# design 1

design_1/met3.png
(2 px per µm) Cells faint in the background.
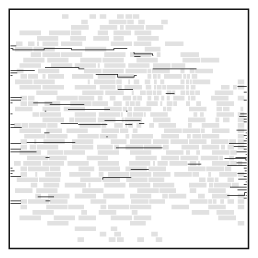

==> config.mk <==
export PLATFORM = sky130hd
export DESIGN_NAME = alu_issue_queue_flat
export DESIGN_NICKNAME = d
export VERILOG_FILES = /design/src/rtl/alu_pkg.sv /design/src/rtl/alu_issue_queue_if.sv /design/src/rtl/alu_op_fifo.sv /design/src/rtl/alu_issue_queue.sv /design/src/flat_wrapper.sv
export SDC_FILE = /design/constraint.sdc
export NUM_CORES = 1
export LEC_CHECK = 0
export CORE_MARGIN = 1.5
export CORE_UTILIZATION = 45
export DETAILED_ROUTE_END_ITERATION = 12
export PLACE_DENSITY_LB_ADDON = 0.3
export SYNTH_ARGS = -nofsm -noshare
export SYNTH_HDL_FRONTEND = slang
export SYNTH_HIERARCHICAL = 1
export SYNTH_SLANG_ARGS = --single-unit
==> constraint.sdc <==
create_clock -name i_clk -period 3.05 [get_ports i_clk]
set_input_delay 0.61 -clock i_clk [delete_from_list [all_inputs] [get_ports i_clk]]
set_output_delay 0.61 -clock i_clk [all_outputs]
set_load 0.005 [all_outputs]
==> src/rtl/alu_pkg.sv <==
// ---------------------------------------------------------------------------
// alu_pkg
// Shared definitions for the 8-bit registered ALU and the blocks around it.
//   ALU_W          datapath width of the ALU
//   ALU_RES_LAG    clocks from operand load to alu_out being valid
//   ALU_CARRY_LAG  clocks from operand load to alu_cout being valid
//   alu_op_e       ALU operation encodings
//   op_has_carry   1 for operations whose carry out is meaningful
// ---------------------------------------------------------------------------
package alu_pkg;

    localparam int ALU_W         = 8;
    localparam int ALU_RES_LAG   = 1;
    localparam int ALU_CARRY_LAG = 2;

    typedef enum logic [1:0] {
        OP_ADD = 2'd0,
        OP_XOR = 2'd1,
        OP_DEC = 2'd2,
        OP_ILL = 2'd3
    } alu_op_e;

    function automatic logic op_has_carry(input logic [1:0] op);
        return (op == OP_ADD) || (op == OP_DEC);
    endfunction

endpackage

==> src/rtl/alu_issue_queue_if.sv <==
// ---------------------------------------------------------------------------
// alu_issue_queue_if
// Bundles the three buses of the ALU issue queue.
//   Operation input : in_vld, in_rdy, in_a, in_b, in_op, in_cin, in_tag, flush
//   ALU side        : alu_a, alu_b, alu_op, alu_cin, alu_rst, alu_out, alu_cout
//   Result output   : res_vld, res_data, res_cout, res_tag, res_err
// Modports
//   slave  : the issue queue itself
//   master : the environment (operation source, ALU and result sink)
// ---------------------------------------------------------------------------
interface alu_issue_queue_if #(
    parameter int TAG_W = 4
);
    import alu_pkg::*;

    logic               in_vld;
    logic               in_rdy;
    logic [ALU_W-1:0]   in_a;
    logic [ALU_W-1:0]   in_b;
    logic [1:0]         in_op;
    logic               in_cin;
    logic [TAG_W-1:0]   in_tag;
    logic               flush;

    logic [ALU_W-1:0]   alu_a;
    logic [ALU_W-1:0]   alu_b;
    logic [1:0]         alu_op;
    logic               alu_cin;
    logic               alu_rst;
    logic [ALU_W-1:0]   alu_out;
    logic               alu_cout;

    logic               res_vld;
    logic [ALU_W-1:0]   res_data;
    logic               res_cout;
    logic [TAG_W-1:0]   res_tag;
    logic               res_err;

    modport slave (
        input  in_vld, in_a, in_b, in_op, in_cin, in_tag, flush,
        output in_rdy,
        output alu_a, alu_b, alu_op, alu_cin, alu_rst,
        input  alu_out, alu_cout,
        output res_vld, res_data, res_cout, res_tag, res_err
    );

    modport master (
        output in_vld, in_a, in_b, in_op, in_cin, in_tag, flush,
        input  in_rdy,
        input  alu_a, alu_b, alu_op, alu_cin, alu_rst,
        output alu_out, alu_cout,
        input  res_vld, res_data, res_cout, res_tag, res_err
    );

endinterface

==> src/rtl/alu_op_fifo.sv <==
// ---------------------------------------------------------------------------
// alu_op_fifo
// Synchronous FIFO with occupancy count and no write-to-read bypass: an
// entry pushed on one edge is first visible on o_rdata after that edge.
// Parameters
//   DEPTH   number of entries, power of two, minimum 2
//   W       entry width
// Ports
//   i_clk     clock, rising edge
//   i_rst_n   asynchronous reset, active low
//   i_flush   synchronous clear; push and pop are ignored while high
//   i_push    write i_wdata (ignored when full unless popping too)
//   i_wdata   entry to write
//   i_pop     advance the read pointer (ignored when empty)
//   o_rdata   head entry
//   o_count   number of stored entries, 0..DEPTH
// ---------------------------------------------------------------------------
module alu_op_fifo #(
    parameter  int DEPTH = 4,
    parameter  int W     = 8,
    localparam int AW    = $clog2(DEPTH),
    localparam int CW    = AW + 1
) (
    input  logic          i_clk,
    input  logic          i_rst_n,
    input  logic          i_flush,
    input  logic          i_push,
    input  logic [W-1:0]  i_wdata,
    input  logic          i_pop,
    output logic [W-1:0]  o_rdata,
    output logic [CW-1:0] o_count
);

    logic [W-1:0]  r_mem [DEPTH];
    logic [AW-1:0] r_wptr;
    logic [AW-1:0] r_rptr;
    logic [CW-1:0] r_count;
    logic          w_do_push;
    logic          w_do_pop;

    // A push at full is only taken when the same edge frees a slot.
    assign w_do_pop  = i_pop  & ~i_flush & (r_count != '0);
    assign w_do_push = i_push & ~i_flush & ((r_count != CW'(DEPTH)) | w_do_pop);

    always_ff @(posedge i_clk or negedge i_rst_n) begin
        if (!i_rst_n) begin
            r_wptr  <= '0;
            r_rptr  <= '0;
            r_count <= '0;
        end else if (i_flush) begin
            r_wptr  <= '0;
            r_rptr  <= '0;
            r_count <= '0;
        end else begin
            if (w_do_push) begin
                r_wptr <= r_wptr + AW'(1);
            end
            if (w_do_pop) begin
                r_rptr <= r_rptr + AW'(1);
            end
            case ({w_do_push, w_do_pop})
                2'b10:   r_count <= r_count + CW'(1);
                2'b01:   r_count <= r_count - CW'(1);
                default: r_count <= r_count;
            endcase
        end
    end

    always_ff @(posedge i_clk) begin
        if (w_do_push) begin
            r_mem[r_wptr] <= i_wdata;
        end
    end

    assign o_rdata = r_mem[r_rptr];
    assign o_count = r_count;

endmodule

==> src/rtl/alu_issue_queue.sv <==
// ---------------------------------------------------------------------------
// alu_issue_queue
// Feeder and result collector for the 8-bit registered ALU. Tagged operations
// are buffered in a FIFO, issued one per clock to the ALU, and the ALU result
// (1-cycle lag) and carry (2-cycle lag) are realigned into one tagged result
// beat, three clocks after issue, in acceptance order.
// Parameters
//   DEPTH   FIFO entries, power of two, minimum 2
//   TAG_W   width of the caller-supplied tag (must match the interface)
// Ports
//   i_clk     clock, rising edge
//   i_rst_n   asynchronous reset, active low
//   bus       alu_issue_queue_if.slave: operation input handshake and flush,
//             registered ALU operand/control outputs, ALU result/carry
//             inputs, and the result strobe with data, carry, tag and error
// ---------------------------------------------------------------------------
module alu_issue_queue
    import alu_pkg::*;
#(
    parameter int DEPTH = 4,
    parameter int TAG_W = 4
) (
    input  logic             i_clk,
    input  logic             i_rst_n,
    alu_issue_queue_if.slave bus
);

    localparam int CW = $clog2(DEPTH) + 1;
    localparam int EW = 2 * ALU_W + 2 + 1 + TAG_W;

    logic [EW-1:0]    w_wdata;
    logic [EW-1:0]    w_rdata;
    logic [CW-1:0]    w_count;
    logic             w_rdy;
    logic             w_push;
    logic             w_pop;
    logic [ALU_W-1:0] w_head_a;
    logic [ALU_W-1:0] w_head_b;
    logic [1:0]       w_head_op;
    logic             w_head_cin;
    logic [TAG_W-1:0] w_head_tag;

    logic [ALU_W-1:0] r_alu_a;
    logic [ALU_W-1:0] r_alu_b;
    logic [1:0]       r_alu_op;
    logic             r_alu_cin;
    logic             r_alu_rst;

    logic             r_s0_v;
    logic [TAG_W-1:0] r_s0_tag;
    logic             r_s0_err;
    logic [1:0]       r_s0_op;
    logic             r_s1_v;
    logic [TAG_W-1:0] r_s1_tag;
    logic             r_s1_err;
    logic [1:0]       r_s1_op;
    logic             r_s2_v;
    logic [TAG_W-1:0] r_s2_tag;
    logic             r_s2_err;
    logic [1:0]       r_s2_op;
    logic [ALU_W-1:0] r_s2_data;

    logic             r_res_vld;
    logic [ALU_W-1:0] r_res_data;
    logic             r_res_cout;
    logic [TAG_W-1:0] r_res_tag;
    logic             r_res_err;

    logic             w_s2_live;
    logic             w_s2_ok;

    // in_rdy is forced low while reset is held so nothing is offered a
    // handshake that the cleared FIFO would silently drop.
    assign w_rdy   = i_rst_n & (w_count < CW'(DEPTH)) & ~bus.flush;
    assign w_push  = bus.in_vld & w_rdy;
    assign w_pop   = (w_count != '0) & ~bus.flush;
    assign w_wdata = {bus.in_a, bus.in_b, bus.in_op, bus.in_cin, bus.in_tag};
    assign {w_head_a, w_head_b, w_head_op, w_head_cin, w_head_tag} = w_rdata;

    alu_op_fifo #(
        .DEPTH (DEPTH),
        .W     (EW)
    ) u_fifo (
        .i_clk   (i_clk),
        .i_rst_n (i_rst_n),
        .i_flush (bus.flush),
        .i_push  (w_push),
        .i_wdata (w_wdata),
        .i_pop   (w_pop),
        .o_rdata (w_rdata),
        .o_count (w_count)
    );

    // Issue stage. Idle cycles and illegal ops both drive a harmless
    // XOR of zeros; an illegal op still occupies a slot so its error
    // result comes back in order.
    always_ff @(posedge i_clk or negedge i_rst_n) begin
        if (!i_rst_n) begin
            r_alu_a   <= '0;
            r_alu_b   <= '0;
            r_alu_op  <= OP_XOR;
            r_alu_cin <= 1'b0;
            r_alu_rst <= 1'b1;
            r_s0_v    <= 1'b0;
            r_s0_tag  <= '0;
            r_s0_err  <= 1'b0;
            r_s0_op   <= OP_XOR;
        end else begin
            r_alu_rst <= bus.flush;
            r_alu_a   <= '0;
            r_alu_b   <= '0;
            r_alu_op  <= OP_XOR;
            r_alu_cin <= 1'b0;
            r_s0_v    <= 1'b0;
            r_s0_tag  <= '0;
            r_s0_err  <= 1'b0;
            r_s0_op   <= OP_XOR;
            if (w_pop) begin
                r_s0_v   <= 1'b1;
                r_s0_tag <= w_head_tag;
                r_s0_op  <= w_head_op;
                if (w_head_op == OP_ILL) begin
                    r_s0_err <= 1'b1;
                end else begin
                    r_alu_a   <= w_head_a;
                    r_alu_b   <= w_head_b;
                    r_alu_op  <= w_head_op;
                    r_alu_cin <= w_head_cin;
                end
            end
        end
    end

    // Alignment pipeline. S2 captures alu_out while it holds the result of
    // the op now entering S2; the carry arrives one clock later and is
    // sampled directly into the result register.
    always_ff @(posedge i_clk or negedge i_rst_n) begin
        if (!i_rst_n) begin
            r_s1_v    <= 1'b0;
            r_s1_tag  <= '0;
            r_s1_err  <= 1'b0;
            r_s1_op   <= OP_XOR;
            r_s2_v    <= 1'b0;
            r_s2_tag  <= '0;
            r_s2_err  <= 1'b0;
            r_s2_op   <= OP_XOR;
            r_s2_data <= '0;
        end else begin
            r_s1_v    <= r_s0_v & ~bus.flush;
            r_s1_tag  <= r_s0_tag;
            r_s1_err  <= r_s0_err;
            r_s1_op   <= r_s0_op;
            r_s2_v    <= r_s1_v & ~bus.flush;
            r_s2_tag  <= r_s1_tag;
            r_s2_err  <= r_s1_err;
            r_s2_op   <= r_s1_op;
            r_s2_data <= bus.alu_out;
        end
    end

    // The S2 op is also dropped on a flush edge so a flushed op never
    // reaches res_vld.
    assign w_s2_live = r_s2_v & ~bus.flush;
    assign w_s2_ok   = w_s2_live & ~r_s2_err;

    always_ff @(posedge i_clk or negedge i_rst_n) begin
        if (!i_rst_n) begin
            r_res_vld  <= 1'b0;
            r_res_data <= '0;
            r_res_cout <= 1'b0;
            r_res_tag  <= '0;
            r_res_err  <= 1'b0;
        end else begin
            r_res_vld  <= w_s2_live;
            r_res_data <= w_s2_ok ? r_s2_data : '0;
            r_res_cout <= w_s2_ok & op_has_carry(r_s2_op) & bus.alu_cout;
            r_res_tag  <= w_s2_live ? r_s2_tag : '0;
            r_res_err  <= w_s2_live & r_s2_err;
        end
    end

    assign bus.in_rdy   = w_rdy;
    assign bus.alu_a    = r_alu_a;
    assign bus.alu_b    = r_alu_b;
    assign bus.alu_op   = r_alu_op;
    assign bus.alu_cin  = r_alu_cin;
    assign bus.alu_rst  = r_alu_rst;
    assign bus.res_vld  = r_res_vld;
    assign bus.res_data = r_res_data;
    assign bus.res_cout = r_res_cout;
    assign bus.res_tag  = r_res_tag;
    assign bus.res_err  = r_res_err;

endmodule

==> src/flat_wrapper.sv <==
// flat-port wrapper written by rule: the top's interface ports become plain ports
module alu_issue_queue_flat import alu_pkg::*;
#(
    parameter int DEPTH = 4,
    parameter int TAG_W = 4
)
  (i_clk, i_rst_n, bus_in_vld, bus_in_a, bus_in_b, bus_in_op, bus_in_cin, bus_in_tag, bus_flush, bus_in_rdy, bus_alu_a, bus_alu_b, bus_alu_op, bus_alu_cin, bus_alu_rst, bus_alu_out, bus_alu_cout, bus_res_vld, bus_res_data, bus_res_cout, bus_res_tag, bus_res_err);
  alu_issue_queue_if #(.TAG_W(TAG_W)) bus_i ();
  input  logic i_clk;
  input  logic i_rst_n;
  input wire logic [$bits(bus_i.in_vld)-1:0] bus_in_vld;
  input wire logic [$bits(bus_i.in_a)-1:0] bus_in_a;
  input wire logic [$bits(bus_i.in_b)-1:0] bus_in_b;
  input wire logic [$bits(bus_i.in_op)-1:0] bus_in_op;
  input wire logic [$bits(bus_i.in_cin)-1:0] bus_in_cin;
  input wire logic [$bits(bus_i.in_tag)-1:0] bus_in_tag;
  input wire logic [$bits(bus_i.flush)-1:0] bus_flush;
  output wire logic [$bits(bus_i.in_rdy)-1:0] bus_in_rdy;
  output wire logic [$bits(bus_i.alu_a)-1:0] bus_alu_a;
  output wire logic [$bits(bus_i.alu_b)-1:0] bus_alu_b;
  output wire logic [$bits(bus_i.alu_op)-1:0] bus_alu_op;
  output wire logic [$bits(bus_i.alu_cin)-1:0] bus_alu_cin;
  output wire logic [$bits(bus_i.alu_rst)-1:0] bus_alu_rst;
  input wire logic [$bits(bus_i.alu_out)-1:0] bus_alu_out;
  input wire logic [$bits(bus_i.alu_cout)-1:0] bus_alu_cout;
  output wire logic [$bits(bus_i.res_vld)-1:0] bus_res_vld;
  output wire logic [$bits(bus_i.res_data)-1:0] bus_res_data;
  output wire logic [$bits(bus_i.res_cout)-1:0] bus_res_cout;
  output wire logic [$bits(bus_i.res_tag)-1:0] bus_res_tag;
  output wire logic [$bits(bus_i.res_err)-1:0] bus_res_err;
  assign bus_i.in_vld = bus_in_vld;
  assign bus_i.in_a = bus_in_a;
  assign bus_i.in_b = bus_in_b;
  assign bus_i.in_op = bus_in_op;
  assign bus_i.in_cin = bus_in_cin;
  assign bus_i.in_tag = bus_in_tag;
  assign bus_i.flush = bus_flush;
  assign bus_in_rdy = bus_i.in_rdy;
  assign bus_alu_a = bus_i.alu_a;
  assign bus_alu_b = bus_i.alu_b;
  assign bus_alu_op = bus_i.alu_op;
  assign bus_alu_cin = bus_i.alu_cin;
  assign bus_alu_rst = bus_i.alu_rst;
  assign bus_i.alu_out = bus_alu_out;
  assign bus_i.alu_cout = bus_alu_cout;
  assign bus_res_vld = bus_i.res_vld;
  assign bus_res_data = bus_i.res_data;
  assign bus_res_cout = bus_i.res_cout;
  assign bus_res_tag = bus_i.res_tag;
  assign bus_res_err = bus_i.res_err;
  alu_issue_queue #(.DEPTH(DEPTH), .TAG_W(TAG_W)) u_core (.i_clk(i_clk), .i_rst_n(i_rst_n), .bus(bus_i));
endmodule
# design 2

[src/rtl/rv32_writeback.sv]
// rtl/rv32_writeback.sv - RV32I writeback stage merging ALU results and in-order load responses
//
// Purpose:
//   Drives the single write port of the integer register file. Two sources
//   compete for it: single-cycle ALU results and load responses coming back
//   from data memory in issue order. Outstanding loads are remembered in a
//   small FIFO of {rd, funct3, addr_lo}. When a response arrives, the FIFO
//   head is used to pick the byte/half/word and to sign- or zero-extend it.
//   The chosen result is registered, so the register file sees at most one
//   clean write per cycle, one cycle after acceptance.
//
// Parameters:
//   LD_DEPTH          outstanding load capacity (power of two, >= 2)
//
// Ports:
//   clk, rst          rising-edge clock, asynchronous active-high reset
//   alu_valid/ready   ALU result handshake; ALU holds rd/data until ready
//   alu_rd, alu_data  ALU destination register and result
//   ld_issue_valid    load issued to memory (pushes one queue entry)
//   ld_issue_ready    queue not full
//   ld_issue_rd       load destination register
//   ld_issue_funct3   RV32I load funct3
//   ld_issue_addr_lo  byte offset (address bits [1:0])
//   mem_rsp_valid     one aligned word per issued load, in order
//   mem_rsp_data      aligned 32-bit memory word
//   wr_en             register file write enable
//   rd_address        register file write address
//   rd_data           register file write data
//   err_unexpected    sticky: response seen while no load was outstanding
//
// Optional feature (macro WB_SCOREBOARD_EN):
//   rs1_address, rs2_address  source registers of the instruction in decode
//   rs1_busy, rs2_busy        a queued load still targets that register

module rv32_writeback #(
  parameter int LD_DEPTH = 4
) (
  input  logic        clk,
  input  logic        rst,
  input  logic        alu_valid,
  output logic        alu_ready,
  input  logic [4:0]  alu_rd,
  input  logic [31:0] alu_data,
  input  logic        ld_issue_valid,
  output logic        ld_issue_ready,
  input  logic [4:0]  ld_issue_rd,
  input  logic [2:0]  ld_issue_funct3,
  input  logic [1:0]  ld_issue_addr_lo,
  input  logic        mem_rsp_valid,
  input  logic [31:0] mem_rsp_data,
  output logic        wr_en,
  output logic [4:0]  rd_address,
  output logic [31:0] rd_data,
`ifdef WB_SCOREBOARD_EN
  input  logic [4:0]  rs1_address,
  input  logic [4:0]  rs2_address,
  output logic        rs1_busy,
  output logic        rs2_busy,
`endif
  output logic        err_unexpected
);

  localparam int PW = (LD_DEPTH > 1) ? $clog2(LD_DEPTH) : 1;
  localparam int CW = PW + 1;
  localparam logic [CW-1:0] DEPTH_C = CW'(LD_DEPTH);

  // RV32I load funct3 encodings
  localparam logic [2:0] F3_LB  = 3'b000;
  localparam logic [2:0] F3_LH  = 3'b001;
  localparam logic [2:0] F3_LBU = 3'b100;
  localparam logic [2:0] F3_LHU = 3'b101;

  // ------------------------------------------------------------------
  // Load queue state
  // ------------------------------------------------------------------
  logic [4:0]    q_rd [LD_DEPTH];
  logic [2:0]    q_f3 [LD_DEPTH];
  logic [1:0]    q_lo [LD_DEPTH];
  logic [PW-1:0] wr_ptr;
  logic [PW-1:0] rd_ptr;
  logic [CW-1:0] count;

  logic q_full;
  logic q_empty;
  logic push;
  logic pop;
  logic stray_rsp;

  assign q_full  = (count == DEPTH_C);
  assign q_empty = (count == '0);

  // No bypass: a full queue refuses an issue even if a pop happens now,
  // which keeps ld_issue_ready independent of mem_rsp_valid.
  assign ld_issue_ready = !q_full;
  assign push           = ld_issue_valid && !q_full;
  assign pop            = mem_rsp_valid && !q_empty;
  assign stray_rsp      = mem_rsp_valid && q_empty;

  // A load response owns the write port; the ALU waits one cycle.
  assign alu_ready = !pop;

  // Entry storage carries no reset: validity is defined by the pointers.
  always_ff @(posedge clk) begin
    if (push) begin
      q_rd[wr_ptr] <= ld_issue_rd;
      q_f3[wr_ptr] <= ld_issue_funct3;
      q_lo[wr_ptr] <= ld_issue_addr_lo;
    end
  end

  always_ff @(posedge clk or posedge rst) begin
    if (rst) begin
      wr_ptr <= '0;
      rd_ptr <= '0;
      count  <= '0;
    end else begin
      if (push) begin
        wr_ptr <= wr_ptr + PW'(1);
      end
      if (pop) begin
        rd_ptr <= rd_ptr + PW'(1);
      end
      // Simultaneous push and pop leave the occupancy unchanged.
      if (push && !pop) begin
        count <= count + CW'(1);
      end else if (pop && !push) begin
        count <= count - CW'(1);
      end
    end
  end

  // ------------------------------------------------------------------
  // Load data extraction from the head entry
  // ------------------------------------------------------------------
  logic [4:0]  head_rd;
  logic [2:0]  head_f3;
  logic [1:0]  head_lo;
  logic [7:0]  byte_sel;
  logic [15:0] half_sel;
  logic [31:0] ld_value;

  assign head_rd = q_rd[rd_ptr];
  assign head_f3 = q_f3[rd_ptr];
  assign head_lo = q_lo[rd_ptr];

  always_comb begin
    byte_sel = mem_rsp_data[7:0];
    case (head_lo)
      2'd0: byte_sel = mem_rsp_data[7:0];
      2'd1: byte_sel = mem_rsp_data[15:8];
      2'd2: byte_sel = mem_rsp_data[23:16];
      2'd3: byte_sel = mem_rsp_data[31:24];
      default: byte_sel = mem_rsp_data[7:0];
    endcase
  end

  // Halfword selection uses only addr_lo[1]; a misaligned bit 0 is ignored.
  assign half_sel = head_lo[1] ? mem_rsp_data[31:16] : mem_rsp_data[15:0];

  always_comb begin
    ld_value = mem_rsp_data;
    case (head_f3)
      F3_LB:   ld_value = {{24{byte_sel[7]}}, byte_sel};
      F3_LBU:  ld_value = {24'd0, byte_sel};
      F3_LH:   ld_value = {{16{half_sel[15]}}, half_sel};
      F3_LHU:  ld_value = {16'd0, half_sel};
      default: ld_value = mem_rsp_data;  // LW and unused encodings
    endcase
  end

  // ------------------------------------------------------------------
  // Output register and sticky error
  // ------------------------------------------------------------------
  always_ff @(posedge clk or posedge rst) begin
    if (rst) begin
      wr_en          <= 1'b0;
      rd_address     <= 5'd0;
      rd_data        <= 32'd0;
      err_unexpected <= 1'b0;
    end else begin
      if (pop) begin
        rd_address <= head_rd;
        rd_data    <= ld_value;
        wr_en      <= (head_rd != 5'd0);
      end else if (alu_valid) begin
        rd_address <= alu_rd;
        rd_data    <= alu_data;
        wr_en      <= (alu_rd != 5'd0);
      end else begin
        // Address and data hold; only the enable drops.
        wr_en <= 1'b0;
      end
      if (stray_rsp) begin
        err_unexpected <= 1'b1;
      end
    end
  end

`ifdef WB_SCOREBOARD_EN
  // ------------------------------------------------------------------
  // Busy scoreboard: per-entry valid bits so every queued rd can be
  // compared against the decode-stage sources in parallel.
  // ------------------------------------------------------------------
  logic [LD_DEPTH-1:0] q_vld;

  // push and pop can never address the same slot in one cycle: equal
  // pointers mean empty (no pop) or full (no push).
  always_ff @(posedge clk or posedge rst) begin
    if (rst) begin
      q_vld <= '0;
    end else begin
      if (push) begin
        q_vld[wr_ptr] <= 1'b1;
      end
      if (pop) begin
        q_vld[rd_ptr] <= 1'b0;
      end
    end
  end

  // Uses registered queue state only, so an entry popped this cycle still
  // reports busy now and clears next cycle, when its write is forwardable.
  always_comb begin
    rs1_busy = 1'b0;
    rs2_busy = 1'b0;
    for (int i = 0; i < LD_DEPTH; i++) begin
      if (q_vld[i] && (q_rd[i] == rs1_address) && (rs1_address != 5'd0)) begin
        rs1_busy = 1'b1;
      end
      if (q_vld[i] && (q_rd[i] == rs2_address) && (rs2_address != 5'd0)) begin
        rs2_busy = 1'b1;
      end
    end
  end
`endif

endmodule

[config.mk]
export PLATFORM = sky130hd
export DESIGN_NAME = rv32_writeback
export DESIGN_NICKNAME = d
export VERILOG_FILES = /design/src/rtl/rv32_writeback.sv
export SDC_FILE = /design/constraint.sdc
export NUM_CORES = 1
export LEC_CHECK = 0
export ABC_AREA = 1
export CELL_PAD_IN_SITES_DETAIL_PLACEMENT = 1
export CELL_PAD_IN_SITES_GLOBAL_PLACEMENT = 2
export CORE_MARGIN = 2
export CORE_UTILIZATION = 30
export CTS_CLUSTER_DIAMETER = 50
export DETAILED_ROUTE_END_ITERATION = 8
export PLACE_DENSITY = 0.85
export SLEW_MARGIN = 20
export SYNTH_ARGS = -nofsm -noshare
export SYNTH_HDL_FRONTEND = slang
export SYNTH_SLANG_ARGS = --single-unit
[constraint.sdc]
create_clock -name clk -period 5.8 [get_ports clk]
set_input_delay 0.58 -clock clk [delete_from_list [all_inputs] [get_ports clk]]
set_output_delay 0.58 -clock clk [all_outputs]
set_load 0.01 [all_outputs]
design_2/clock_map.png
(3 px per µm)
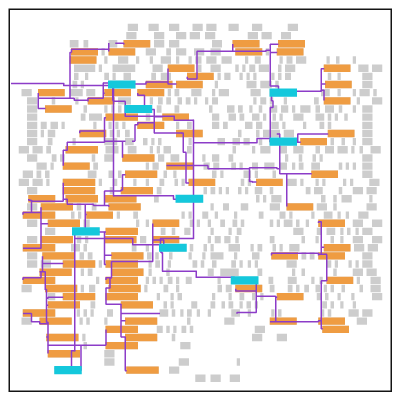
[flip-flops] orange | count: 86
[clock wires] purple | length: 1190 µm
[cells driving clock nets] cyan | count: 9
routed clock nets: 10
flops lie: all over the die
clock network power: 577 µW
clock share of power: 18.7%
skew final: 0.00475 ns
worst-skew pair later-pin latency: 0.35 ns

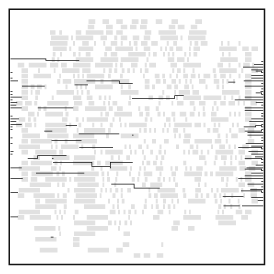
design_2/met3.png
(2 px per µm) Cells faint in the background.
wire length on this layer: 683 µm
main direction: horizontal
share of all routed wire: 4.7%
nets with wire on the layer: 88
met3 Use GR: 3.63%
via count: 4054
final WL: 14400 µm

==> flow_summary.toml, design 2 <==
# physical design summary
[clock_tree]
postCtsHoldBufs = 0
clk_pin_slew_worst_paths_ns = 0.07
clock_path_buffers = 2

[synth]
async_reset_ff_share_pct = 53.5
ys_cells = 534
edf_count = 40
syn_area_per_cell_um2 = 8.48
synthAdderAreaFrac_pct = 1.82

[finish]
drive_gt1_share_pct = 7.24
n_antenna_cell = 0
final_area_um2 = 6180
largest_reg_flops = 32
utilization_pct = 42.2
final_common_cell = "nand2_1"
reg_top3 = "rd_data: 32 flops, q_rd: 20 flops, q_f3: 12 flops"
final_cell_mix = "nand2_1 (128), clkdlybuf4s50_1 (124), nor2_1 (69)"

[detailed_routing]
post_drt_wl_per_cell_um = 17.3
dr.pass1.iters = 4

[placed_design]
port-buffer-count = 124

[critical_path]
r2r_cells = 10

[die]
fp_util_pct = 30.9
io_pins = 125

[sta]
fin_setup_tns_ns = 0
setup_viol = 0

[outcome]
outcome = "finished clean"

[power]
vdd_drop_max_v = 0.000163
p_int_uw = 1760
-- design 2: worst min-delay path by stage --
stage	startpoint	to	slack (ns)	depth (start not counted)
after floorplan	count[0]	count[0]	0.50	1
after global placement	err_unexpected	err_unexpected	0.46	1
after detailed placement	err_unexpected	err_unexpected	0.46	1
after CTS	err_unexpected	err_unexpected	0.48	1
after global routing	rd_data[30]	rd_data[30]	0.51	2
final	err_unexpected	err_unexpected	0.48	1
-- design 2: cell type report --
cell class                      count  area [µm²]
Multi-Input combinational cell    363        1820
Fill cell                        1743        8470
Clock buffer                        9         225
Clock inverter                      7        70.1
Sequential cell                    86        2350
Tap cell                          184         230
Timing Repair Buffer              126        1260
Inverter                           58         219
-- design 2: metal layers --
layer / GRT usage, % / vias to the layer above / routed length, µm
met5: 0 / - / 0
met4: 4.52 / 0 / 130
met3: 3.63 / 11 / 682
met2: 30.9 / 107 / 7040
met1: 24.2 / 1952 / 6550
li1: - / 1984 / -
-- design 2: through the flow --
step,setup slack [ns],hold slack (ns),power [µW]
final,2.40,0.476,3090
after global placement,2.40,0.458,2480
after CTS,2.37,0.478,3130
after detailed placement,2.38,0.462,2540
after global routing,2.22,0.511,3340
after floorplan,3.54,0.503,1950
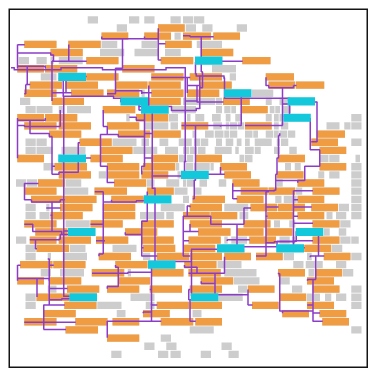
design_1/clock_map.png
(3 px per µm)
[clock wires] purple | length: 1740 µm
[cells driving clock nets] cyan | count: 17
[flip-flops] orange | count: 163
routed clock nets: 18
flops lie: all over the die
worst-skew pair later-pin latency: 0.42 ns
clock share of power: 43.2%

About design_1/met3.png:
longest straight run: 23.9 µm
main direction: horizontal
wire length on this layer: 522 µm
nets with wire on the layer: 64
share of all routed wire: 4.9%
via count: 2952
met3 Use GR: 5.22%
final WL: 10700 µm

==> flow_summary.toml, design 1 <==
# physical design summary
[clock_tree]
cts_buffers = 17

[critical_path]
worst-path-max-fanout = 13
cp-startpoint = "u_core/u_fifo/o_count[1]"
r2r_setup_slack_ns = 0.70
crit_arrival_ns = 2.69
start_kind = "flop"
path_buffers = 1
max_stage_delay_ns = 0.52
r2r_cells = 9

[sta]
hold_ws_ns = 0.336
tightestPinTransition_ns = 0.894
postLayoutSetupSlackWorst_ns = 0.699

[finish]
n_antenna_cell = 0
inverters_excl_clock = 2
final-nonclk-buf-share_pct = 10.9

[detailed_routing]
dr.pass1.iters = 4

[run]
tool_warnings = 29

[min_path]
hold_path_class = "in2reg"
whs_path_depth = 1

[die]
chipArea_um2 = 14100

[synth]
ys_area_um2 = 6040
syn_area_per_cell_um2 = 19.9
async_reset_ff_share_pct = 43.6

[power]
maxPowerGroup = "sequential cells"

[outcome]
outcome = "finished clean"
## design 1: logic make-up after synthesis
group | share of synthesized area, %
compound gates | 2.01
xor+xnor | 0.290
fa+ha+maj | 1.16
buf+inv | 2.49
flops | 75.2
mux | 8.82
simple gates | 10.0
## design 1: metrics by stage
step / util [%] / instances
CTS: 56.8 / 581
detailed placement: 52.6 / 549
global route: 56.8 / 581
global placement: 52.6 / 549
finish: 56.8 / 581
floorplan: - / 304
## design 1: registers in the layout (all words and copies together), names as in the netlist, 2 cells and up
register               count
u_core/bus.res_data        8
u_core/bus.res_tag         4
u_core/r_s2_tag            4
u_core/r_s0_tag            4
u_core/bus.alu_a           8
u_core/u_fifo/r_wptr       2
u_core/bus.alu_b           8
u_core/r_s1_tag            4
u_core/r_s2_data           8
u_core/bus.alu_op          2
u_core/u_fifo/r_mem       92
u_core/u_fifo/r_rptr       2
u_core/u_fifo/o_count      3
## design 1: routing by layer
| layer | share of wire (%) | up-vias | wire length, µm |
|---|---|---|---|
| li1 | - | 1335 | - |
| met1 | 45 | 1505 | 4830 |
| met2 | 48 | 102 | 5170 |
| met3 | 4.9 | 10 | 522 |
| met4 | 1.4 | 0 | 150 |
| met5 | 0 | - | 0 |

# design 3

design_3/metal_stack.png
(2 px per µm)
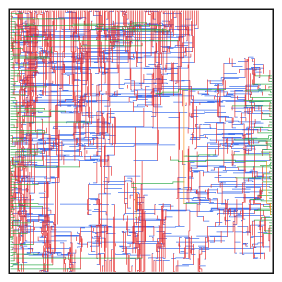

[src/rtl/memory_arbiter_pkg.sv]
// Shared types for the two-requester memory arbiter: ownership FSM states and requester indices.
// Pure declarations; no latency or flow control of its own.
package memory_arbiter_pkg;

    typedef enum logic [1:0] {
        IDLE   = 2'd0,
        OWNED0 = 2'd1,
        OWNED1 = 2'd2
    } state_t;

    localparam logic REQUESTER0 = 1'b0;
    localparam logic REQUESTER1 = 1'b1;

endpackage

[src/rtl/arbiter_response.sv]
// Per-requester completion register: one-cycle rsp pulse plus captured read data.
// Latency 1 cycle after the granted transfer.
// No backpressure; a pulse is issued for every completed transfer.
module arbiter_response #(
    parameter int word_width = 32
) (
    input  logic                  clock,
    input  logic                  reset_n,
    input  logic                  transfer,
    input  logic                  write,
    input  logic [word_width-1:0] mem_read_data,
    output logic                  rsp_valid,
    output logic [word_width-1:0] rsp_read_data
);

    always_ff @(posedge clock or negedge reset_n) begin
        if (!reset_n) begin
            rsp_valid     <= 1'b0;
            rsp_read_data <= '0;
        end else begin
            rsp_valid <= transfer;
            // Writes leave the last read value visible to the requester.
            if (transfer && !write) begin
                rsp_read_data <= mem_read_data;
            end
        end
    end

endmodule

[src/rtl/memory_arbiter.sv]
// Round-robin arbiter of two requesters onto one single-port word memory, with lock ownership.
// Grant is combinational; completion pulse and read data arrive 1 cycle after the grant.
// Losing or locked-out requester sees ready low and holds its request.
module memory_arbiter
    import memory_arbiter_pkg::*;
#(
    parameter int address_width = 32,
    parameter int word_width    = 32
) (
    input  logic                     clock,
    input  logic                     reset_n,

    input  logic                     req0_valid,
    output logic                     req0_ready,
    input  logic                     req0_write,
    input  logic                     req0_lock,
    input  logic [address_width-1:0] req0_address,
    input  logic [word_width-1:0]    req0_write_data,
    output logic                     rsp0_valid,
    output logic [word_width-1:0]    rsp0_read_data,

    input  logic                     req1_valid,
    output logic                     req1_ready,
    input  logic                     req1_write,
    input  logic                     req1_lock,
    input  logic [address_width-1:0] req1_address,
    input  logic [word_width-1:0]    req1_write_data,
    output logic                     rsp1_valid,
    output logic [word_width-1:0]    rsp1_read_data,

    output logic                     mem_write_enable,
    output logic [address_width-1:0] mem_address,
    output logic [word_width-1:0]    mem_write_data,
    input  logic [word_width-1:0]    mem_read_data
);

    state_t state, state_nxt;
    logic   rr_ptr, rr_ptr_nxt;
    logic   grant0, grant1;

    always_ff @(posedge clock or negedge reset_n) begin
        if (!reset_n) begin
            state  <= IDLE;
            rr_ptr <= REQUESTER1;
        end else begin
            state  <= state_nxt;
            rr_ptr <= rr_ptr_nxt;
        end
    end

    always_comb begin
        grant0           = 1'b0;
        grant1           = 1'b0;
        state_nxt        = state;
        rr_ptr_nxt       = rr_ptr;
        mem_write_enable = 1'b0;
        mem_address      = '0;
        mem_write_data   = '0;

        case (state)
            IDLE: begin
                // rr_ptr holds the last winner, so the other side takes a contested cycle.
                if (req0_valid && req1_valid) begin
                    grant0 = (rr_ptr == REQUESTER1);
                    grant1 = (rr_ptr == REQUESTER0);
                end else begin
                    grant0 = req0_valid;
                    grant1 = req1_valid;
                end
            end
            OWNED0:  grant0 = req0_valid;
            OWNED1:  grant1 = req1_valid;
            default: ;
        endcase

        if (grant0) begin
            rr_ptr_nxt       = REQUESTER0;
            state_nxt        = req0_lock ? OWNED0 : IDLE;
            mem_write_enable = req0_write;
            mem_address      = req0_address;
            mem_write_data   = req0_write_data;
        end else if (grant1) begin
            rr_ptr_nxt       = REQUESTER1;
            state_nxt        = req1_lock ? OWNED1 : IDLE;
            mem_write_enable = req1_write;
            mem_address      = req1_address;
            mem_write_data   = req1_write_data;
        end
    end

    assign req0_ready = grant0;
    assign req1_ready = grant1;

    arbiter_response #(.word_width(word_width)) u_rsp0 (
        .clock         (clock),
        .reset_n       (reset_n),
        .transfer      (grant0),
        .write         (req0_write),
        .mem_read_data (mem_read_data),
        .rsp_valid     (rsp0_valid),
        .rsp_read_data (rsp0_read_data)
    );

    arbiter_response #(.word_width(word_width)) u_rsp1 (
        .clock         (clock),
        .reset_n       (reset_n),
        .transfer      (grant1),
        .write         (req1_write),
        .mem_read_data (mem_read_data),
        .rsp_valid     (rsp1_valid),
        .rsp_read_data (rsp1_read_data)
    );

endmodule

[config.mk]
export PLATFORM = sky130hd
export DESIGN_NAME = memory_arbiter
export DESIGN_NICKNAME = d
export VERILOG_FILES = /design/src/rtl/memory_arbiter_pkg.sv /design/src/rtl/arbiter_response.sv /design/src/rtl/memory_arbiter.sv
export SDC_FILE = /design/constraint.sdc
export NUM_CORES = 1
export LEC_CHECK = 0
export CAP_MARGIN = 20
export CELL_PAD_IN_SITES_DETAIL_PLACEMENT = 0
export CELL_PAD_IN_SITES_GLOBAL_PLACEMENT = 1
export CORE_UTILIZATION = 20
export DETAILED_ROUTE_END_ITERATION = 10
export PLACE_DENSITY_LB_ADDON = 0.2
export REMOVE_ABC_BUFFERS = 1
export SYNTH_ARGS = -nofsm -noshare
export SYNTH_HDL_FRONTEND = slang
export SYNTH_SLANG_ARGS = --single-unit
[constraint.sdc]
create_clock -name clock -period 1.5 [get_ports clock]
set_input_delay 0.225 -clock clock [delete_from_list [all_inputs] [get_ports clock]]
set_output_delay 0.225 -clock clock [all_outputs]
set_load 0.01 [all_outputs]
# design 4

File: src/rtl/tdc_pkg.sv
// Shared types and constants for the TDC thermometer decoder.
// Contents: clog2 helper, per-segment encoder result struct, default
// zero-run / guard constants.
package tdc_pkg;

    // Ceiling log2 for elaboration-time sizing (clog2(1) = 0).
    function automatic int unsigned clog2(input int unsigned v);
        int unsigned r;
        r = 0;
        while ((64'd1 << r) < 64'(v)) begin
            r = r + 1;
        end
        return r;
    endfunction

    localparam int unsigned DEF_ZERO_RUN = 4;
    localparam int unsigned DEF_GUARD    = 20;

    // The segment index field is sized for segments up to 256 taps.
    // The top checks that clog2(SEG_W) fits in this width.
    localparam int unsigned SEG_IDX_W = 8;

    // One segment's encoder result: any hit, highest local hit index,
    // and the hit count saturating at 2.
    typedef struct packed {
        logic                 any;
        logic [SEG_IDX_W-1:0] idx;
        logic [1:0]           cnt;
    } seg_result_t;

endpackage

File: src/rtl/tdc_seg_encoder.sv
// One segment of the edge search: hit detect, last-priority encode and
// saturating hit count. Purely combinational; the top registers the result.
// Ports:
//   taps   in  SEG_W+ZERO_RUN  segment taps plus ZERO_RUN look-ahead taps
//   base   in  BITS_DECO       global index of taps[0]
//   seg_c  out seg_result_t    any / highest local hit index / count (sat 2)
module tdc_seg_encoder
    import tdc_pkg::*;
#(
    parameter int unsigned SEG_W     = 16,
    parameter int unsigned ZERO_RUN  = DEF_ZERO_RUN,
    parameter int unsigned BITS_DECO = 8,
    parameter int unsigned LIMIT     = 44
) (
    input  logic [SEG_W+ZERO_RUN-1:0] taps,
    input  logic [BITS_DECO-1:0]      base,
    output seg_result_t               seg_c
);

    // A tap hits when it is 1, the next ZERO_RUN taps are 0, and its global
    // index is below LIMIT. Scanning upward leaves the highest hit in idx.
    always_comb begin
        seg_c = '0;
        for (int j = 0; j < int'(SEG_W); j++) begin
            if (taps[j] && !(|taps[j+1 +: ZERO_RUN]) &&
                ((int'(base) + j) < int'(LIMIT))) begin
                seg_c.any = 1'b1;
                seg_c.idx = SEG_IDX_W'(j);
                if (seg_c.cnt != 2'd2) begin
                    seg_c.cnt = seg_c.cnt + 2'd1;
                end
            end
        end
    end

endmodule

File: src/rtl/tdc_thermo_decoder.sv
// Pipelined thermometer-to-binary decoder for a TDC delay-line FF column.
// Finds the last tap holding a 1 followed by ZERO_RUN zeros (bubble
// tolerant) within taps 0..NUM_FF-GUARD-1 and reports index+1.
// Three register stages (column, segment results, outputs); latency 3 clk,
// one capture per cycle, no backpressure.
// Ports:
//   clk, rst_n     clock, synchronous active-low reset
//   in_valid       new capture on in_thermo this cycle
//   in_thermo      captured column, bit 0 = first tap
//   cfg_invert     invert column before search (falling-edge line)
//   out_valid      one-cycle strobe, out_* updated
//   out_bin        last qualifying index + 1; 0 = no edge
//   out_no_edge    no qualifying edge in the search range
//   out_multi      two or more qualifying edges
module tdc_thermo_decoder
    import tdc_pkg::*;
#(
    parameter int unsigned NUM_FF    = 64,
    parameter int unsigned BITS_DECO = 8,
    parameter int unsigned ZERO_RUN  = DEF_ZERO_RUN,
    parameter int unsigned GUARD     = DEF_GUARD,
    parameter int unsigned SEG_W     = 16
) (
    input  logic                 clk,
    input  logic                 rst_n,
    input  logic                 in_valid,
    input  logic [NUM_FF-1:0]    in_thermo,
    input  logic                 cfg_invert,
    output logic                 out_valid,
    output logic [BITS_DECO-1:0] out_bin,
    output logic                 out_no_edge,
    output logic                 out_multi
);

    localparam int unsigned NUM_SEG = NUM_FF / SEG_W;
    localparam int unsigned LIMIT   = NUM_FF - GUARD;

    // Elaboration-time parameter checks.
    if (NUM_FF > (1 << BITS_DECO) - 1) begin : g_err_bits
        $error("NUM_FF does not fit in BITS_DECO");
    end
    if ((NUM_FF % SEG_W) != 0) begin : g_err_seg
        $error("NUM_FF must be a multiple of SEG_W");
    end
    if (ZERO_RUN < 1 || ZERO_RUN > 8) begin : g_err_zr
        $error("ZERO_RUN must be 1..8");
    end
    if (GUARD < ZERO_RUN || GUARD >= NUM_FF) begin : g_err_guard
        $error("GUARD must be >= ZERO_RUN and < NUM_FF");
    end
    if (clog2(SEG_W) > SEG_IDX_W) begin : g_err_idx
        $error("SEG_W too wide for seg_result_t index");
    end

    // Stage 1: polarity-corrected column.
    logic              v1_q;
    logic [NUM_FF-1:0] t_q;

    always_ff @(posedge clk) begin
        if (!rst_n) begin
            v1_q <= 1'b0;
            t_q  <= '0;
        end else begin
            v1_q <= in_valid;
            if (in_valid) begin
                t_q <= in_thermo ^ {NUM_FF{cfg_invert}};
            end
        end
    end

    // Zero padding above the column feeds the top segment's look-ahead;
    // those taps lie inside the guard band so they never produce a hit.
    logic [NUM_FF+ZERO_RUN-1:0] ext_c;
    assign ext_c = {{ZERO_RUN{1'b0}}, t_q};

    seg_result_t seg_c [NUM_SEG];

    for (genvar s = 0; s < int'(NUM_SEG); s++) begin : g_seg
        tdc_seg_encoder #(
            .SEG_W     (SEG_W),
            .ZERO_RUN  (ZERO_RUN),
            .BITS_DECO (BITS_DECO),
            .LIMIT     (LIMIT)
        ) u_enc (
            .taps  (ext_c[s*SEG_W +: SEG_W+ZERO_RUN]),
            .base  (BITS_DECO'(s*SEG_W)),
            .seg_c (seg_c[s])
        );
    end

    // Stage 2: registered segment results.
    logic        v2_q;
    seg_result_t seg_q [NUM_SEG];

    always_ff @(posedge clk) begin
        if (!rst_n) begin
            v2_q <= 1'b0;
            for (int s = 0; s < int'(NUM_SEG); s++) begin
                seg_q[s] <= '0;
            end
        end else begin
            v2_q <= v1_q;
            for (int s = 0; s < int'(NUM_SEG); s++) begin
                seg_q[s] <= seg_c[s];
            end
        end
    end

    // Stage 3 merge: highest segment with a hit wins. Multiple hits exist if
    // any segment saw two, or a hit segment follows an earlier hit segment.
    logic [BITS_DECO-1:0] bin_c;
    logic                 multi_c;
    logic                 seen_c;

    always_comb begin
        bin_c   = '0;
        multi_c = 1'b0;
        seen_c  = 1'b0;
        for (int s = 0; s < int'(NUM_SEG); s++) begin
            if (seg_q[s].any) begin
                bin_c = BITS_DECO'(s*SEG_W) + BITS_DECO'(seg_q[s].idx)
                      + BITS_DECO'(1);
                if (seen_c || (seg_q[s].cnt == 2'd2)) begin
                    multi_c = 1'b1;
                end
                seen_c = 1'b1;
            end
        end
    end

    // Output registers; values hold between valid results.
    always_ff @(posedge clk) begin
        if (!rst_n) begin
            out_valid   <= 1'b0;
            out_bin     <= '0;
            out_no_edge <= 1'b0;
            out_multi   <= 1'b0;
        end else begin
            out_valid <= v2_q;
            if (v2_q) begin
                out_bin     <= bin_c;
                out_no_edge <= !seen_c;
                out_multi   <= multi_c;
            end
        end
    end

endmodule

File: config.mk
export PLATFORM = sky130hd
export DESIGN_NAME = tdc_thermo_decoder
export DESIGN_NICKNAME = d
export VERILOG_FILES = /design/src/rtl/tdc_pkg.sv /design/src/rtl/tdc_seg_encoder.sv /design/src/rtl/tdc_thermo_decoder.sv
export SDC_FILE = /design/constraint.sdc
export NUM_CORES = 1
export LEC_CHECK = 0
export CORE_UTILIZATION = 38
export CTS_CLUSTER_SIZE = 12
export DETAILED_ROUTE_END_ITERATION = 7
export GPL_ROUTABILITY_DRIVEN = 1
export HOLD_SLACK_MARGIN = 0.08
export MAX_ROUTING_LAYER = met4
export PLACE_DENSITY = 0.66
export SETUP_SLACK_MARGIN = 0.2
export SLEW_MARGIN = 20
export SYNTH_ARGS = -nofsm -noshare
export SYNTH_HDL_FRONTEND = slang
export SYNTH_SLANG_ARGS = --single-unit
export TNS_END_PERCENT = 20
File: constraint.sdc
create_clock -name clk -period 8.6 [get_ports clk]
set_input_delay 1.72 -clock clk [delete_from_list [all_inputs] [get_ports clk]]
set_output_delay 1.72 -clock clk [all_outputs]
set_load 0.02 [all_outputs]
# design 5

`src/rtl/cnn_sched_pkg.sv`:
```
// Shared constants for the conv pass scheduler: FSM encoding, descriptor field layout, load targets.
package cnn_sched_pkg;

  localparam logic [2:0] ST_IDLE          = 3'd0;
  localparam logic [2:0] ST_LOAD_REQ      = 3'd1;
  localparam logic [2:0] ST_LOAD_W        = 3'd2;
  localparam logic [2:0] ST_COMPUTE_SETUP = 3'd3;
  localparam logic [2:0] ST_COMPUTE       = 3'd4;
  localparam logic [2:0] ST_NEXT          = 3'd5;
  localparam logic [2:0] ST_DONE          = 3'd6;

  // Descriptor word is {l2_base, l1_base}; field index times BASE_W gives the LSB.
  localparam int DESC_L1_FIELD = 0;
  localparam int DESC_L2_FIELD = 1;

  // Targets 0..3 are the L1 cores, the last target is L2.
  localparam int L2_TARGET_ID    = 4;
  localparam int DEF_NUM_TARGETS = L2_TARGET_ID + 1;

endpackage

```
`src/rtl/cnn_pass_desc_ram.sv`:
```
// Pass descriptor table: synchronous write, registered read with same-cycle write bypass.
// Contents clear on reset so an unprogrammed pass reads as base 0.
module cnn_pass_desc_ram #(
  parameter int DEPTH = 4,
  parameter int W     = 18
) (
  input  logic                     clk,
  input  logic                     rst_n,
  input  logic                     we_i,
  input  logic [$clog2(DEPTH)-1:0] waddr_i,
  input  logic [W-1:0]             wdata_i,
  input  logic [$clog2(DEPTH)-1:0] raddr_i,
  output logic [W-1:0]             rdata_o
);

  logic [W-1:0] mem_q [DEPTH];
  logic [W-1:0] rdata_q;

  always_ff @(posedge clk or negedge rst_n) begin
    if (!rst_n) begin
      for (int i = 0; i < DEPTH; i++) mem_q[i] <= '0;
      rdata_q <= '0;
    end else begin
      if (we_i) mem_q[waddr_i] <= wdata_i;
      rdata_q <= (we_i && (waddr_i == raddr_i)) ? wdata_i : mem_q[raddr_i];
    end
  end

  assign rdata_o = rdata_q;

endmodule

```
`src/rtl/cnn_pass_scheduler.sv`:
```
// Weight-load then multi-pass compute sequencer; start->load 1 cycle, tlast->gate 2, done->gate 3.
// Define SCHED_TIMEOUT_EN to add a watchdog on the weight-stream and compute waits.
module cnn_pass_scheduler
  import cnn_sched_pkg::*;
#(
  parameter int NUM_PASSES  = 4,
  parameter int BASE_W      = 9,
  parameter int NUM_TARGETS = DEF_NUM_TARGETS
`ifdef SCHED_TIMEOUT_EN
  , parameter int TIMEOUT_CYCLES = 1048576
`endif
) (
  input  logic                          clk,
  input  logic                          rst_n,
  input  logic                          cfg_we,
  input  logic [$clog2(NUM_PASSES)-1:0] cfg_addr,
  input  logic [2*BASE_W-1:0]           cfg_wdata,
  input  logic [$clog2(NUM_PASSES):0]   cfg_num_passes,
  input  logic                          i_start,
  input  logic                          i_reload_weights,
  input  logic                          i_w_tvalid,
  input  logic                          i_w_tready,
  input  logic                          i_w_tlast,
  output logic                          o_w_req,
  output logic                          o_load_weights,
  output logic [3:0]                    o_target_layer,
  output logic                          o_start_compute,
  output logic [BASE_W-1:0]             o_l1_weight_base,
  output logic [BASE_W-1:0]             o_l2_weight_base,
  input  logic                          i_compute_done,
  output logic [$clog2(NUM_PASSES)-1:0] o_pass_idx,
  output logic                          o_busy,
  output logic                          o_done,
  output logic                          o_error
);

  localparam int PW  = $clog2(NUM_PASSES);
  localparam int NPW = PW + 1;
  localparam logic [PW:0] NP_MAX   = NPW'(NUM_PASSES);
  localparam logic [3:0]  TGT_LAST = 4'(NUM_TARGETS - 1);

  logic [2:0]        state_q, state_d;
  logic [PW:0]       np_q, np_d;
  logic [3:0]        target_q, target_d;
  logic [PW-1:0]     pass_q, pass_d;
  logic [BASE_W-1:0] l1_q, l1_d, l2_q, l2_d;
  logic              err_q, err_d;
  logic [2*BASE_W-1:0] desc_rd;
  logic [PW:0]       pass_inc;
  logic              tlast_hs;
  logic              wd_hit;

  assign tlast_hs = i_w_tvalid & i_w_tready & i_w_tlast;
  assign pass_inc = {1'b0, pass_q} + NPW'(1);

  // Read address follows the next pass so the registered read lines up with COMPUTE_SETUP.
  cnn_pass_desc_ram #(.DEPTH(NUM_PASSES), .W(2*BASE_W)) u_desc (
    .clk     (clk),
    .rst_n   (rst_n),
    .we_i    (cfg_we & (state_q == ST_IDLE)),
    .waddr_i (cfg_addr),
    .wdata_i (cfg_wdata),
    .raddr_i (pass_d),
    .rdata_o (desc_rd)
  );

`ifdef SCHED_TIMEOUT_EN
  localparam int CW = $clog2(TIMEOUT_CYCLES);
  logic [CW-1:0] wd_cnt_q;
  logic          wait_st;

  assign wait_st = (state_q == ST_LOAD_W) || (state_q == ST_COMPUTE);
  assign wd_hit  = wait_st && (wd_cnt_q == CW'(TIMEOUT_CYCLES - 1));

  always_ff @(posedge clk or negedge rst_n) begin
    if (!rst_n)                  wd_cnt_q <= '0;
    else if (state_d != state_q) wd_cnt_q <= '0;
    else if (wait_st)            wd_cnt_q <= wd_cnt_q + CW'(1);
  end
`else
  assign wd_hit = 1'b0;
`endif

  always_comb begin
    state_d  = state_q;
    np_d     = np_q;
    target_d = target_q;
    pass_d   = pass_q;
    l1_d     = l1_q;
    l2_d     = l2_q;
    err_d    = err_q;
    case (state_q)
      ST_IDLE: begin
        if (i_start) begin
          np_d     = cfg_num_passes;
          target_d = '0;
          pass_d   = '0;
          err_d    = 1'b0;
          if (cfg_num_passes == '0) begin
            state_d = ST_DONE;
          end else if (cfg_num_passes > NP_MAX) begin
            state_d = ST_DONE;
            err_d   = 1'b1;
          end else begin
            state_d = i_reload_weights ? ST_LOAD_REQ : ST_COMPUTE_SETUP;
          end
        end
      end
      ST_LOAD_REQ: state_d = ST_LOAD_W;
      ST_LOAD_W: begin
        if (tlast_hs) begin
          if (target_q == TGT_LAST) begin
            state_d = ST_COMPUTE_SETUP;
          end else begin
            target_d = target_q + 4'd1;
            state_d  = ST_LOAD_REQ;
          end
        end else if (wd_hit) begin
          state_d = ST_DONE;
          err_d   = 1'b1;
        end
      end
      ST_COMPUTE_SETUP: begin
        l1_d    = desc_rd[DESC_L1_FIELD*BASE_W +: BASE_W];
        l2_d    = desc_rd[DESC_L2_FIELD*BASE_W +: BASE_W];
        state_d = ST_COMPUTE;
      end
      ST_COMPUTE: begin
        if (i_compute_done) begin
          state_d = ST_NEXT;
        end else if (wd_hit) begin
          state_d = ST_DONE;
          err_d   = 1'b1;
        end
      end
      ST_NEXT: begin
        if (pass_inc == np_q) begin
          state_d = ST_DONE;
        end else begin
          pass_d  = pass_inc[PW-1:0];
          state_d = ST_COMPUTE_SETUP;
        end
      end
      ST_DONE: state_d = ST_IDLE;
      default: state_d = ST_IDLE;
    endcase
  end

  always_ff @(posedge clk or negedge rst_n) begin
    if (!rst_n) begin
      state_q  <= ST_IDLE;
      np_q     <= '0;
      target_q <= '0;
      pass_q   <= '0;
      l1_q     <= '0;
      l2_q     <= '0;
      err_q    <= 1'b0;
    end else begin
      state_q  <= state_d;
      np_q     <= np_d;
      target_q <= target_d;
      pass_q   <= pass_d;
      l1_q     <= l1_d;
      l2_q     <= l2_d;
      err_q    <= err_d;
    end
  end

  assign o_w_req          = (state_q == ST_LOAD_W);
  assign o_load_weights   = (state_q == ST_LOAD_REQ);
  assign o_start_compute  = (state_q == ST_COMPUTE);
  assign o_busy           = (state_q != ST_IDLE);
  assign o_done           = (state_q == ST_DONE);
  assign o_target_layer   = target_q;
  assign o_l1_weight_base = l1_q;
  assign o_l2_weight_base = l2_q;
  assign o_pass_idx       = pass_q;
  assign o_error          = err_q;

endmodule

```
`config.mk`:
```
export PLATFORM = sky130hd
export DESIGN_NAME = cnn_pass_scheduler
export DESIGN_NICKNAME = d
export VERILOG_FILES = /design/src/rtl/cnn_sched_pkg.sv /design/src/rtl/cnn_pass_desc_ram.sv /design/src/rtl/cnn_pass_scheduler.sv
export SDC_FILE = /design/constraint.sdc
export NUM_CORES = 1
export LEC_CHECK = 0
export CORE_UTILIZATION = 50
export CTS_CLUSTER_DIAMETER = 30
export DETAILED_ROUTE_END_ITERATION = 8
export PLACE_DENSITY_LB_ADDON = 0.3
export SYNTH_ARGS = -nofsm -noshare
export SYNTH_HDL_FRONTEND = slang
export SYNTH_SLANG_ARGS = --single-unit
export TNS_END_PERCENT = 5
```
`constraint.sdc`:
```
create_clock -name clk -period 2.45 [get_ports clk]
set_input_delay 0.245 -clock clk [delete_from_list [all_inputs] [get_ports clk]]
set_output_delay 0.245 -clock clk [all_outputs]
set_load 0.02 [all_outputs]
```
design_4/metal_stack.png
(2 px per µm)
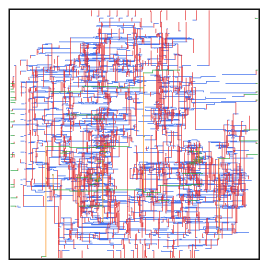
| layer | colour | wire length |
|---|---|---|
| met4 | orange | 224 µm |
| met2 | red | 5620 µm |
| met3 | green | 380 µm |
| met1 | blue | 6330 µm |
final WL: 12600 µm
Avg WL per Cell: 13.2 µm
total global-route track usage: 17.5%
via count: 5181

==> flow_summary.toml, design 4 <==
# physical design summary
[finish]
regArea_um2 = 1600
inverters_excl_clock = 21
dominant-cell-class = "multi-input combinational cells"
clockBufferCount = 9
final_cells = 952
nNonClkBuffers = 63

[die]
chipArea_um2 = 15400

[critical_path]
worstPathRequired_ns = 8.82
worstReg2RegStart = "t_q[33]"
crit_path_top_delay_cell = "a211oi_1"
path_buffers = 0
max_stage_delay_ns = 0.37

[clock_tree]
cts_tree = "yes"
cts_buffers = 9
cts_root_buf = "clkbuf_16"
clk_pin_slew_worst_paths_ns = 0.06
clock_path_buffers = 2
cts_resized = 0

[run]
tool_warnings = 48

[grt]
antenna_found_initial = 0
grt_pass1_vias = 4772

[detailed_routing]
vias_per_cell = 5.44

[outcome]
outcome = "finished clean"

[sta]
fin_setup_tns_ns = 0
rsz0062_at_grt = "false"

[synth]
ys_cells = 731
syn_area_um2 = 5680

[placed_design]
gp_congestion = 0.883
[design 4: stage by stage]
step	util [%]	instance area (µm²)	setup slack (ns)	hold slack (ns)
finish	45.9	6670	2.67	0.432
global placement	43.7	6350	2.77	0.413
CTS	45.9	6670	2.66	0.433
global route	45.9	6670	2.22	0.462
detailed placement	43.7	6350	2.68	0.417
floorplan	-	5680	3.16	0.412
[design 4: cells by family after synthesis]
| family | share of synthesized area, % |
|---|---|
| AND/OR/NAND/NOR | 24.3 |
| AND-OR/OR-AND | 25.0 |
| flip-flops | 28.2 |
| XOR/XNOR | 10.0 |
| buffers and inverters | 4.47 |
| adder cells (fa/ha/maj) | 5.95 |
| multiplexers | 1.96 |
| other | 0.0661 |
[design 4: report_power, final]
part / internal [µW] / total (µW) / leakage (µW) / switching [µW]
logic: 191 / 415 / 0.00178 / 224
clock network: 255 / 412 / 0.000156 / 158
registers: 411 / 454 / 0.000664 / 42.8
[design 4: routing by layer]
metal | part of all wire (%) | GRT usage [%]
met5 | 0 | -
met4 | 1.8 | 5.67
met3 | 3.0 | 3.71
met2 | 45 | 27.4
met1 | 50 | 22.3
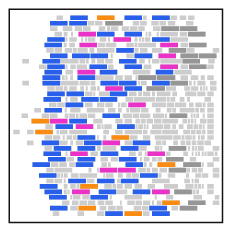
design_5/registers.png
(2 px per µm) Other sequential cells in the stronger grey, the rest of the logic in the fainter grey.
| netlist name | colour | placed flops |
|---|---|---|
| `u_desc.mem_q` | blue | 72 |
| `u_desc.rdata_o` | magenta | 18 |
| `o_l1_weight_base` | orange | 9 |
not coloured: 22
Seq group: 3500 µW
Reg area: 3030 µm²

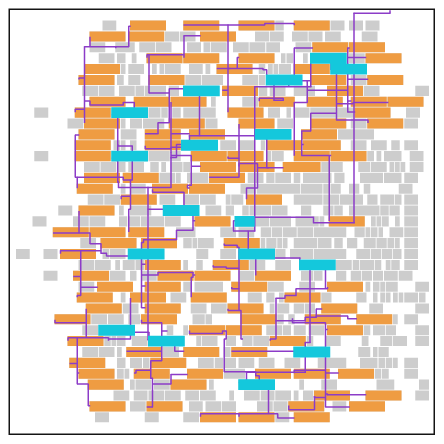
design_5/clock_map.png
(4 px per µm)
[clock wires] purple | length: 1490 µm
[cells driving clock nets] cyan | count: 17
[flip-flops] orange | count: 121
routed clock nets: 18
clock network power: 2370 µW
skew final: 0.00750 ns
worst-skew pair later-pin latency: 0.52 ns

==> flow_summary.toml, design 5 <==
# physical design summary
[critical_path]
cp-end-kind = "flop"
crit_path_top_delay_cell = "dfrtp_2"

[clock_tree]
clk_pin_slew_worst_paths_ns = 0.06
cts_root_buf = "clkbuf_8"
postCtsHoldBufs = 1

[finish]
final-nonclk-buf-share_pct = 13.3
sh_comb_area_pct = 33.1
nFillCells = 737

[sta]
postLayoutSetupSlackWorst_ns = -0.0421
setup_viol = 15

[detailed_routing]
dr.pass1.iters = 4
vias_per_cell = 5.81
top_layer_used = "met4"
drt-met1-wl_um = 5470

[die]
core_um2 = 10400
die.size.y_um = 106

[outcome]
violations = "setup timing"
outcome = "complete, but fails checks"

[synth]
common_cells = "dfrtp_1 (121), mux2_2 (96), nand2_1 (47), nand3_1 (22), clkbuf_1 (20)"

[min_path]
hold_path_class = "in2async"

[placed_design]
placed_cells = 626
design 5: power by group:
part           switching, µW  internal (µW)  total (µW)
clock                    882           1490        2370
combinational           1610           1930        3540
sequential               530           2970        3500
design 5: logic make-up after synthesis:
family	synth area share, %
xor gates and xnor gates	1.14
adders and majority gates	1.16
and+or+nand+nor	8.35
AOI/OAI and AO/OA	6.96
buffers and inverters	2.76
DFF	56.1
muxes	23.5
design 5: flip-flops by register name, summed over array words and instances, names as in the netlist, 2 cells and up:
| name | flops |
|---|---|
| np_q | 3 |
| o_l2_weight_base | 9 |
| u_desc.rdata_o | 18 |
| u_desc.mem_q | 72 |
| state_q | 3 |
| o_target_layer | 4 |
| o_pass_idx | 2 |
| o_l1_weight_base | 9 |
design 5: metrics by stage:
stage	hold slack, ns	worst slack [ns]	TNS [ns]
finish	0.233	-0.0421	-0.322
global route	0.267	-0.141	-1.94
CTS	0.233	-0.0130	-0.0401
detailed placement	0.249	-0.153	-2.43
global placement	0.245	-0.139	-2.38
floorplan	-0.0506	-0.126	-1.29
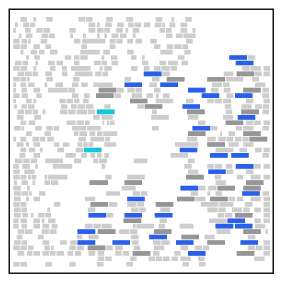
design_3/registers.png
(2 px per µm) Other sequential cells in the stronger grey, the rest of the logic in the fainter grey.
| netlist name | colour | placed flops |
|---|---|---|
| `state` | cyan | 2 |
| `u_rsp1.rsp_read_data` | blue | 32 |
not coloured: 35
Seq area share: 23.6%
Reg area: 1730 µm²
Core Util, Final: 45.4%
Seq group: 3320 µW

Notes on design_3/metal_stack.png above:
| layer | colour | wire length |
|---|---|---|
| met4 | orange | 100 µm |
| met3 | green | 1480 µm |
| met2 | red | 8490 µm |
| met1 | blue | 6530 µm |
Avg WL per Cell: 21.0 µm
total global-route track usage: 18.9%
via count: 3472
final WL: 16600 µm

==> flow_summary.toml, design 3 <==
# physical design summary
[outcome]
outcome = "complete, but fails checks"
violations = "setup timing"

[sta]
setup_viol = 131
relSlewSlack_pct = 65.8
hold_viol = 0
postLayoutSetupSlackWorst_ns = -0.603

[placed_design]
postPlaceCellArea_um2 = 6740
gp_congestion = 0.884

[synth]
top_area_cell = "dfrtp_1"
common_cells = "dfrtp_1 (68), a22o_1 (66), mux2_1 (33), mux2_4 (29), buf_2 (11)"
synthTopCellsByArea = "dfrtp_1 (51%), a22o_1 (17%), mux2_4 (13%)"

[critical_path]
worst-path-max-fanout = 4
max_stage_delay_ns = 0.52

[finish]
final_common_cell = "clkdlybuf4s50_1"
layout.nets = 731
inverters_excl_clock = 1
clockBufferCount = 12

[clock_tree]
cts_buffers = 9

[run]
cap_violations = 0

[grt]
grt_pass1_vias = 3794
-- design 3: registers in the layout, summed over array words and instances (netlist names) --
| name | flops |
|---|---|
| rr_ptr | 1 |
| state | 2 |
| u_rsp0.rsp_read_data | 32 |
| u_rsp0.rsp_valid | 1 |
| u_rsp1.rsp_read_data | 32 |
| u_rsp1.rsp_valid | 1 |
-- design 3: logic make-up after synthesis --
group / count (synthesis) / share of synthesized area [%]
compound gates: 70 / 18.2
simple gates: 7 / 1.42
flops: 69 / 51.8
buf+inv: 22 / 3.79
mux: 64 / 24.9
-- design 3: how the worst max path moves through the flow --
stage	to	slack, ns	cells past startpoint
final	req1_ready	-0.60	4
after detailed placement	mem_write_data[4]	-0.82	7
after CTS	mem_write_data[29]	-0.64	8
after floorplan	mem_address[0]	-2.27	3
after global routing	mem_write_data[9]	-0.66	8
after global placement	mem_write_data[4]	-0.85	7
-- design 3: metal layers --
metal	vias up	global-route usage (%)	share of wire [%]	wire length [µm]
met5	-	0	0	0
met4	0	6.54	0.60	100
met3	8	6.44	8.9	1480
met2	182	32.2	51	8490
met1	1714	21.8	39	6530
li1	1568	-	-	-

==> screenshots <==
Routing congestion map.
Plate I
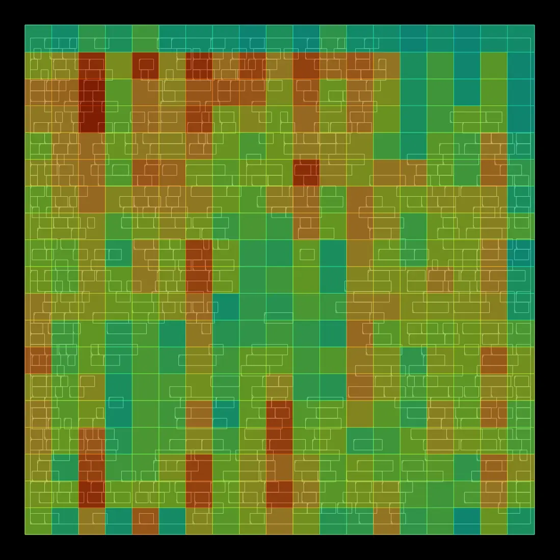
Plate II
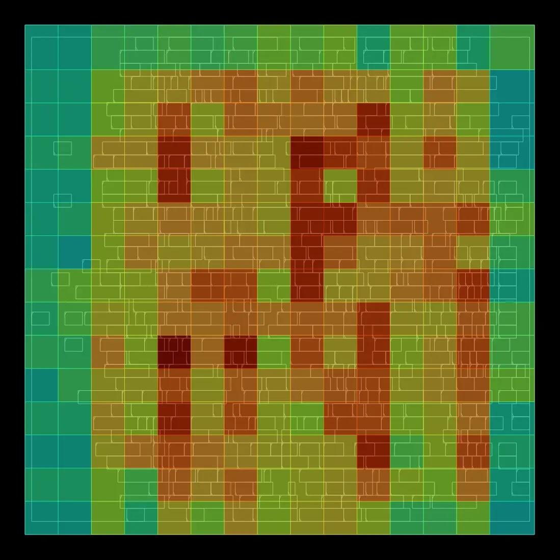
Plate III
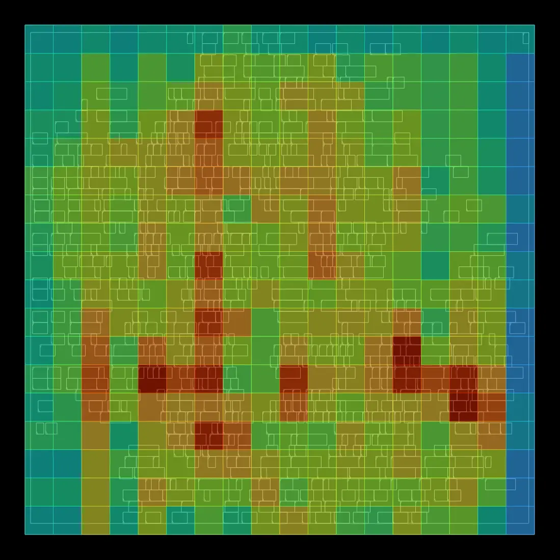
Plate II comes from design 5.
Plate I comes from design 3.
Plate III comes from design 4.


# design 6

design_6/registers.png
(1 px per µm) Other sequential cells in the stronger grey, the rest of the logic in the fainter grey.
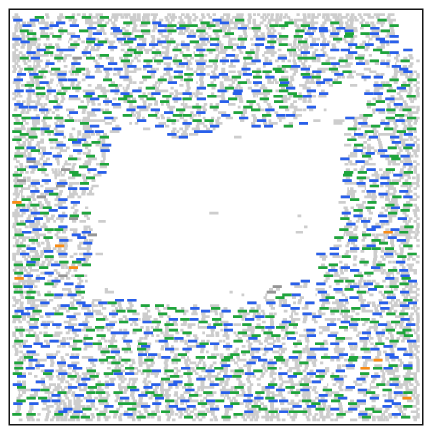

[src/rtl/if_axi_stream.sv]
// AXI-stream style bundle with sink/source views.
// One beat transfers when val && rdy on a rising clock edge.
interface if_axi_stream #(
    parameter int DAT_BYTS = 64,
    parameter int CTL_BITS = 8,
    parameter int MOD_BITS = (DAT_BYTS == 1) ? 1 : $clog2(DAT_BYTS)
);

    logic                  val;
    logic                  rdy;
    logic                  err;
    logic                  sop;
    logic                  eop;
    logic [CTL_BITS-1:0]   ctl;
    logic [DAT_BYTS*8-1:0] dat;
    logic [MOD_BITS-1:0]   mod;

    modport sink (
        input  val, err, sop, eop, ctl, dat, mod,
        output rdy
    );

    modport source (
        output val, err, sop, eop, ctl, dat, mod,
        input  rdy
    );

endinterface

[src/rtl/modport_reg_slice.sv]
// Full-throughput stream register slice: main register plus one skid entry.
// Upstream rdy is registered and depends only on skid occupancy.
module modport_reg_slice #(
    parameter int DAT_BYTS = 64,
    parameter int CTL_BITS = 8,
    parameter int MOD_BITS = (DAT_BYTS == 1) ? 1 : $clog2(DAT_BYTS)
) (
    input  logic          i_clk,
    input  logic          i_rst,
    if_axi_stream.sink    i_axi,
    if_axi_stream.source  o_axi
);

    localparam int DAT_BITS = DAT_BYTS * 8;

    typedef struct packed {
        logic                val;
        logic                err;
        logic                sop;
        logic                eop;
        logic [CTL_BITS-1:0] ctl;
        logic [DAT_BITS-1:0] dat;
        logic [MOD_BITS-1:0] mod;
    } if_t;

    if_t  main_q, main_d;
    if_t  skid_q, skid_d;
    if_t  in_beat;
    logic rdy_q, rdy_d;
    logic in_fire;
    logic out_fire;

    always_comb begin
        in_beat     = '0;
        in_beat.val = 1'b1;
        in_beat.err = i_axi.err;
        in_beat.sop = i_axi.sop;
        in_beat.eop = i_axi.eop;
        in_beat.ctl = i_axi.ctl;
        in_beat.dat = i_axi.dat;
        in_beat.mod = i_axi.mod;
    end

    assign in_fire  = i_axi.val & rdy_q;
    assign out_fire = main_q.val & o_axi.rdy;

    always_comb begin
        main_d = main_q;
        skid_d = skid_q;
        if (skid_q.val) begin
            if (out_fire) begin
                main_d     = skid_q;
                skid_d.val = 1'b0;
            end
        end else if (!main_q.val || out_fire) begin
            if (in_fire) begin
                main_d = in_beat;
            end else begin
                // Data fields keep their last value while idle.
                main_d.val = 1'b0;
            end
        end else if (in_fire) begin
            skid_d = in_beat;
        end
        rdy_d = ~skid_d.val;
    end

    always_ff @(posedge i_clk or negedge i_rst) begin
        if (!i_rst) begin
            main_q <= '0;
            skid_q <= '0;
            rdy_q  <= 1'b0;
        end else begin
            main_q <= main_d;
            skid_q <= skid_d;
            rdy_q  <= rdy_d;
        end
    end

    assign i_axi.rdy = rdy_q;
    assign o_axi.val = main_q.val;
    assign o_axi.err = main_q.err;
    assign o_axi.sop = main_q.sop;
    assign o_axi.eop = main_q.eop;
    assign o_axi.ctl = main_q.ctl;
    assign o_axi.dat = main_q.dat;
    assign o_axi.mod = main_q.mod;

endmodule

[src/flat_wrapper.sv]
// flat-port wrapper written by rule: the top's interface ports become plain ports
module modport_reg_slice_flat 
#(
    parameter int DAT_BYTS = 64,
    parameter int CTL_BITS = 8,
    parameter int MOD_BITS = (DAT_BYTS == 1) ? 1 : $clog2(DAT_BYTS)
)
  (i_clk, i_rst, i_axi_val, i_axi_err, i_axi_sop, i_axi_eop, i_axi_ctl, i_axi_dat, i_axi_mod, i_axi_rdy, o_axi_val, o_axi_err, o_axi_sop, o_axi_eop, o_axi_ctl, o_axi_dat, o_axi_mod, o_axi_rdy);
  if_axi_stream #(.DAT_BYTS(DAT_BYTS), .CTL_BITS(CTL_BITS), .MOD_BITS(MOD_BITS)) i_axi_i ();
  if_axi_stream #(.DAT_BYTS(DAT_BYTS), .CTL_BITS(CTL_BITS), .MOD_BITS(MOD_BITS)) o_axi_i ();
  input  logic i_clk;
  input  logic i_rst;
  input wire logic [$bits(i_axi_i.val)-1:0] i_axi_val;
  input wire logic [$bits(i_axi_i.err)-1:0] i_axi_err;
  input wire logic [$bits(i_axi_i.sop)-1:0] i_axi_sop;
  input wire logic [$bits(i_axi_i.eop)-1:0] i_axi_eop;
  input wire logic [$bits(i_axi_i.ctl)-1:0] i_axi_ctl;
  input wire logic [$bits(i_axi_i.dat)-1:0] i_axi_dat;
  input wire logic [$bits(i_axi_i.mod)-1:0] i_axi_mod;
  output wire logic [$bits(i_axi_i.rdy)-1:0] i_axi_rdy;
  output wire logic [$bits(o_axi_i.val)-1:0] o_axi_val;
  output wire logic [$bits(o_axi_i.err)-1:0] o_axi_err;
  output wire logic [$bits(o_axi_i.sop)-1:0] o_axi_sop;
  output wire logic [$bits(o_axi_i.eop)-1:0] o_axi_eop;
  output wire logic [$bits(o_axi_i.ctl)-1:0] o_axi_ctl;
  output wire logic [$bits(o_axi_i.dat)-1:0] o_axi_dat;
  output wire logic [$bits(o_axi_i.mod)-1:0] o_axi_mod;
  input wire logic [$bits(o_axi_i.rdy)-1:0] o_axi_rdy;
  assign i_axi_i.val = i_axi_val;
  assign i_axi_i.err = i_axi_err;
  assign i_axi_i.sop = i_axi_sop;
  assign i_axi_i.eop = i_axi_eop;
  assign i_axi_i.ctl = i_axi_ctl;
  assign i_axi_i.dat = i_axi_dat;
  assign i_axi_i.mod = i_axi_mod;
  assign i_axi_rdy = i_axi_i.rdy;
  assign o_axi_val = o_axi_i.val;
  assign o_axi_err = o_axi_i.err;
  assign o_axi_sop = o_axi_i.sop;
  assign o_axi_eop = o_axi_i.eop;
  assign o_axi_ctl = o_axi_i.ctl;
  assign o_axi_dat = o_axi_i.dat;
  assign o_axi_mod = o_axi_i.mod;
  assign o_axi_i.rdy = o_axi_rdy;
  modport_reg_slice #(.DAT_BYTS(DAT_BYTS), .CTL_BITS(CTL_BITS), .MOD_BITS(MOD_BITS)) u_core (.i_clk(i_clk), .i_rst(i_rst), .i_axi(i_axi_i), .o_axi(o_axi_i));
endmodule
[config.mk]
export PLATFORM = sky130hd
export DESIGN_NAME = modport_reg_slice_flat
export DESIGN_NICKNAME = d
export VERILOG_FILES = /design/src/rtl/if_axi_stream.sv /design/src/rtl/modport_reg_slice.sv /design/src/flat_wrapper.sv
export SDC_FILE = /design/constraint.sdc
export NUM_CORES = 1
export LEC_CHECK = 0
export CAP_MARGIN = 20
export CORE_AREA = 2 2 410 412
export CTS_BUF_LIST = sky130_fd_sc_hd__clkbuf_16
export DETAILED_ROUTE_END_ITERATION = 6
export DIE_AREA = 0 0 412 414
export HOLD_SLACK_MARGIN = 0.12
export PLACE_DENSITY = 0.5
export SYNTH_ARGS = -nofsm -noshare
export SYNTH_HDL_FRONTEND = slang
export SYNTH_SLANG_ARGS = --single-unit
[constraint.sdc]
create_clock -name i_clk -period 2.1 [get_ports i_clk]
set_input_delay 0.21 -clock i_clk [delete_from_list [all_inputs] [get_ports i_clk]]
set_output_delay 0.21 -clock i_clk [all_outputs]
set_load 0.02 [all_outputs]
# design 7

`src/rtl/apb_master_ctrl_pkg.sv`:
```
// Shared types and address map for the AHB2APB bridge APB master.
// Slave n owns a 4 KiB window starting at APB_BASE + n*SLV_SPAN.
package apb_master_ctrl_pkg;

  localparam int PADDR_WIDTH    = 32;
  localparam int NUM_APB_SLAVES = 12;

  localparam logic [31:0] APB_BASE = 32'h4000_0000;
  localparam logic [31:0] SLV_SPAN = 32'h0000_1000;

  typedef enum logic [1:0] {
    ST_IDLE   = 2'd0,
    ST_SETUP  = 2'd1,
    ST_ACCESS = 2'd2
  } state_e;

  function automatic logic [31:0] start_paddr(input int i);
    return APB_BASE + (32'(i) << 12);
  endfunction

  function automatic logic [31:0] end_paddr(input int i);
    return start_paddr(i) + SLV_SPAN - 32'd1;
  endfunction

endpackage

```
`src/rtl/apb_rsp_mux.sv`:
```
// Lowest-index select from the decoder result and the matching
// slave response mux (pready/pslverr/prdata).
module apb_rsp_mux #(
  parameter int NSLV   = 12,
  parameter int DATA_W = 32
)(
  input  logic [NSLV-1:0]        psel_int,
  input  logic [NSLV-1:0]        pready_s,
  input  logic [NSLV-1:0]        pslverr_s,
  input  logic [NSLV*DATA_W-1:0] prdata_s,
  output logic [NSLV-1:0]        sel_oh,
  output logic                   hit,
  output logic                   pready,
  output logic                   pslverr,
  output logic [DATA_W-1:0]      prdata
);

  localparam int SW = (NSLV > 1) ? $clog2(NSLV) : 1;

  logic [SW-1:0] sel;

  // descending scan so the lowest set bit wins
  always_comb begin
    sel = '0;
    for (int i = NSLV - 1; i >= 0; i--) begin
      if (psel_int[i]) sel = SW'(i);
    end
  end

  assign sel_oh  = psel_int & (~psel_int + 1'b1);
  assign hit     = |psel_int;
  assign pready  = pready_s[sel];
  assign pslverr = pslverr_s[sel];
  assign prdata  = prdata_s[int'(sel)*DATA_W +: DATA_W];

endmodule

```
`src/rtl/apb_master_ctrl.sv`:
```
// APB master FSM of the AHB2APB bridge: one request at a time,
// SETUP/ACCESS sequencing, timeout abort and single-cycle response.
module apb_master_ctrl
  import apb_master_ctrl_pkg::*;
#(
  parameter int ADDR_W  = PADDR_WIDTH,
  parameter int DATA_W  = 32,
  parameter int NSLV    = NUM_APB_SLAVES,
  parameter int TIMEOUT = 255
)(
  input  logic                   hclk,
  input  logic                   hreset,
  input  logic                   req_valid,
  output logic                   req_ready,
  input  logic                   req_write,
  input  logic [ADDR_W-1:0]      req_addr,
  input  logic [DATA_W-1:0]      req_wdata,
  input  logic [NSLV-1:0]        psel_int,
  output logic [ADDR_W-1:0]      paddr,
  output logic                   pwrite,
  output logic [DATA_W-1:0]      pwdata,
  output logic [NSLV-1:0]        psel,
  output logic                   penable,
  input  logic [NSLV-1:0]        pready_s,
  input  logic [NSLV-1:0]        pslverr_s,
  input  logic [NSLV*DATA_W-1:0] prdata_s,
  output logic                   rsp_valid,
  output logic                   rsp_err,
  output logic [DATA_W-1:0]      rsp_rdata
);

  localparam int CW = (TIMEOUT > 0) ? $clog2(TIMEOUT + 1) : 1;
  localparam logic [CW-1:0] CMAX  = '1;
  localparam logic [CW-1:0] CLAST =
    CW'((TIMEOUT > 0) ? TIMEOUT - 1 : 0);

  state_e              state_q, state_d;
  logic [CW-1:0]       cnt_q, cnt_d;
  logic                pen_d;
  logic                rsp_valid_d;
  logic                rsp_err_d;
  logic [DATA_W-1:0]   rsp_rdata_d;
  logic                accept;
  logic [NSLV-1:0]     sel_oh;
  logic                hit;
  logic                m_pready;
  logic                m_pslverr;
  logic [DATA_W-1:0]   m_prdata;

  apb_rsp_mux #(
    .NSLV   (NSLV),
    .DATA_W (DATA_W)
  ) u_mux (
    .psel_int  (psel_int),
    .pready_s  (pready_s),
    .pslverr_s (pslverr_s),
    .prdata_s  (prdata_s),
    .sel_oh    (sel_oh),
    .hit       (hit),
    .pready    (m_pready),
    .pslverr   (m_pslverr),
    .prdata    (m_prdata)
  );

  assign req_ready = (state_q == ST_IDLE);
  assign accept    = req_valid & req_ready;

  // select depends only on registered paddr and state
  assign psel = ((state_q == ST_SETUP && hit) ||
                 state_q == ST_ACCESS) ? sel_oh : '0;

  always_comb begin
    state_d     = state_q;
    cnt_d       = cnt_q;
    pen_d       = penable;
    rsp_valid_d = 1'b0;
    rsp_err_d   = rsp_err;
    rsp_rdata_d = rsp_rdata;
    case (state_q)
      ST_IDLE: begin
        if (req_valid) state_d = ST_SETUP;
      end
      ST_SETUP: begin
        if (hit) begin
          pen_d   = 1'b1;
          cnt_d   = '0;
          state_d = ST_ACCESS;
        end else begin
          rsp_valid_d = 1'b1;
          rsp_err_d   = 1'b1;
          rsp_rdata_d = '0;
          state_d     = ST_IDLE;
        end
      end
      ST_ACCESS: begin
        if (m_pready) begin
          pen_d       = 1'b0;
          rsp_valid_d = 1'b1;
          rsp_err_d   = m_pslverr;
          rsp_rdata_d = (!pwrite && !m_pslverr) ? m_prdata : '0;
          state_d     = ST_IDLE;
        end else if (TIMEOUT != 0 && cnt_q == CLAST) begin
          pen_d       = 1'b0;
          rsp_valid_d = 1'b1;
          rsp_err_d   = 1'b1;
          rsp_rdata_d = '0;
          state_d     = ST_IDLE;
        end else if (cnt_q != CMAX) begin
          cnt_d = cnt_q + 1'b1;
        end
      end
      default: begin
        pen_d   = 1'b0;
        state_d = ST_IDLE;
      end
    endcase
  end

  always_ff @(posedge hclk or posedge hreset) begin
    if (hreset) begin
      state_q   <= ST_IDLE;
      cnt_q     <= '0;
      penable   <= 1'b0;
      rsp_valid <= 1'b0;
      rsp_err   <= 1'b0;
      rsp_rdata <= '0;
    end else begin
      state_q   <= state_d;
      cnt_q     <= cnt_d;
      penable   <= pen_d;
      rsp_valid <= rsp_valid_d;
      rsp_err   <= rsp_err_d;
      rsp_rdata <= rsp_rdata_d;
    end
  end

  always_ff @(posedge hclk or posedge hreset) begin
    if (hreset) begin
      paddr  <= '0;
      pwrite <= 1'b0;
      pwdata <= '0;
    end else if (accept) begin
      paddr  <= req_addr;
      pwrite <= req_write;
      pwdata <= req_wdata;
    end
  end

endmodule

```
`config.mk`:
```
export PLATFORM = sky130hd
export DESIGN_NAME = apb_master_ctrl
export DESIGN_NICKNAME = d
export VERILOG_FILES = /design/src/rtl/apb_master_ctrl_pkg.sv /design/src/rtl/apb_rsp_mux.sv /design/src/rtl/apb_master_ctrl.sv
export SDC_FILE = /design/constraint.sdc
export NUM_CORES = 1
export LEC_CHECK = 0
export ABC_AREA = 1
export CAP_MARGIN = 40
export CORE_AREA = 2 2 232 234
export DETAILED_ROUTE_END_ITERATION = 6
export DIE_AREA = 0 0 234 236
export MAX_ROUTING_LAYER = met4
export SETUP_SLACK_MARGIN = 0.05
export SYNTH_ARGS = -nofsm -noshare
export SYNTH_HDL_FRONTEND = slang
export SYNTH_SLANG_ARGS = --single-unit
```
`constraint.sdc`:
```
create_clock -name hclk -period 4.4 [get_ports hclk]
set_input_delay 0.88 -clock hclk [delete_from_list [all_inputs] [get_ports hclk]]
set_output_delay 0.88 -clock hclk [all_outputs]
set_load 0.02 [all_outputs]
```
# design 8

--- src/rtl/lifo_drain.sv ---
// Pops a LIFO stack (fixed burst or until empty) into a 2-entry buffer drained over valid/ready.
// Zero-latency pop-to-buffer; stalls pops when the buffer is full, on a push collision, or on abort.

module lifo_drain_fifo #(
  parameter  int W     = 8,
  parameter  int DEPTH = 2,
  localparam int AW    = (DEPTH > 1) ? $clog2(DEPTH) : 1,
  localparam int CW    = $clog2(DEPTH + 1)
) (
  input  logic          clk,
  input  logic          rst,
  input  logic          i_push,
  input  logic [W-1:0]  i_push_dat,
  input  logic          i_pop,
  output logic [W-1:0]  o_head_dat,
  output logic [CW-1:0] o_count,
  output logic          o_full
);

  logic [W-1:0]  r_mem [DEPTH];
  logic [AW-1:0] r_wr_ptr;
  logic [AW-1:0] r_rd_ptr;
  logic [CW-1:0] r_count;
  logic          w_push;
  logic          w_pop;

  assign o_full     = (r_count == CW'(DEPTH));
  assign w_push     = i_push & ~o_full;
  assign w_pop      = i_pop & (r_count != '0);
  assign o_head_dat = r_mem[r_rd_ptr];
  assign o_count    = r_count;

  always_ff @(posedge clk or negedge rst) begin
    if (!rst) begin
      for (int i = 0; i < DEPTH; i++) r_mem[i] <= '0;
      r_wr_ptr <= '0;
      r_rd_ptr <= '0;
      r_count  <= '0;
    end else begin
      if (w_push) begin
        r_mem[r_wr_ptr] <= i_push_dat;
        r_wr_ptr        <= (r_wr_ptr == AW'(DEPTH - 1)) ? '0 : r_wr_ptr + 1'b1;
      end
      if (w_pop) r_rd_ptr <= (r_rd_ptr == AW'(DEPTH - 1)) ? '0 : r_rd_ptr + 1'b1;
      case ({w_push, w_pop})
        2'b10:   r_count <= r_count + 1'b1;
        2'b01:   r_count <= r_count - 1'b1;
        default: r_count <= r_count;
      endcase
    end
  end

endmodule

module lifo_drain #(
  parameter int DWIDTH = 5,
  parameter int CWIDTH = 5
) (
  input  logic              clk,
  input  logic              rst,
  input  logic              start,
  input  logic [CWIDTH-1:0] burst_len,
  input  logic              abort,
  input  logic              stk_empty,
  input  logic [DWIDTH-1:0] stk_dout,
  input  logic              stk_wen,
  output logic              stk_ren,
  output logic              m_valid,
  output logic [DWIDTH-1:0] m_data,
  input  logic              m_ready,
  output logic              busy,
  output logic              done,
  output logic              underrun,
  output logic [CWIDTH-1:0] popped_cnt
);

  typedef enum logic [1:0] {S_IDLE, S_POP, S_FLUSH, S_DONE} state_t;

  state_t            r_state;
  state_t            w_state_nxt;
  logic [CWIDTH-1:0] r_remaining;
  logic              r_until_empty;
  logic [CWIDTH-1:0] r_popped_cnt;
  logic              r_underrun;

  logic              w_ren;
  logic              w_set_underrun;
  logic              w_start_acc;
  logic              w_accept;
  logic              w_full;
  logic [1:0]        w_count;
  logic [DWIDTH-1:0] w_head;

  lifo_drain_fifo #(
    .W     (DWIDTH),
    .DEPTH (2)
  ) u_buf (
    .clk        (clk),
    .rst        (rst),
    .i_push     (w_ren),
    .i_push_dat (stk_dout),
    .i_pop      (w_accept),
    .o_head_dat (w_head),
    .o_count    (w_count),
    .o_full     (w_full)
  );

  assign m_valid     = (w_count != 2'd0);
  assign m_data      = w_head;
  assign w_accept    = m_valid & m_ready;
  assign w_start_acc = (r_state == S_IDLE) & start;
  assign stk_ren     = w_ren;
  assign underrun    = r_underrun;
  assign popped_cnt  = r_popped_cnt;

  always_ff @(posedge clk or negedge rst) begin
    if (!rst) r_state <= S_IDLE;
    else      r_state <= w_state_nxt;
  end

  // A push into the stack this cycle masks the pop, and an empty stack with a
  // pending push keeps us in POP so the freshly pushed word still gets drained.
  always_comb begin
    w_state_nxt    = r_state;
    w_ren          = 1'b0;
    w_set_underrun = 1'b0;
    busy           = 1'b0;
    done           = 1'b0;
    case (r_state)
      S_IDLE: begin
        if (start) w_state_nxt = S_POP;
      end
      S_POP: begin
        busy  = 1'b1;
        w_ren = ~stk_empty & ~stk_wen & ~w_full & ~abort;
        if (abort) begin
          w_state_nxt = S_FLUSH;
        end else if (w_ren & ~r_until_empty & (r_remaining == CWIDTH'(1))) begin
          w_state_nxt = S_FLUSH;
        end else if (stk_empty & ~stk_wen) begin
          w_state_nxt    = S_FLUSH;
          w_set_underrun = ~r_until_empty & (r_remaining != '0);
        end
      end
      S_FLUSH: begin
        busy = 1'b1;
        if ((w_count == 2'd0) || ((w_count == 2'd1) & w_accept)) w_state_nxt = S_DONE;
      end
      S_DONE: begin
        done        = 1'b1;
        w_state_nxt = S_IDLE;
      end
      default: w_state_nxt = S_IDLE;
    endcase
  end

  always_ff @(posedge clk or negedge rst) begin
    if (!rst) begin
      r_remaining   <= '0;
      r_until_empty <= 1'b0;
      r_popped_cnt  <= '0;
      r_underrun    <= 1'b0;
    end else begin
      if (w_start_acc) begin
        r_remaining   <= burst_len;
        r_until_empty <= (burst_len == '0);
        r_popped_cnt  <= '0;
        r_underrun    <= 1'b0;
      end
      if (w_ren) begin
        if (r_popped_cnt != '1) r_popped_cnt <= r_popped_cnt + 1'b1;
        if (~r_until_empty && (r_remaining != '0)) r_remaining <= r_remaining - 1'b1;
      end
      if (w_set_underrun) r_underrun <= 1'b1;
    end
  end

endmodule

--- config.mk ---
export PLATFORM = sky130hd
export DESIGN_NAME = lifo_drain
export DESIGN_NICKNAME = d
export VERILOG_FILES = /design/src/rtl/lifo_drain.sv
export SDC_FILE = /design/constraint.sdc
export NUM_CORES = 1
export LEC_CHECK = 0
export CAP_MARGIN = 20
export CORE_MARGIN = 10
export CORE_UTILIZATION = 65
export DETAILED_ROUTE_END_ITERATION = 6
export DONT_BUFFER_PORTS = 1
export PLACE_DENSITY = 0.86
export SYNTH_ARGS = -nofsm -noshare
export SYNTH_HDL_FRONTEND = slang
export SYNTH_SLANG_ARGS = --single-unit
export TNS_END_PERCENT = 100
--- constraint.sdc ---
create_clock -name clk -period 3.1 [get_ports clk]
set_input_delay 0.31 -clock clk [delete_from_list [all_inputs] [get_ports clk]]
set_output_delay 0.31 -clock clk [all_outputs]
set_load 0.03 [all_outputs]
# design 9

## config.mk

```make
export PLATFORM = sky130hd
export DESIGN_NAME = exception_unit
export DESIGN_NICKNAME = d
export VERILOG_FILES = /design/src/rtl/csr_pkg.sv /design/src/rtl/trap_priority_encoder.sv /design/src/rtl/exception_unit.sv
export SDC_FILE = /design/constraint.sdc
export NUM_CORES = 1
export LEC_CHECK = 0
export CORE_AREA = 2 2 154 156
export DETAILED_ROUTE_END_ITERATION = 12
export DIE_AREA = 0 0 156 158
export GPL_ROUTABILITY_DRIVEN = 0
export PLACE_DENSITY = 0.63
export REMOVE_ABC_BUFFERS = 1
export SETUP_SLACK_MARGIN = 0.05
export SYNTH_ARGS = -nofsm -noshare
export SYNTH_HDL_FRONTEND = slang
export SYNTH_SLANG_ARGS = --single-unit
```

## constraint.sdc

```tcl
create_clock -name clk -period 4.29 [get_ports clk]
set_clock_uncertainty 0.2 [all_clocks]
set_input_delay 0.6435 -clock clk [delete_from_list [all_inputs] [get_ports clk]]
set_output_delay 0.6435 -clock clk [all_outputs]
set_load 0.03 [all_outputs]
```

## src/rtl/csr_pkg.sv

```systemverilog
// Shared CSR constants for the M-mode trap path: addresses, cause codes,
// mstatus bit positions, Zicsr write-mode encodings and trap FSM states.
package csr_pkg;

  // CSR addresses
  localparam logic [11:0] CSR_MSTATUS = 12'h300;
  localparam logic [11:0] CSR_MTVEC   = 12'h305;
  localparam logic [11:0] CSR_MEPC    = 12'h341;
  localparam logic [11:0] CSR_MCAUSE  = 12'h342;
  localparam logic [11:0] CSR_MTVAL   = 12'h343;

  // Synchronous exception cause codes
  localparam int unsigned CAUSE_ILLEGAL = 2;
  localparam int unsigned CAUSE_LFAULT  = 5;
  localparam int unsigned CAUSE_SFAULT  = 7;
  localparam int unsigned CAUSE_ECALL_M = 11;

  // mstatus bit positions
  localparam int MIE_BIT  = 3;
  localparam int MPIE_BIT = 7;
  localparam int MPP_LO   = 11;
  localparam int MPP_HI   = 12;

  // CSR write-port mode encodings
  localparam logic [1:0] WSC_NONE  = 2'b00;
  localparam logic [1:0] WSC_WRITE = 2'b01;
  localparam logic [1:0] WSC_SET   = 2'b10;
  localparam logic [1:0] WSC_CLEAR = 2'b11;

  // Trap-entry sequencer states
  typedef enum logic [1:0] {
    IDLE     = 2'd0,
    W_MEPC   = 2'd1,
    W_MCAUSE = 2'd2
  } trap_state_e;

endpackage

```

## src/rtl/trap_priority_encoder.sv

```systemverilog
// Picks the highest-priority trap source in the WB stage and produces the
// cause, return PC and mtval that go with it. Purely combinational.
module trap_priority_encoder
  import csr_pkg::*;
#(
  parameter int              XLEN      = 32,
  parameter logic [XLEN-1:0] IRQ_CAUSE = XLEN'(32'h8000000B)
) (
  input  logic            illegal_inst_i,
  input  logic            ecall_m_i,
  input  logic            l_fault_i,
  input  logic            s_fault_i,
  input  logic            interrupt_i,
  input  logic            mret_i,
  input  logic            mie_i,
  input  logic [31:0]     inst_wb_i,
  input  logic [XLEN-1:0] addr_wb_i,
  input  logic [XLEN-1:0] epc_cur_i,
  input  logic [XLEN-1:0] epc_next_i,
  output logic            take_o,
  output logic [XLEN-1:0] cause_o,
  output logic [XLEN-1:0] epc_o,
  output logic [XLEN-1:0] mtval_o
);

  // Fixed-priority select: exceptions first, interrupt only when nothing else
  // (including mret) claims the instruction and MIE is set.
  always_comb begin
    // NOTE: every output gets a default up front so no path leaves one unassigned (no latch).
    take_o  = 1'b0;
    cause_o = '0;
    epc_o   = epc_cur_i;
    mtval_o = '0;
    if (illegal_inst_i) begin
      take_o  = 1'b1;
      cause_o = XLEN'(CAUSE_ILLEGAL);
      mtval_o = XLEN'(inst_wb_i);
    end else if (ecall_m_i) begin
      take_o  = 1'b1;
      cause_o = XLEN'(CAUSE_ECALL_M);
    end else if (l_fault_i) begin
      take_o  = 1'b1;
      cause_o = XLEN'(CAUSE_LFAULT);
      mtval_o = addr_wb_i;
    end else if (s_fault_i) begin
      take_o  = 1'b1;
      cause_o = XLEN'(CAUSE_SFAULT);
      mtval_o = addr_wb_i;
    end else if (interrupt_i && mie_i && !mret_i) begin
      take_o  = 1'b1;
      cause_o = IRQ_CAUSE;
      epc_o   = epc_next_i;
    end
  end

endmodule

```

## src/rtl/exception_unit.sv

```systemverilog
// M-mode trap controller in WB. Owns the single CSR write port: sequences
// trap entry (mstatus+mtval, mepc, mcause), handles mret, and otherwise
// passes Zicsr writes straight through. Redirects fetch and flushes on traps.
module exception_unit
  import csr_pkg::*;
#(
  parameter int              XLEN      = 32,
  parameter logic [XLEN-1:0] IRQ_CAUSE = XLEN'(32'h8000000B)
) (
  input  logic            clk,
  input  logic            rst,
  input  logic            valid_wb,
  input  logic            illegal_inst,
  input  logic            ecall_m,
  input  logic            l_fault,
  input  logic            s_fault,
  input  logic            interrupt,
  input  logic            mret,
  input  logic [31:0]     inst_wb,
  input  logic [XLEN-1:0] addr_wb,
  input  logic [XLEN-1:0] epc_cur,
  input  logic [XLEN-1:0] epc_next,
  input  logic            csr_rw_in,
  input  logic [1:0]      csr_wsc_in,
  input  logic [11:0]     csr_waddr_in,
  input  logic [XLEN-1:0] csr_wdata_in,
  input  logic [XLEN-1:0] mstatus,
  input  logic [XLEN-1:0] mepc,
  input  logic [XLEN-1:0] mtvec,
  output logic            csr_w,
  output logic [11:0]     csr_waddr,
  output logic [XLEN-1:0] csr_wdata,
  output logic [1:0]      csr_wsc_mode,
  output logic            mtval_data_in,
  output logic [XLEN-1:0] mtval_data,
  output logic            redirect,
  output logic [XLEN-1:0] redirect_pc,
  output logic            flush,
  output logic            busy
);

  trap_state_e     state_q, state_d;
  logic [XLEN-1:0] epc_q, epc_d;
  logic [XLEN-1:0] cause_q, cause_d;

  logic            trap_take;
  logic [XLEN-1:0] trap_cause, trap_epc, trap_mtval;
  logic [XLEN-1:0] mstatus_trap, mstatus_mret;

  trap_priority_encoder #(
    .XLEN      (XLEN),
    .IRQ_CAUSE (IRQ_CAUSE)
  ) u_prio (
    .illegal_inst_i (illegal_inst),
    .ecall_m_i      (ecall_m),
    .l_fault_i      (l_fault),
    .s_fault_i      (s_fault),
    .interrupt_i    (interrupt),
    .mret_i         (mret),
    .mie_i          (mstatus[MIE_BIT]),
    .inst_wb_i      (inst_wb),
    .addr_wb_i      (addr_wb),
    .epc_cur_i      (epc_cur),
    .epc_next_i     (epc_next),
    .take_o         (trap_take),
    .cause_o        (trap_cause),
    .epc_o          (trap_epc),
    .mtval_o        (trap_mtval)
  );

  // New mstatus images for trap entry and for mret.
  always_comb begin
    mstatus_trap                  = mstatus;
    mstatus_trap[MPP_HI:MPP_LO]   = 2'b11;
    mstatus_trap[MPIE_BIT]        = mstatus[MIE_BIT];
    mstatus_trap[MIE_BIT]         = 1'b0;

    mstatus_mret                  = mstatus;
    mstatus_mret[MPP_HI:MPP_LO]   = 2'b11;
    mstatus_mret[MPIE_BIT]        = 1'b1;
    mstatus_mret[MIE_BIT]         = mstatus[MPIE_BIT];
  end

  // Output decode and next state. Outputs are held at zero while rst is high.
  always_comb begin
    state_d       = state_q;
    epc_d         = epc_q;
    cause_d       = cause_q;
    csr_w         = 1'b0;
    csr_waddr     = '0;
    csr_wdata     = '0;
    csr_wsc_mode  = WSC_NONE;
    mtval_data_in = 1'b0;
    mtval_data    = '0;
    redirect      = 1'b0;
    redirect_pc   = '0;
    flush         = 1'b0;
    busy          = 1'b0;

    if (!rst) begin
      unique case (state_q)
        IDLE: begin
          if (valid_wb) begin
            if (trap_take) begin
              csr_w         = 1'b1;
              csr_waddr     = CSR_MSTATUS;
              csr_wdata     = mstatus_trap;
              csr_wsc_mode  = WSC_WRITE;
              mtval_data_in = 1'b1;
              mtval_data    = trap_mtval;
              redirect      = 1'b1;
              redirect_pc   = mtvec & ~XLEN'(3);
              flush         = 1'b1;
              epc_d         = trap_epc;
              cause_d       = trap_cause;
              state_d       = W_MEPC;
            end else if (mret) begin
              csr_w         = 1'b1;
              csr_waddr     = CSR_MSTATUS;
              csr_wdata     = mstatus_mret;
              csr_wsc_mode  = WSC_WRITE;
              redirect      = 1'b1;
              redirect_pc   = mepc;
              flush         = 1'b1;
            end else begin
              csr_w         = csr_rw_in;
              csr_waddr     = csr_waddr_in;
              csr_wdata     = csr_wdata_in;
              csr_wsc_mode  = csr_wsc_in;
            end
          end
        end
        W_MEPC: begin
          busy         = 1'b1;
          csr_w        = 1'b1;
          csr_waddr    = CSR_MEPC;
          csr_wdata    = epc_q;
          csr_wsc_mode = WSC_WRITE;
          state_d      = W_MCAUSE;
        end
        W_MCAUSE: begin
          busy         = 1'b1;
          csr_w        = 1'b1;
          csr_waddr    = CSR_MCAUSE;
          csr_wdata    = cause_q;
          csr_wsc_mode = WSC_WRITE;
          state_d      = IDLE;
        end
        default: state_d = IDLE;
      endcase
    end
  end

  // State and latched trap info; rst aborts any sequence immediately.
  always_ff @(posedge clk or posedge rst) begin
    if (rst) begin
      state_q <= IDLE;
      epc_q   <= '0;
      cause_q <= '0;
    end else begin
      // NOTE: registers use non-blocking assignment so all flops update together at the edge.
      state_q <= state_d;
      epc_q   <= epc_d;
      cause_q <= cause_d;
    end
  end

endmodule

```

design_7/final_congestion.png
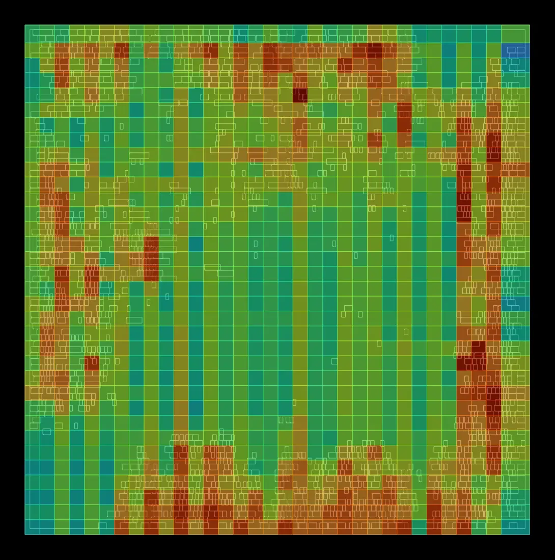
routing usage on met2: 32.3%
total global-route track usage: 17.8%
met3 Use GR: 3.31%
global route hottest layer: met2

==> flow_summary.toml, design 7 <==
# physical design summary
[outcome]
outcome = "finished clean"

[detailed_routing]
wl_um = 50300

[finish]
final_common_cell = "clkdlybuf4s50_1"
final_cell_mix = "clkdlybuf4s50_1 (598), nand3_1 (377), nand2_1 (323)"
regArea_um2 = 2750
final-nonclk-buf-share_pct = 39.9
flops = 110
drive_gt1_share_pct = 7.06
layout.nets = 2385
nNonClkBuffers = 628

[sta]
drv_slew = 0
max_clock_freq_ghz = 0.240

[min_path]
hp-start = "rsp_rdata[16]"
hold_path_class = "reg2reg"
whs_path_depth = 2

[critical_path]
endpoint = "psel[10]"
r2r_setup_slack_ns = 2.17

[grt]
grt_pass1_wl_um = 71900
grt_max_degree = 104

[synth]
ys_warn_count = 0

[placed_design]
port-buffer-count = 600
[design 7: cells in the mapped netlist (all sizes together)]
cell type,instances,share of area (%)
clkbuf,50,2.1
nor4,4,0.28
nand4,4,0.35
nand3,378,21
inv,60,2.5
o21ai,131,7.4
mux2,65,8.2
xor2,4,0.39
o211ai,4,0.45
ha,5,0.70
nand3b,3,0.25
buf,60,4.2
dfrtp,110,31
clkinv,2,0.098
or2,1,0.070
nor3,5,0.28
nand2,330,14
xnor2,1,0.098
a21oi,3,0.29
nor2,143,6.2
[design 7: logic make-up after synthesis]
kind of cell	synth area share, %
AND/OR/NAND/NOR	42.7
buffers and inverters	8.89
AND-OR/OR-AND	8.14
flip-flops	30.9
multiplexers	8.21
XOR/XNOR	0.491
adder cells (fa/ha/maj)	0.701
[design 7: registers in the layout, indices dropped and copies added, names as in the netlist]
register	flops
cnt_q	8
pwdata	32
rsp_rdata	32
penable	1
state_q	2
pwrite	1
rsp_err	1
rsp_valid	1
paddr	32
[design 7: where the power goes]
part | switching, µW | internal, µW | leakage (µW)
clock | 436 | 398 | 0.000134
combinational | 1640 | 1550 | 0.00502
sequential | 184 | 1360 | 0.00138
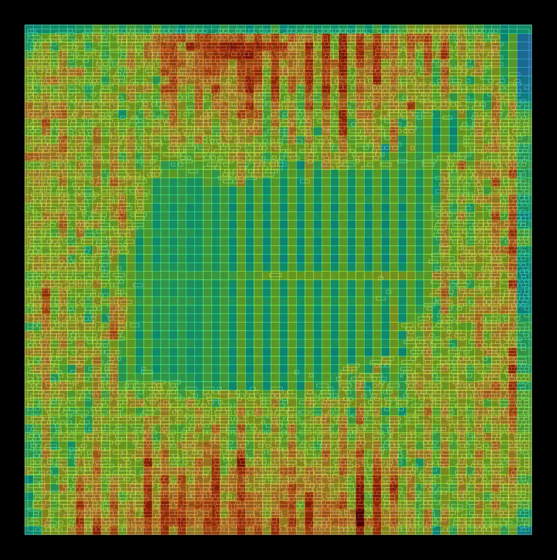
design_6/final_congestion.png
routing usage on met2: 28.7%
M1 GR Usage: 20.5%

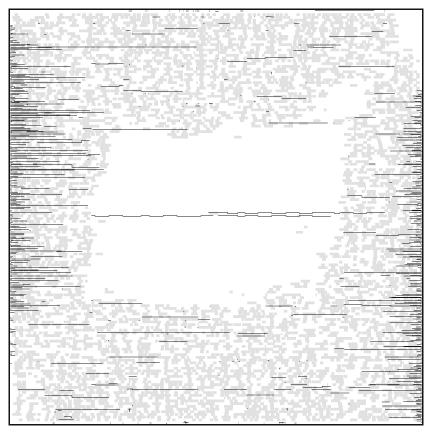
design_6/met3.png
(1 px per µm) Cells faint in the background.
wire length on this layer: 10200 µm
longest straight run: 158 µm
final WL: 147000 µm
met3 Use GR: 4.96%
via count: 29827

## Picture notes: design_6/registers.png
| netlist name | colour | placed flops |
|---|---|---|
| `u_core.o_axi.ctl` | orange | 8 |
| `u_core.skid_q` | blue | 530 |
| `u_core.o_axi.dat` | green | 512 |
Reg area: 26600 µm²
Seq area share: 38.6%

==> flow_summary.toml, design 6 <==
# physical design summary
[critical_path]
max_stage_delay_ns = 0.67
crit_arrival_ns = 1.78

[sta]
max_clock_freq_ghz = 0.502
tightestPinTransition_ns = 0.586
skew_ns = 0.0416
period_needed_ns = 1.99

[placed_design]
pre_cts_slack_ns = -0.144
placed_cells = 6090

[finish]
clockBufferCount = 121

[synth]
async_reset_ff_share_pct = 100
top_area_cell = "dfrtp_1"

[min_path]
hp-start = "i_axi_dat[473]"

[power]
p_total_uw = 104000

[detailed_routing]
dr.pass1.iters = 6

[outcome]
outcome = "finished clean"

[grt]
grt_pass1_wl_um = 219000

[die]
fp_util_pct = 27.5
io_pins = 1064
[design 6: power by group through the flow]
stage	Clock, µW	Combinational, µW	Sequential (µW)
floorplan	0	21800	41600
global placement	0	48500	36200
detailed placement	0	48800	36600
CTS	20800	48700	36200
global route	21700	50900	37500
finish	20100	47700	36200
[design 6: logic make-up (layout without fill, tap and decap cells)]
group | Yosys count | in the layout | share of synthesized area, %
buffers and inverters | 176 | 1981 | 2.64
and+or+nand+nor | 6 | 6 | 0.0794
other | 0 | 23 | 0
DFF | 1061 | 1061 | 58.1
muxes | 1587 | 1587 | 39.1
AOI/OAI and AO/OA | 3 | 3 | 0.0466
[design 6: routing by layer]
metal	vias to the layer above	part of all wire (%)	global-route usage, %
met5	-	0.048	0
met4	12	3.2	6.06
met3	201	6.9	4.96
met2	763	49	28.7
met1	15162	41	20.5
li1	13689	-	-
[design 6: repair_timing]
item	4_1_cts	5_1_grt
hold endpoints to repair	1780	0
pin swaps	0	1
setup endpoints to repair	179	17
resized	179	0
setup buffers	0	1
hold buffers	525	0
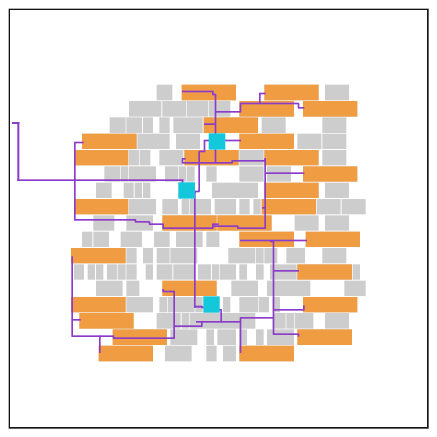
design_8/clock_map.png
(6 px per µm)
[flip-flops] orange | count: 28
[cells driving clock nets] cyan | count: 3
[clock wires] purple | length: 312 µm
routed clock nets: 4
clock network power: 241 µW
clock share of power: 15.1%
skew final: 0.00553 ns

==> flow_summary.toml, design 8 <==
# physical design summary
[run]
tool_warnings = 34

[synth]
ys.flops = 28
syn_area_um2 = 1590
async_reset_ff_share_pct = 100
ys_cells = 140
ys_area_um2 = 1590

[placed_design]
gp_congestion = 0.765

[outcome]
outcome = "finished clean"

[detailed_routing]
drt_iter0_drc = 50

[die]
die.size.y_um = 69.5

[min_path]
hold_path_class = "in2reg"

[finish]
final_cells = 169
logic_gates = 96

[grt]
grt_pass1_wl_um = 5560

[sta]
drv_slew = 0
fin_crit_sh_pct = 70.4

[critical_path]
worstPathRequired_ns = 3.36
[design 8: metal layers]
metal | up-vias | routed length (µm)
li1 | 497 | -
met1 | 519 | 1250
met2 | 30 | 1700
met3 | 6 | 232
met4 | 0 | 55
met5 | - | 0
[design 8: stage by stage]
stage / util (%) / worst slack (ns) / power (µW) / instance area (µm²)
after detailed placement: 70.3 / 0.926 / 1350 / 1600
after global placement: 70.3 / 1.05 / 1300 / 1600
final: 73.9 / 0.918 / 1590 / 1680
after floorplan: - / 1.21 / 1220 / 1590
after CTS: 73.9 / 0.908 / 1600 / 1680
after global routing: 73.9 / 0.798 / 1720 / 1680
[design 8: worst paths after layout]
kind	startpoint	to	slack, ns	cells past startpoint
hold reg to reg	u_buf.r_mem[2]	u_buf.r_mem[2]	0.51	1
setup reg to reg	popped_cnt[0]	popped_cnt[3]	0.92	6
max in group asynchronous	rst	popped_cnt[1]	2.55	2
min in group asynchronous	rst	underrun	0.40	2
setup / recovery	popped_cnt[0]	popped_cnt[3]	0.92	6
hold / removal	burst_len[1]	r_until_empty	0.04	1
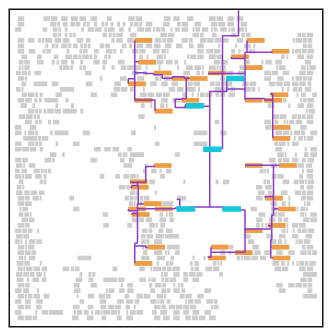
design_9/clock_map.png
(2 px per µm)
[flip-flops] orange | count: 39
[clock wires] purple | length: 689 µm
[cells driving clock nets] cyan | count: 5
routed clock nets: 6
clock share of power: 14.9%
clock network power: 402 µW
worst-skew pair later-pin latency: 0.28 ns

==> flow_summary.toml, design 9 <==
# physical design summary
[synth]
ys_sh_simple_pct = 28.7
edf_count = 0
synth_cell_types = 45
aoi_share_pct = 28.7
synth_cells = 606
syn_area_um2 = 4380

[clock_tree]
clock_sinks = 39

[power]
leakagePower_uw = 0.00337

[grt]
grtUsageTotal_pct = 18.8
grt_pass1_vias = 5921
met3_usage_pct = 4.11

[run]
cap_violations = 0

[critical_path]
crit_path_top_delay_cell = "or4_1"

[detailed_routing]
drt_iter0_drc = 288
post_drt_wl_per_cell_um = 19.9

[finish]
clockBufferCount = 8
final_cell_mix = "clkdlybuf4s50_1 (307), buf_4 (96), nand2_1 (63)"
clockNetworkAreaShare_pct = 1.81
flops = 39
n_antenna_cell = 0
nFillCells = 2408

[sta]
hold_viol = 0

[placed_design]
pre_cts_slack_ns = 0.307
port-buffer-count = 390

[outcome]
outcome = "finished clean"
[design 9: final timing paths]
path / cells after the start / endpoint / slack [ns]
min in group asynchronous: 3 / state_q[1] / 1.04
worst min-delay path: 1 / cause_q[2] / 0.31
worst min register to register: 1 / cause_q[2] / 0.31
max in group asynchronous: 3 / epc_q[30] / 2.27
worst max register to register: 7 / epc_q[14] / 1.79
worst max-delay path: 6 / csr_wdata[9] / 0.34
[design 9: where the power goes]
group | internal (µW) | switching (µW) | total (µW) | leakage [µW]
Sequential | 541 | 107 | 648 | 0.000479
Clock | 248 | 154 | 402 | 0.0000772
Combinational | 761 | 891 | 1650 | 0.00281
[design 9: sequential cells by signal, summed over array words and instances (netlist names)]
name	cells
epc_q	32
state_q	2
cause_q	5
[design 9: layer usage]
layer  part of all wire [%]  vias to the layer above
met4                    1.2                        0
li1                       -                     2969
met5                      0                        -
met3                    7.0                       16
met2                     52                      255
met1                     40                     2838
[design 9: per-stage QoR]
step | instance area (µm²) | std cells | utilization (%)
floorplan | 4030 | 527 | -
global placement | 8510 | 1235 | 36.9
detailed placement | 8510 | 1235 | 36.9
CTS | 8660 | 1243 | 37.6
global route | 8660 | 1243 | 37.6
finish | 8660 | 1243 | 37.6

==> screenshots <==
Signal wires by layer.
panel A
(1 px per µm)
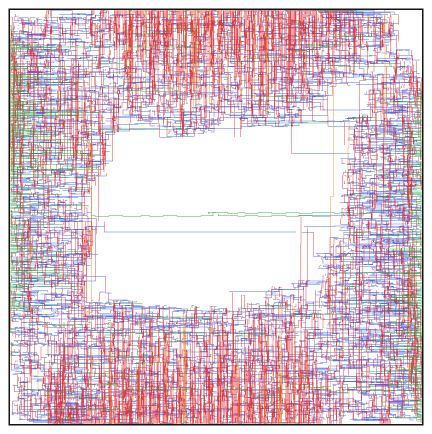
panel B
(1 px per µm)
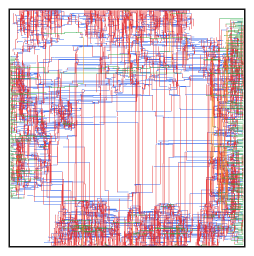
panel C
(2 px per µm)
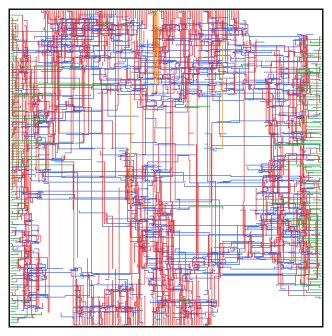
panel D
(4 px per µm)
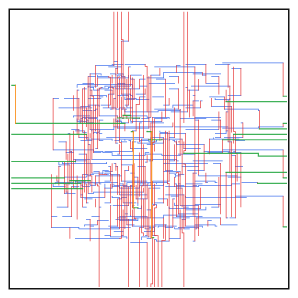
| picture | from |
|---|---|
| panel B | design 7 |
| panel A | design 6 |
| panel C | design 9 |
| panel D | design 8 |
- most wire: panel A
- smallest die: panel D



## Gallery

Clock wires, drivers and flops.
image #1
(1.5 px per µm)
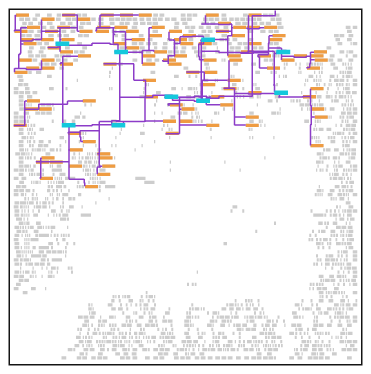
image #2
(3 px per µm)
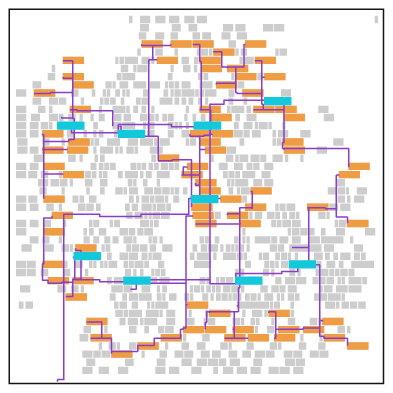
image #3
(1 px per µm)
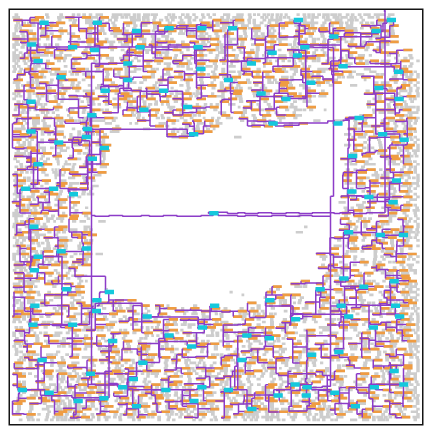
image #4
(3 px per µm)
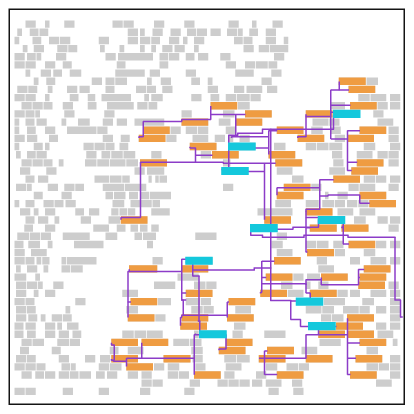
- design 7 = image #1
- design 3 = image #4
- design 4 = image #2
- design 6 = image #3
- most sequential cells: image #3


==> layout pictures side by side <==
Routing congestion map.
picture 1
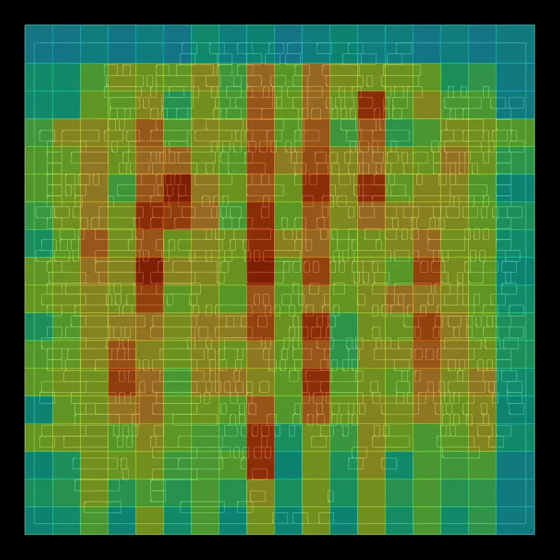
picture 2
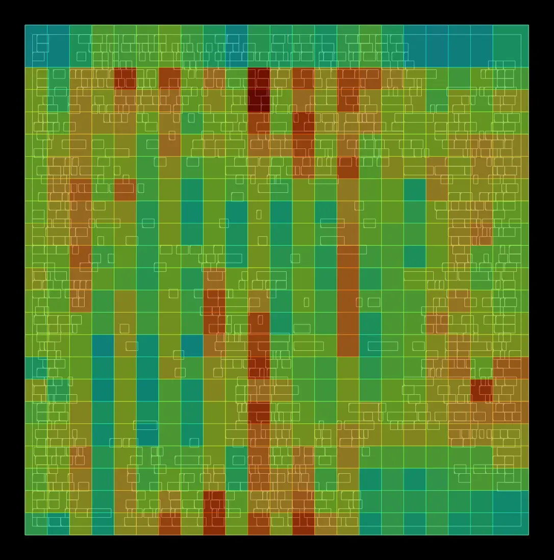
picture 3
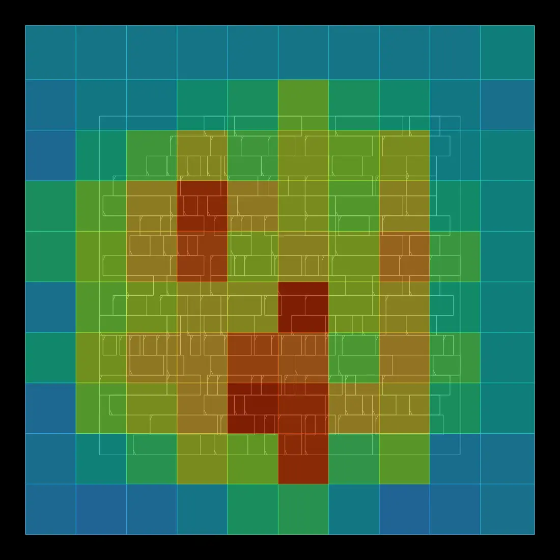
picture 4
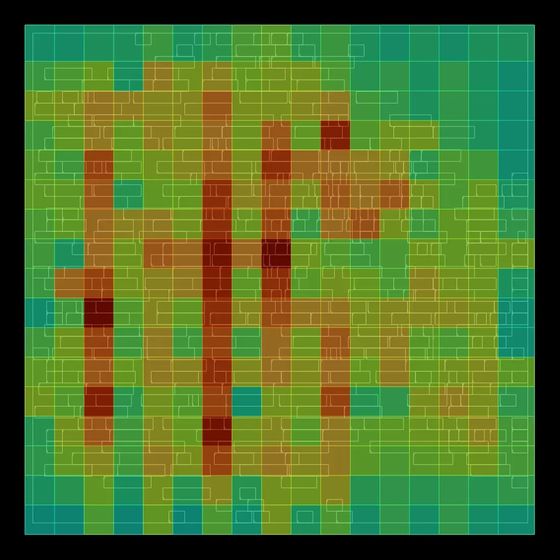
Design 1 is picture 4.
Design 9 is picture 2.
Design 8 is picture 3.
Design 2 is picture 1.
The one with the highest utilization is picture 3.
The one with the lowest track usage is picture 3.

Power and IR drop assume default switching activity.
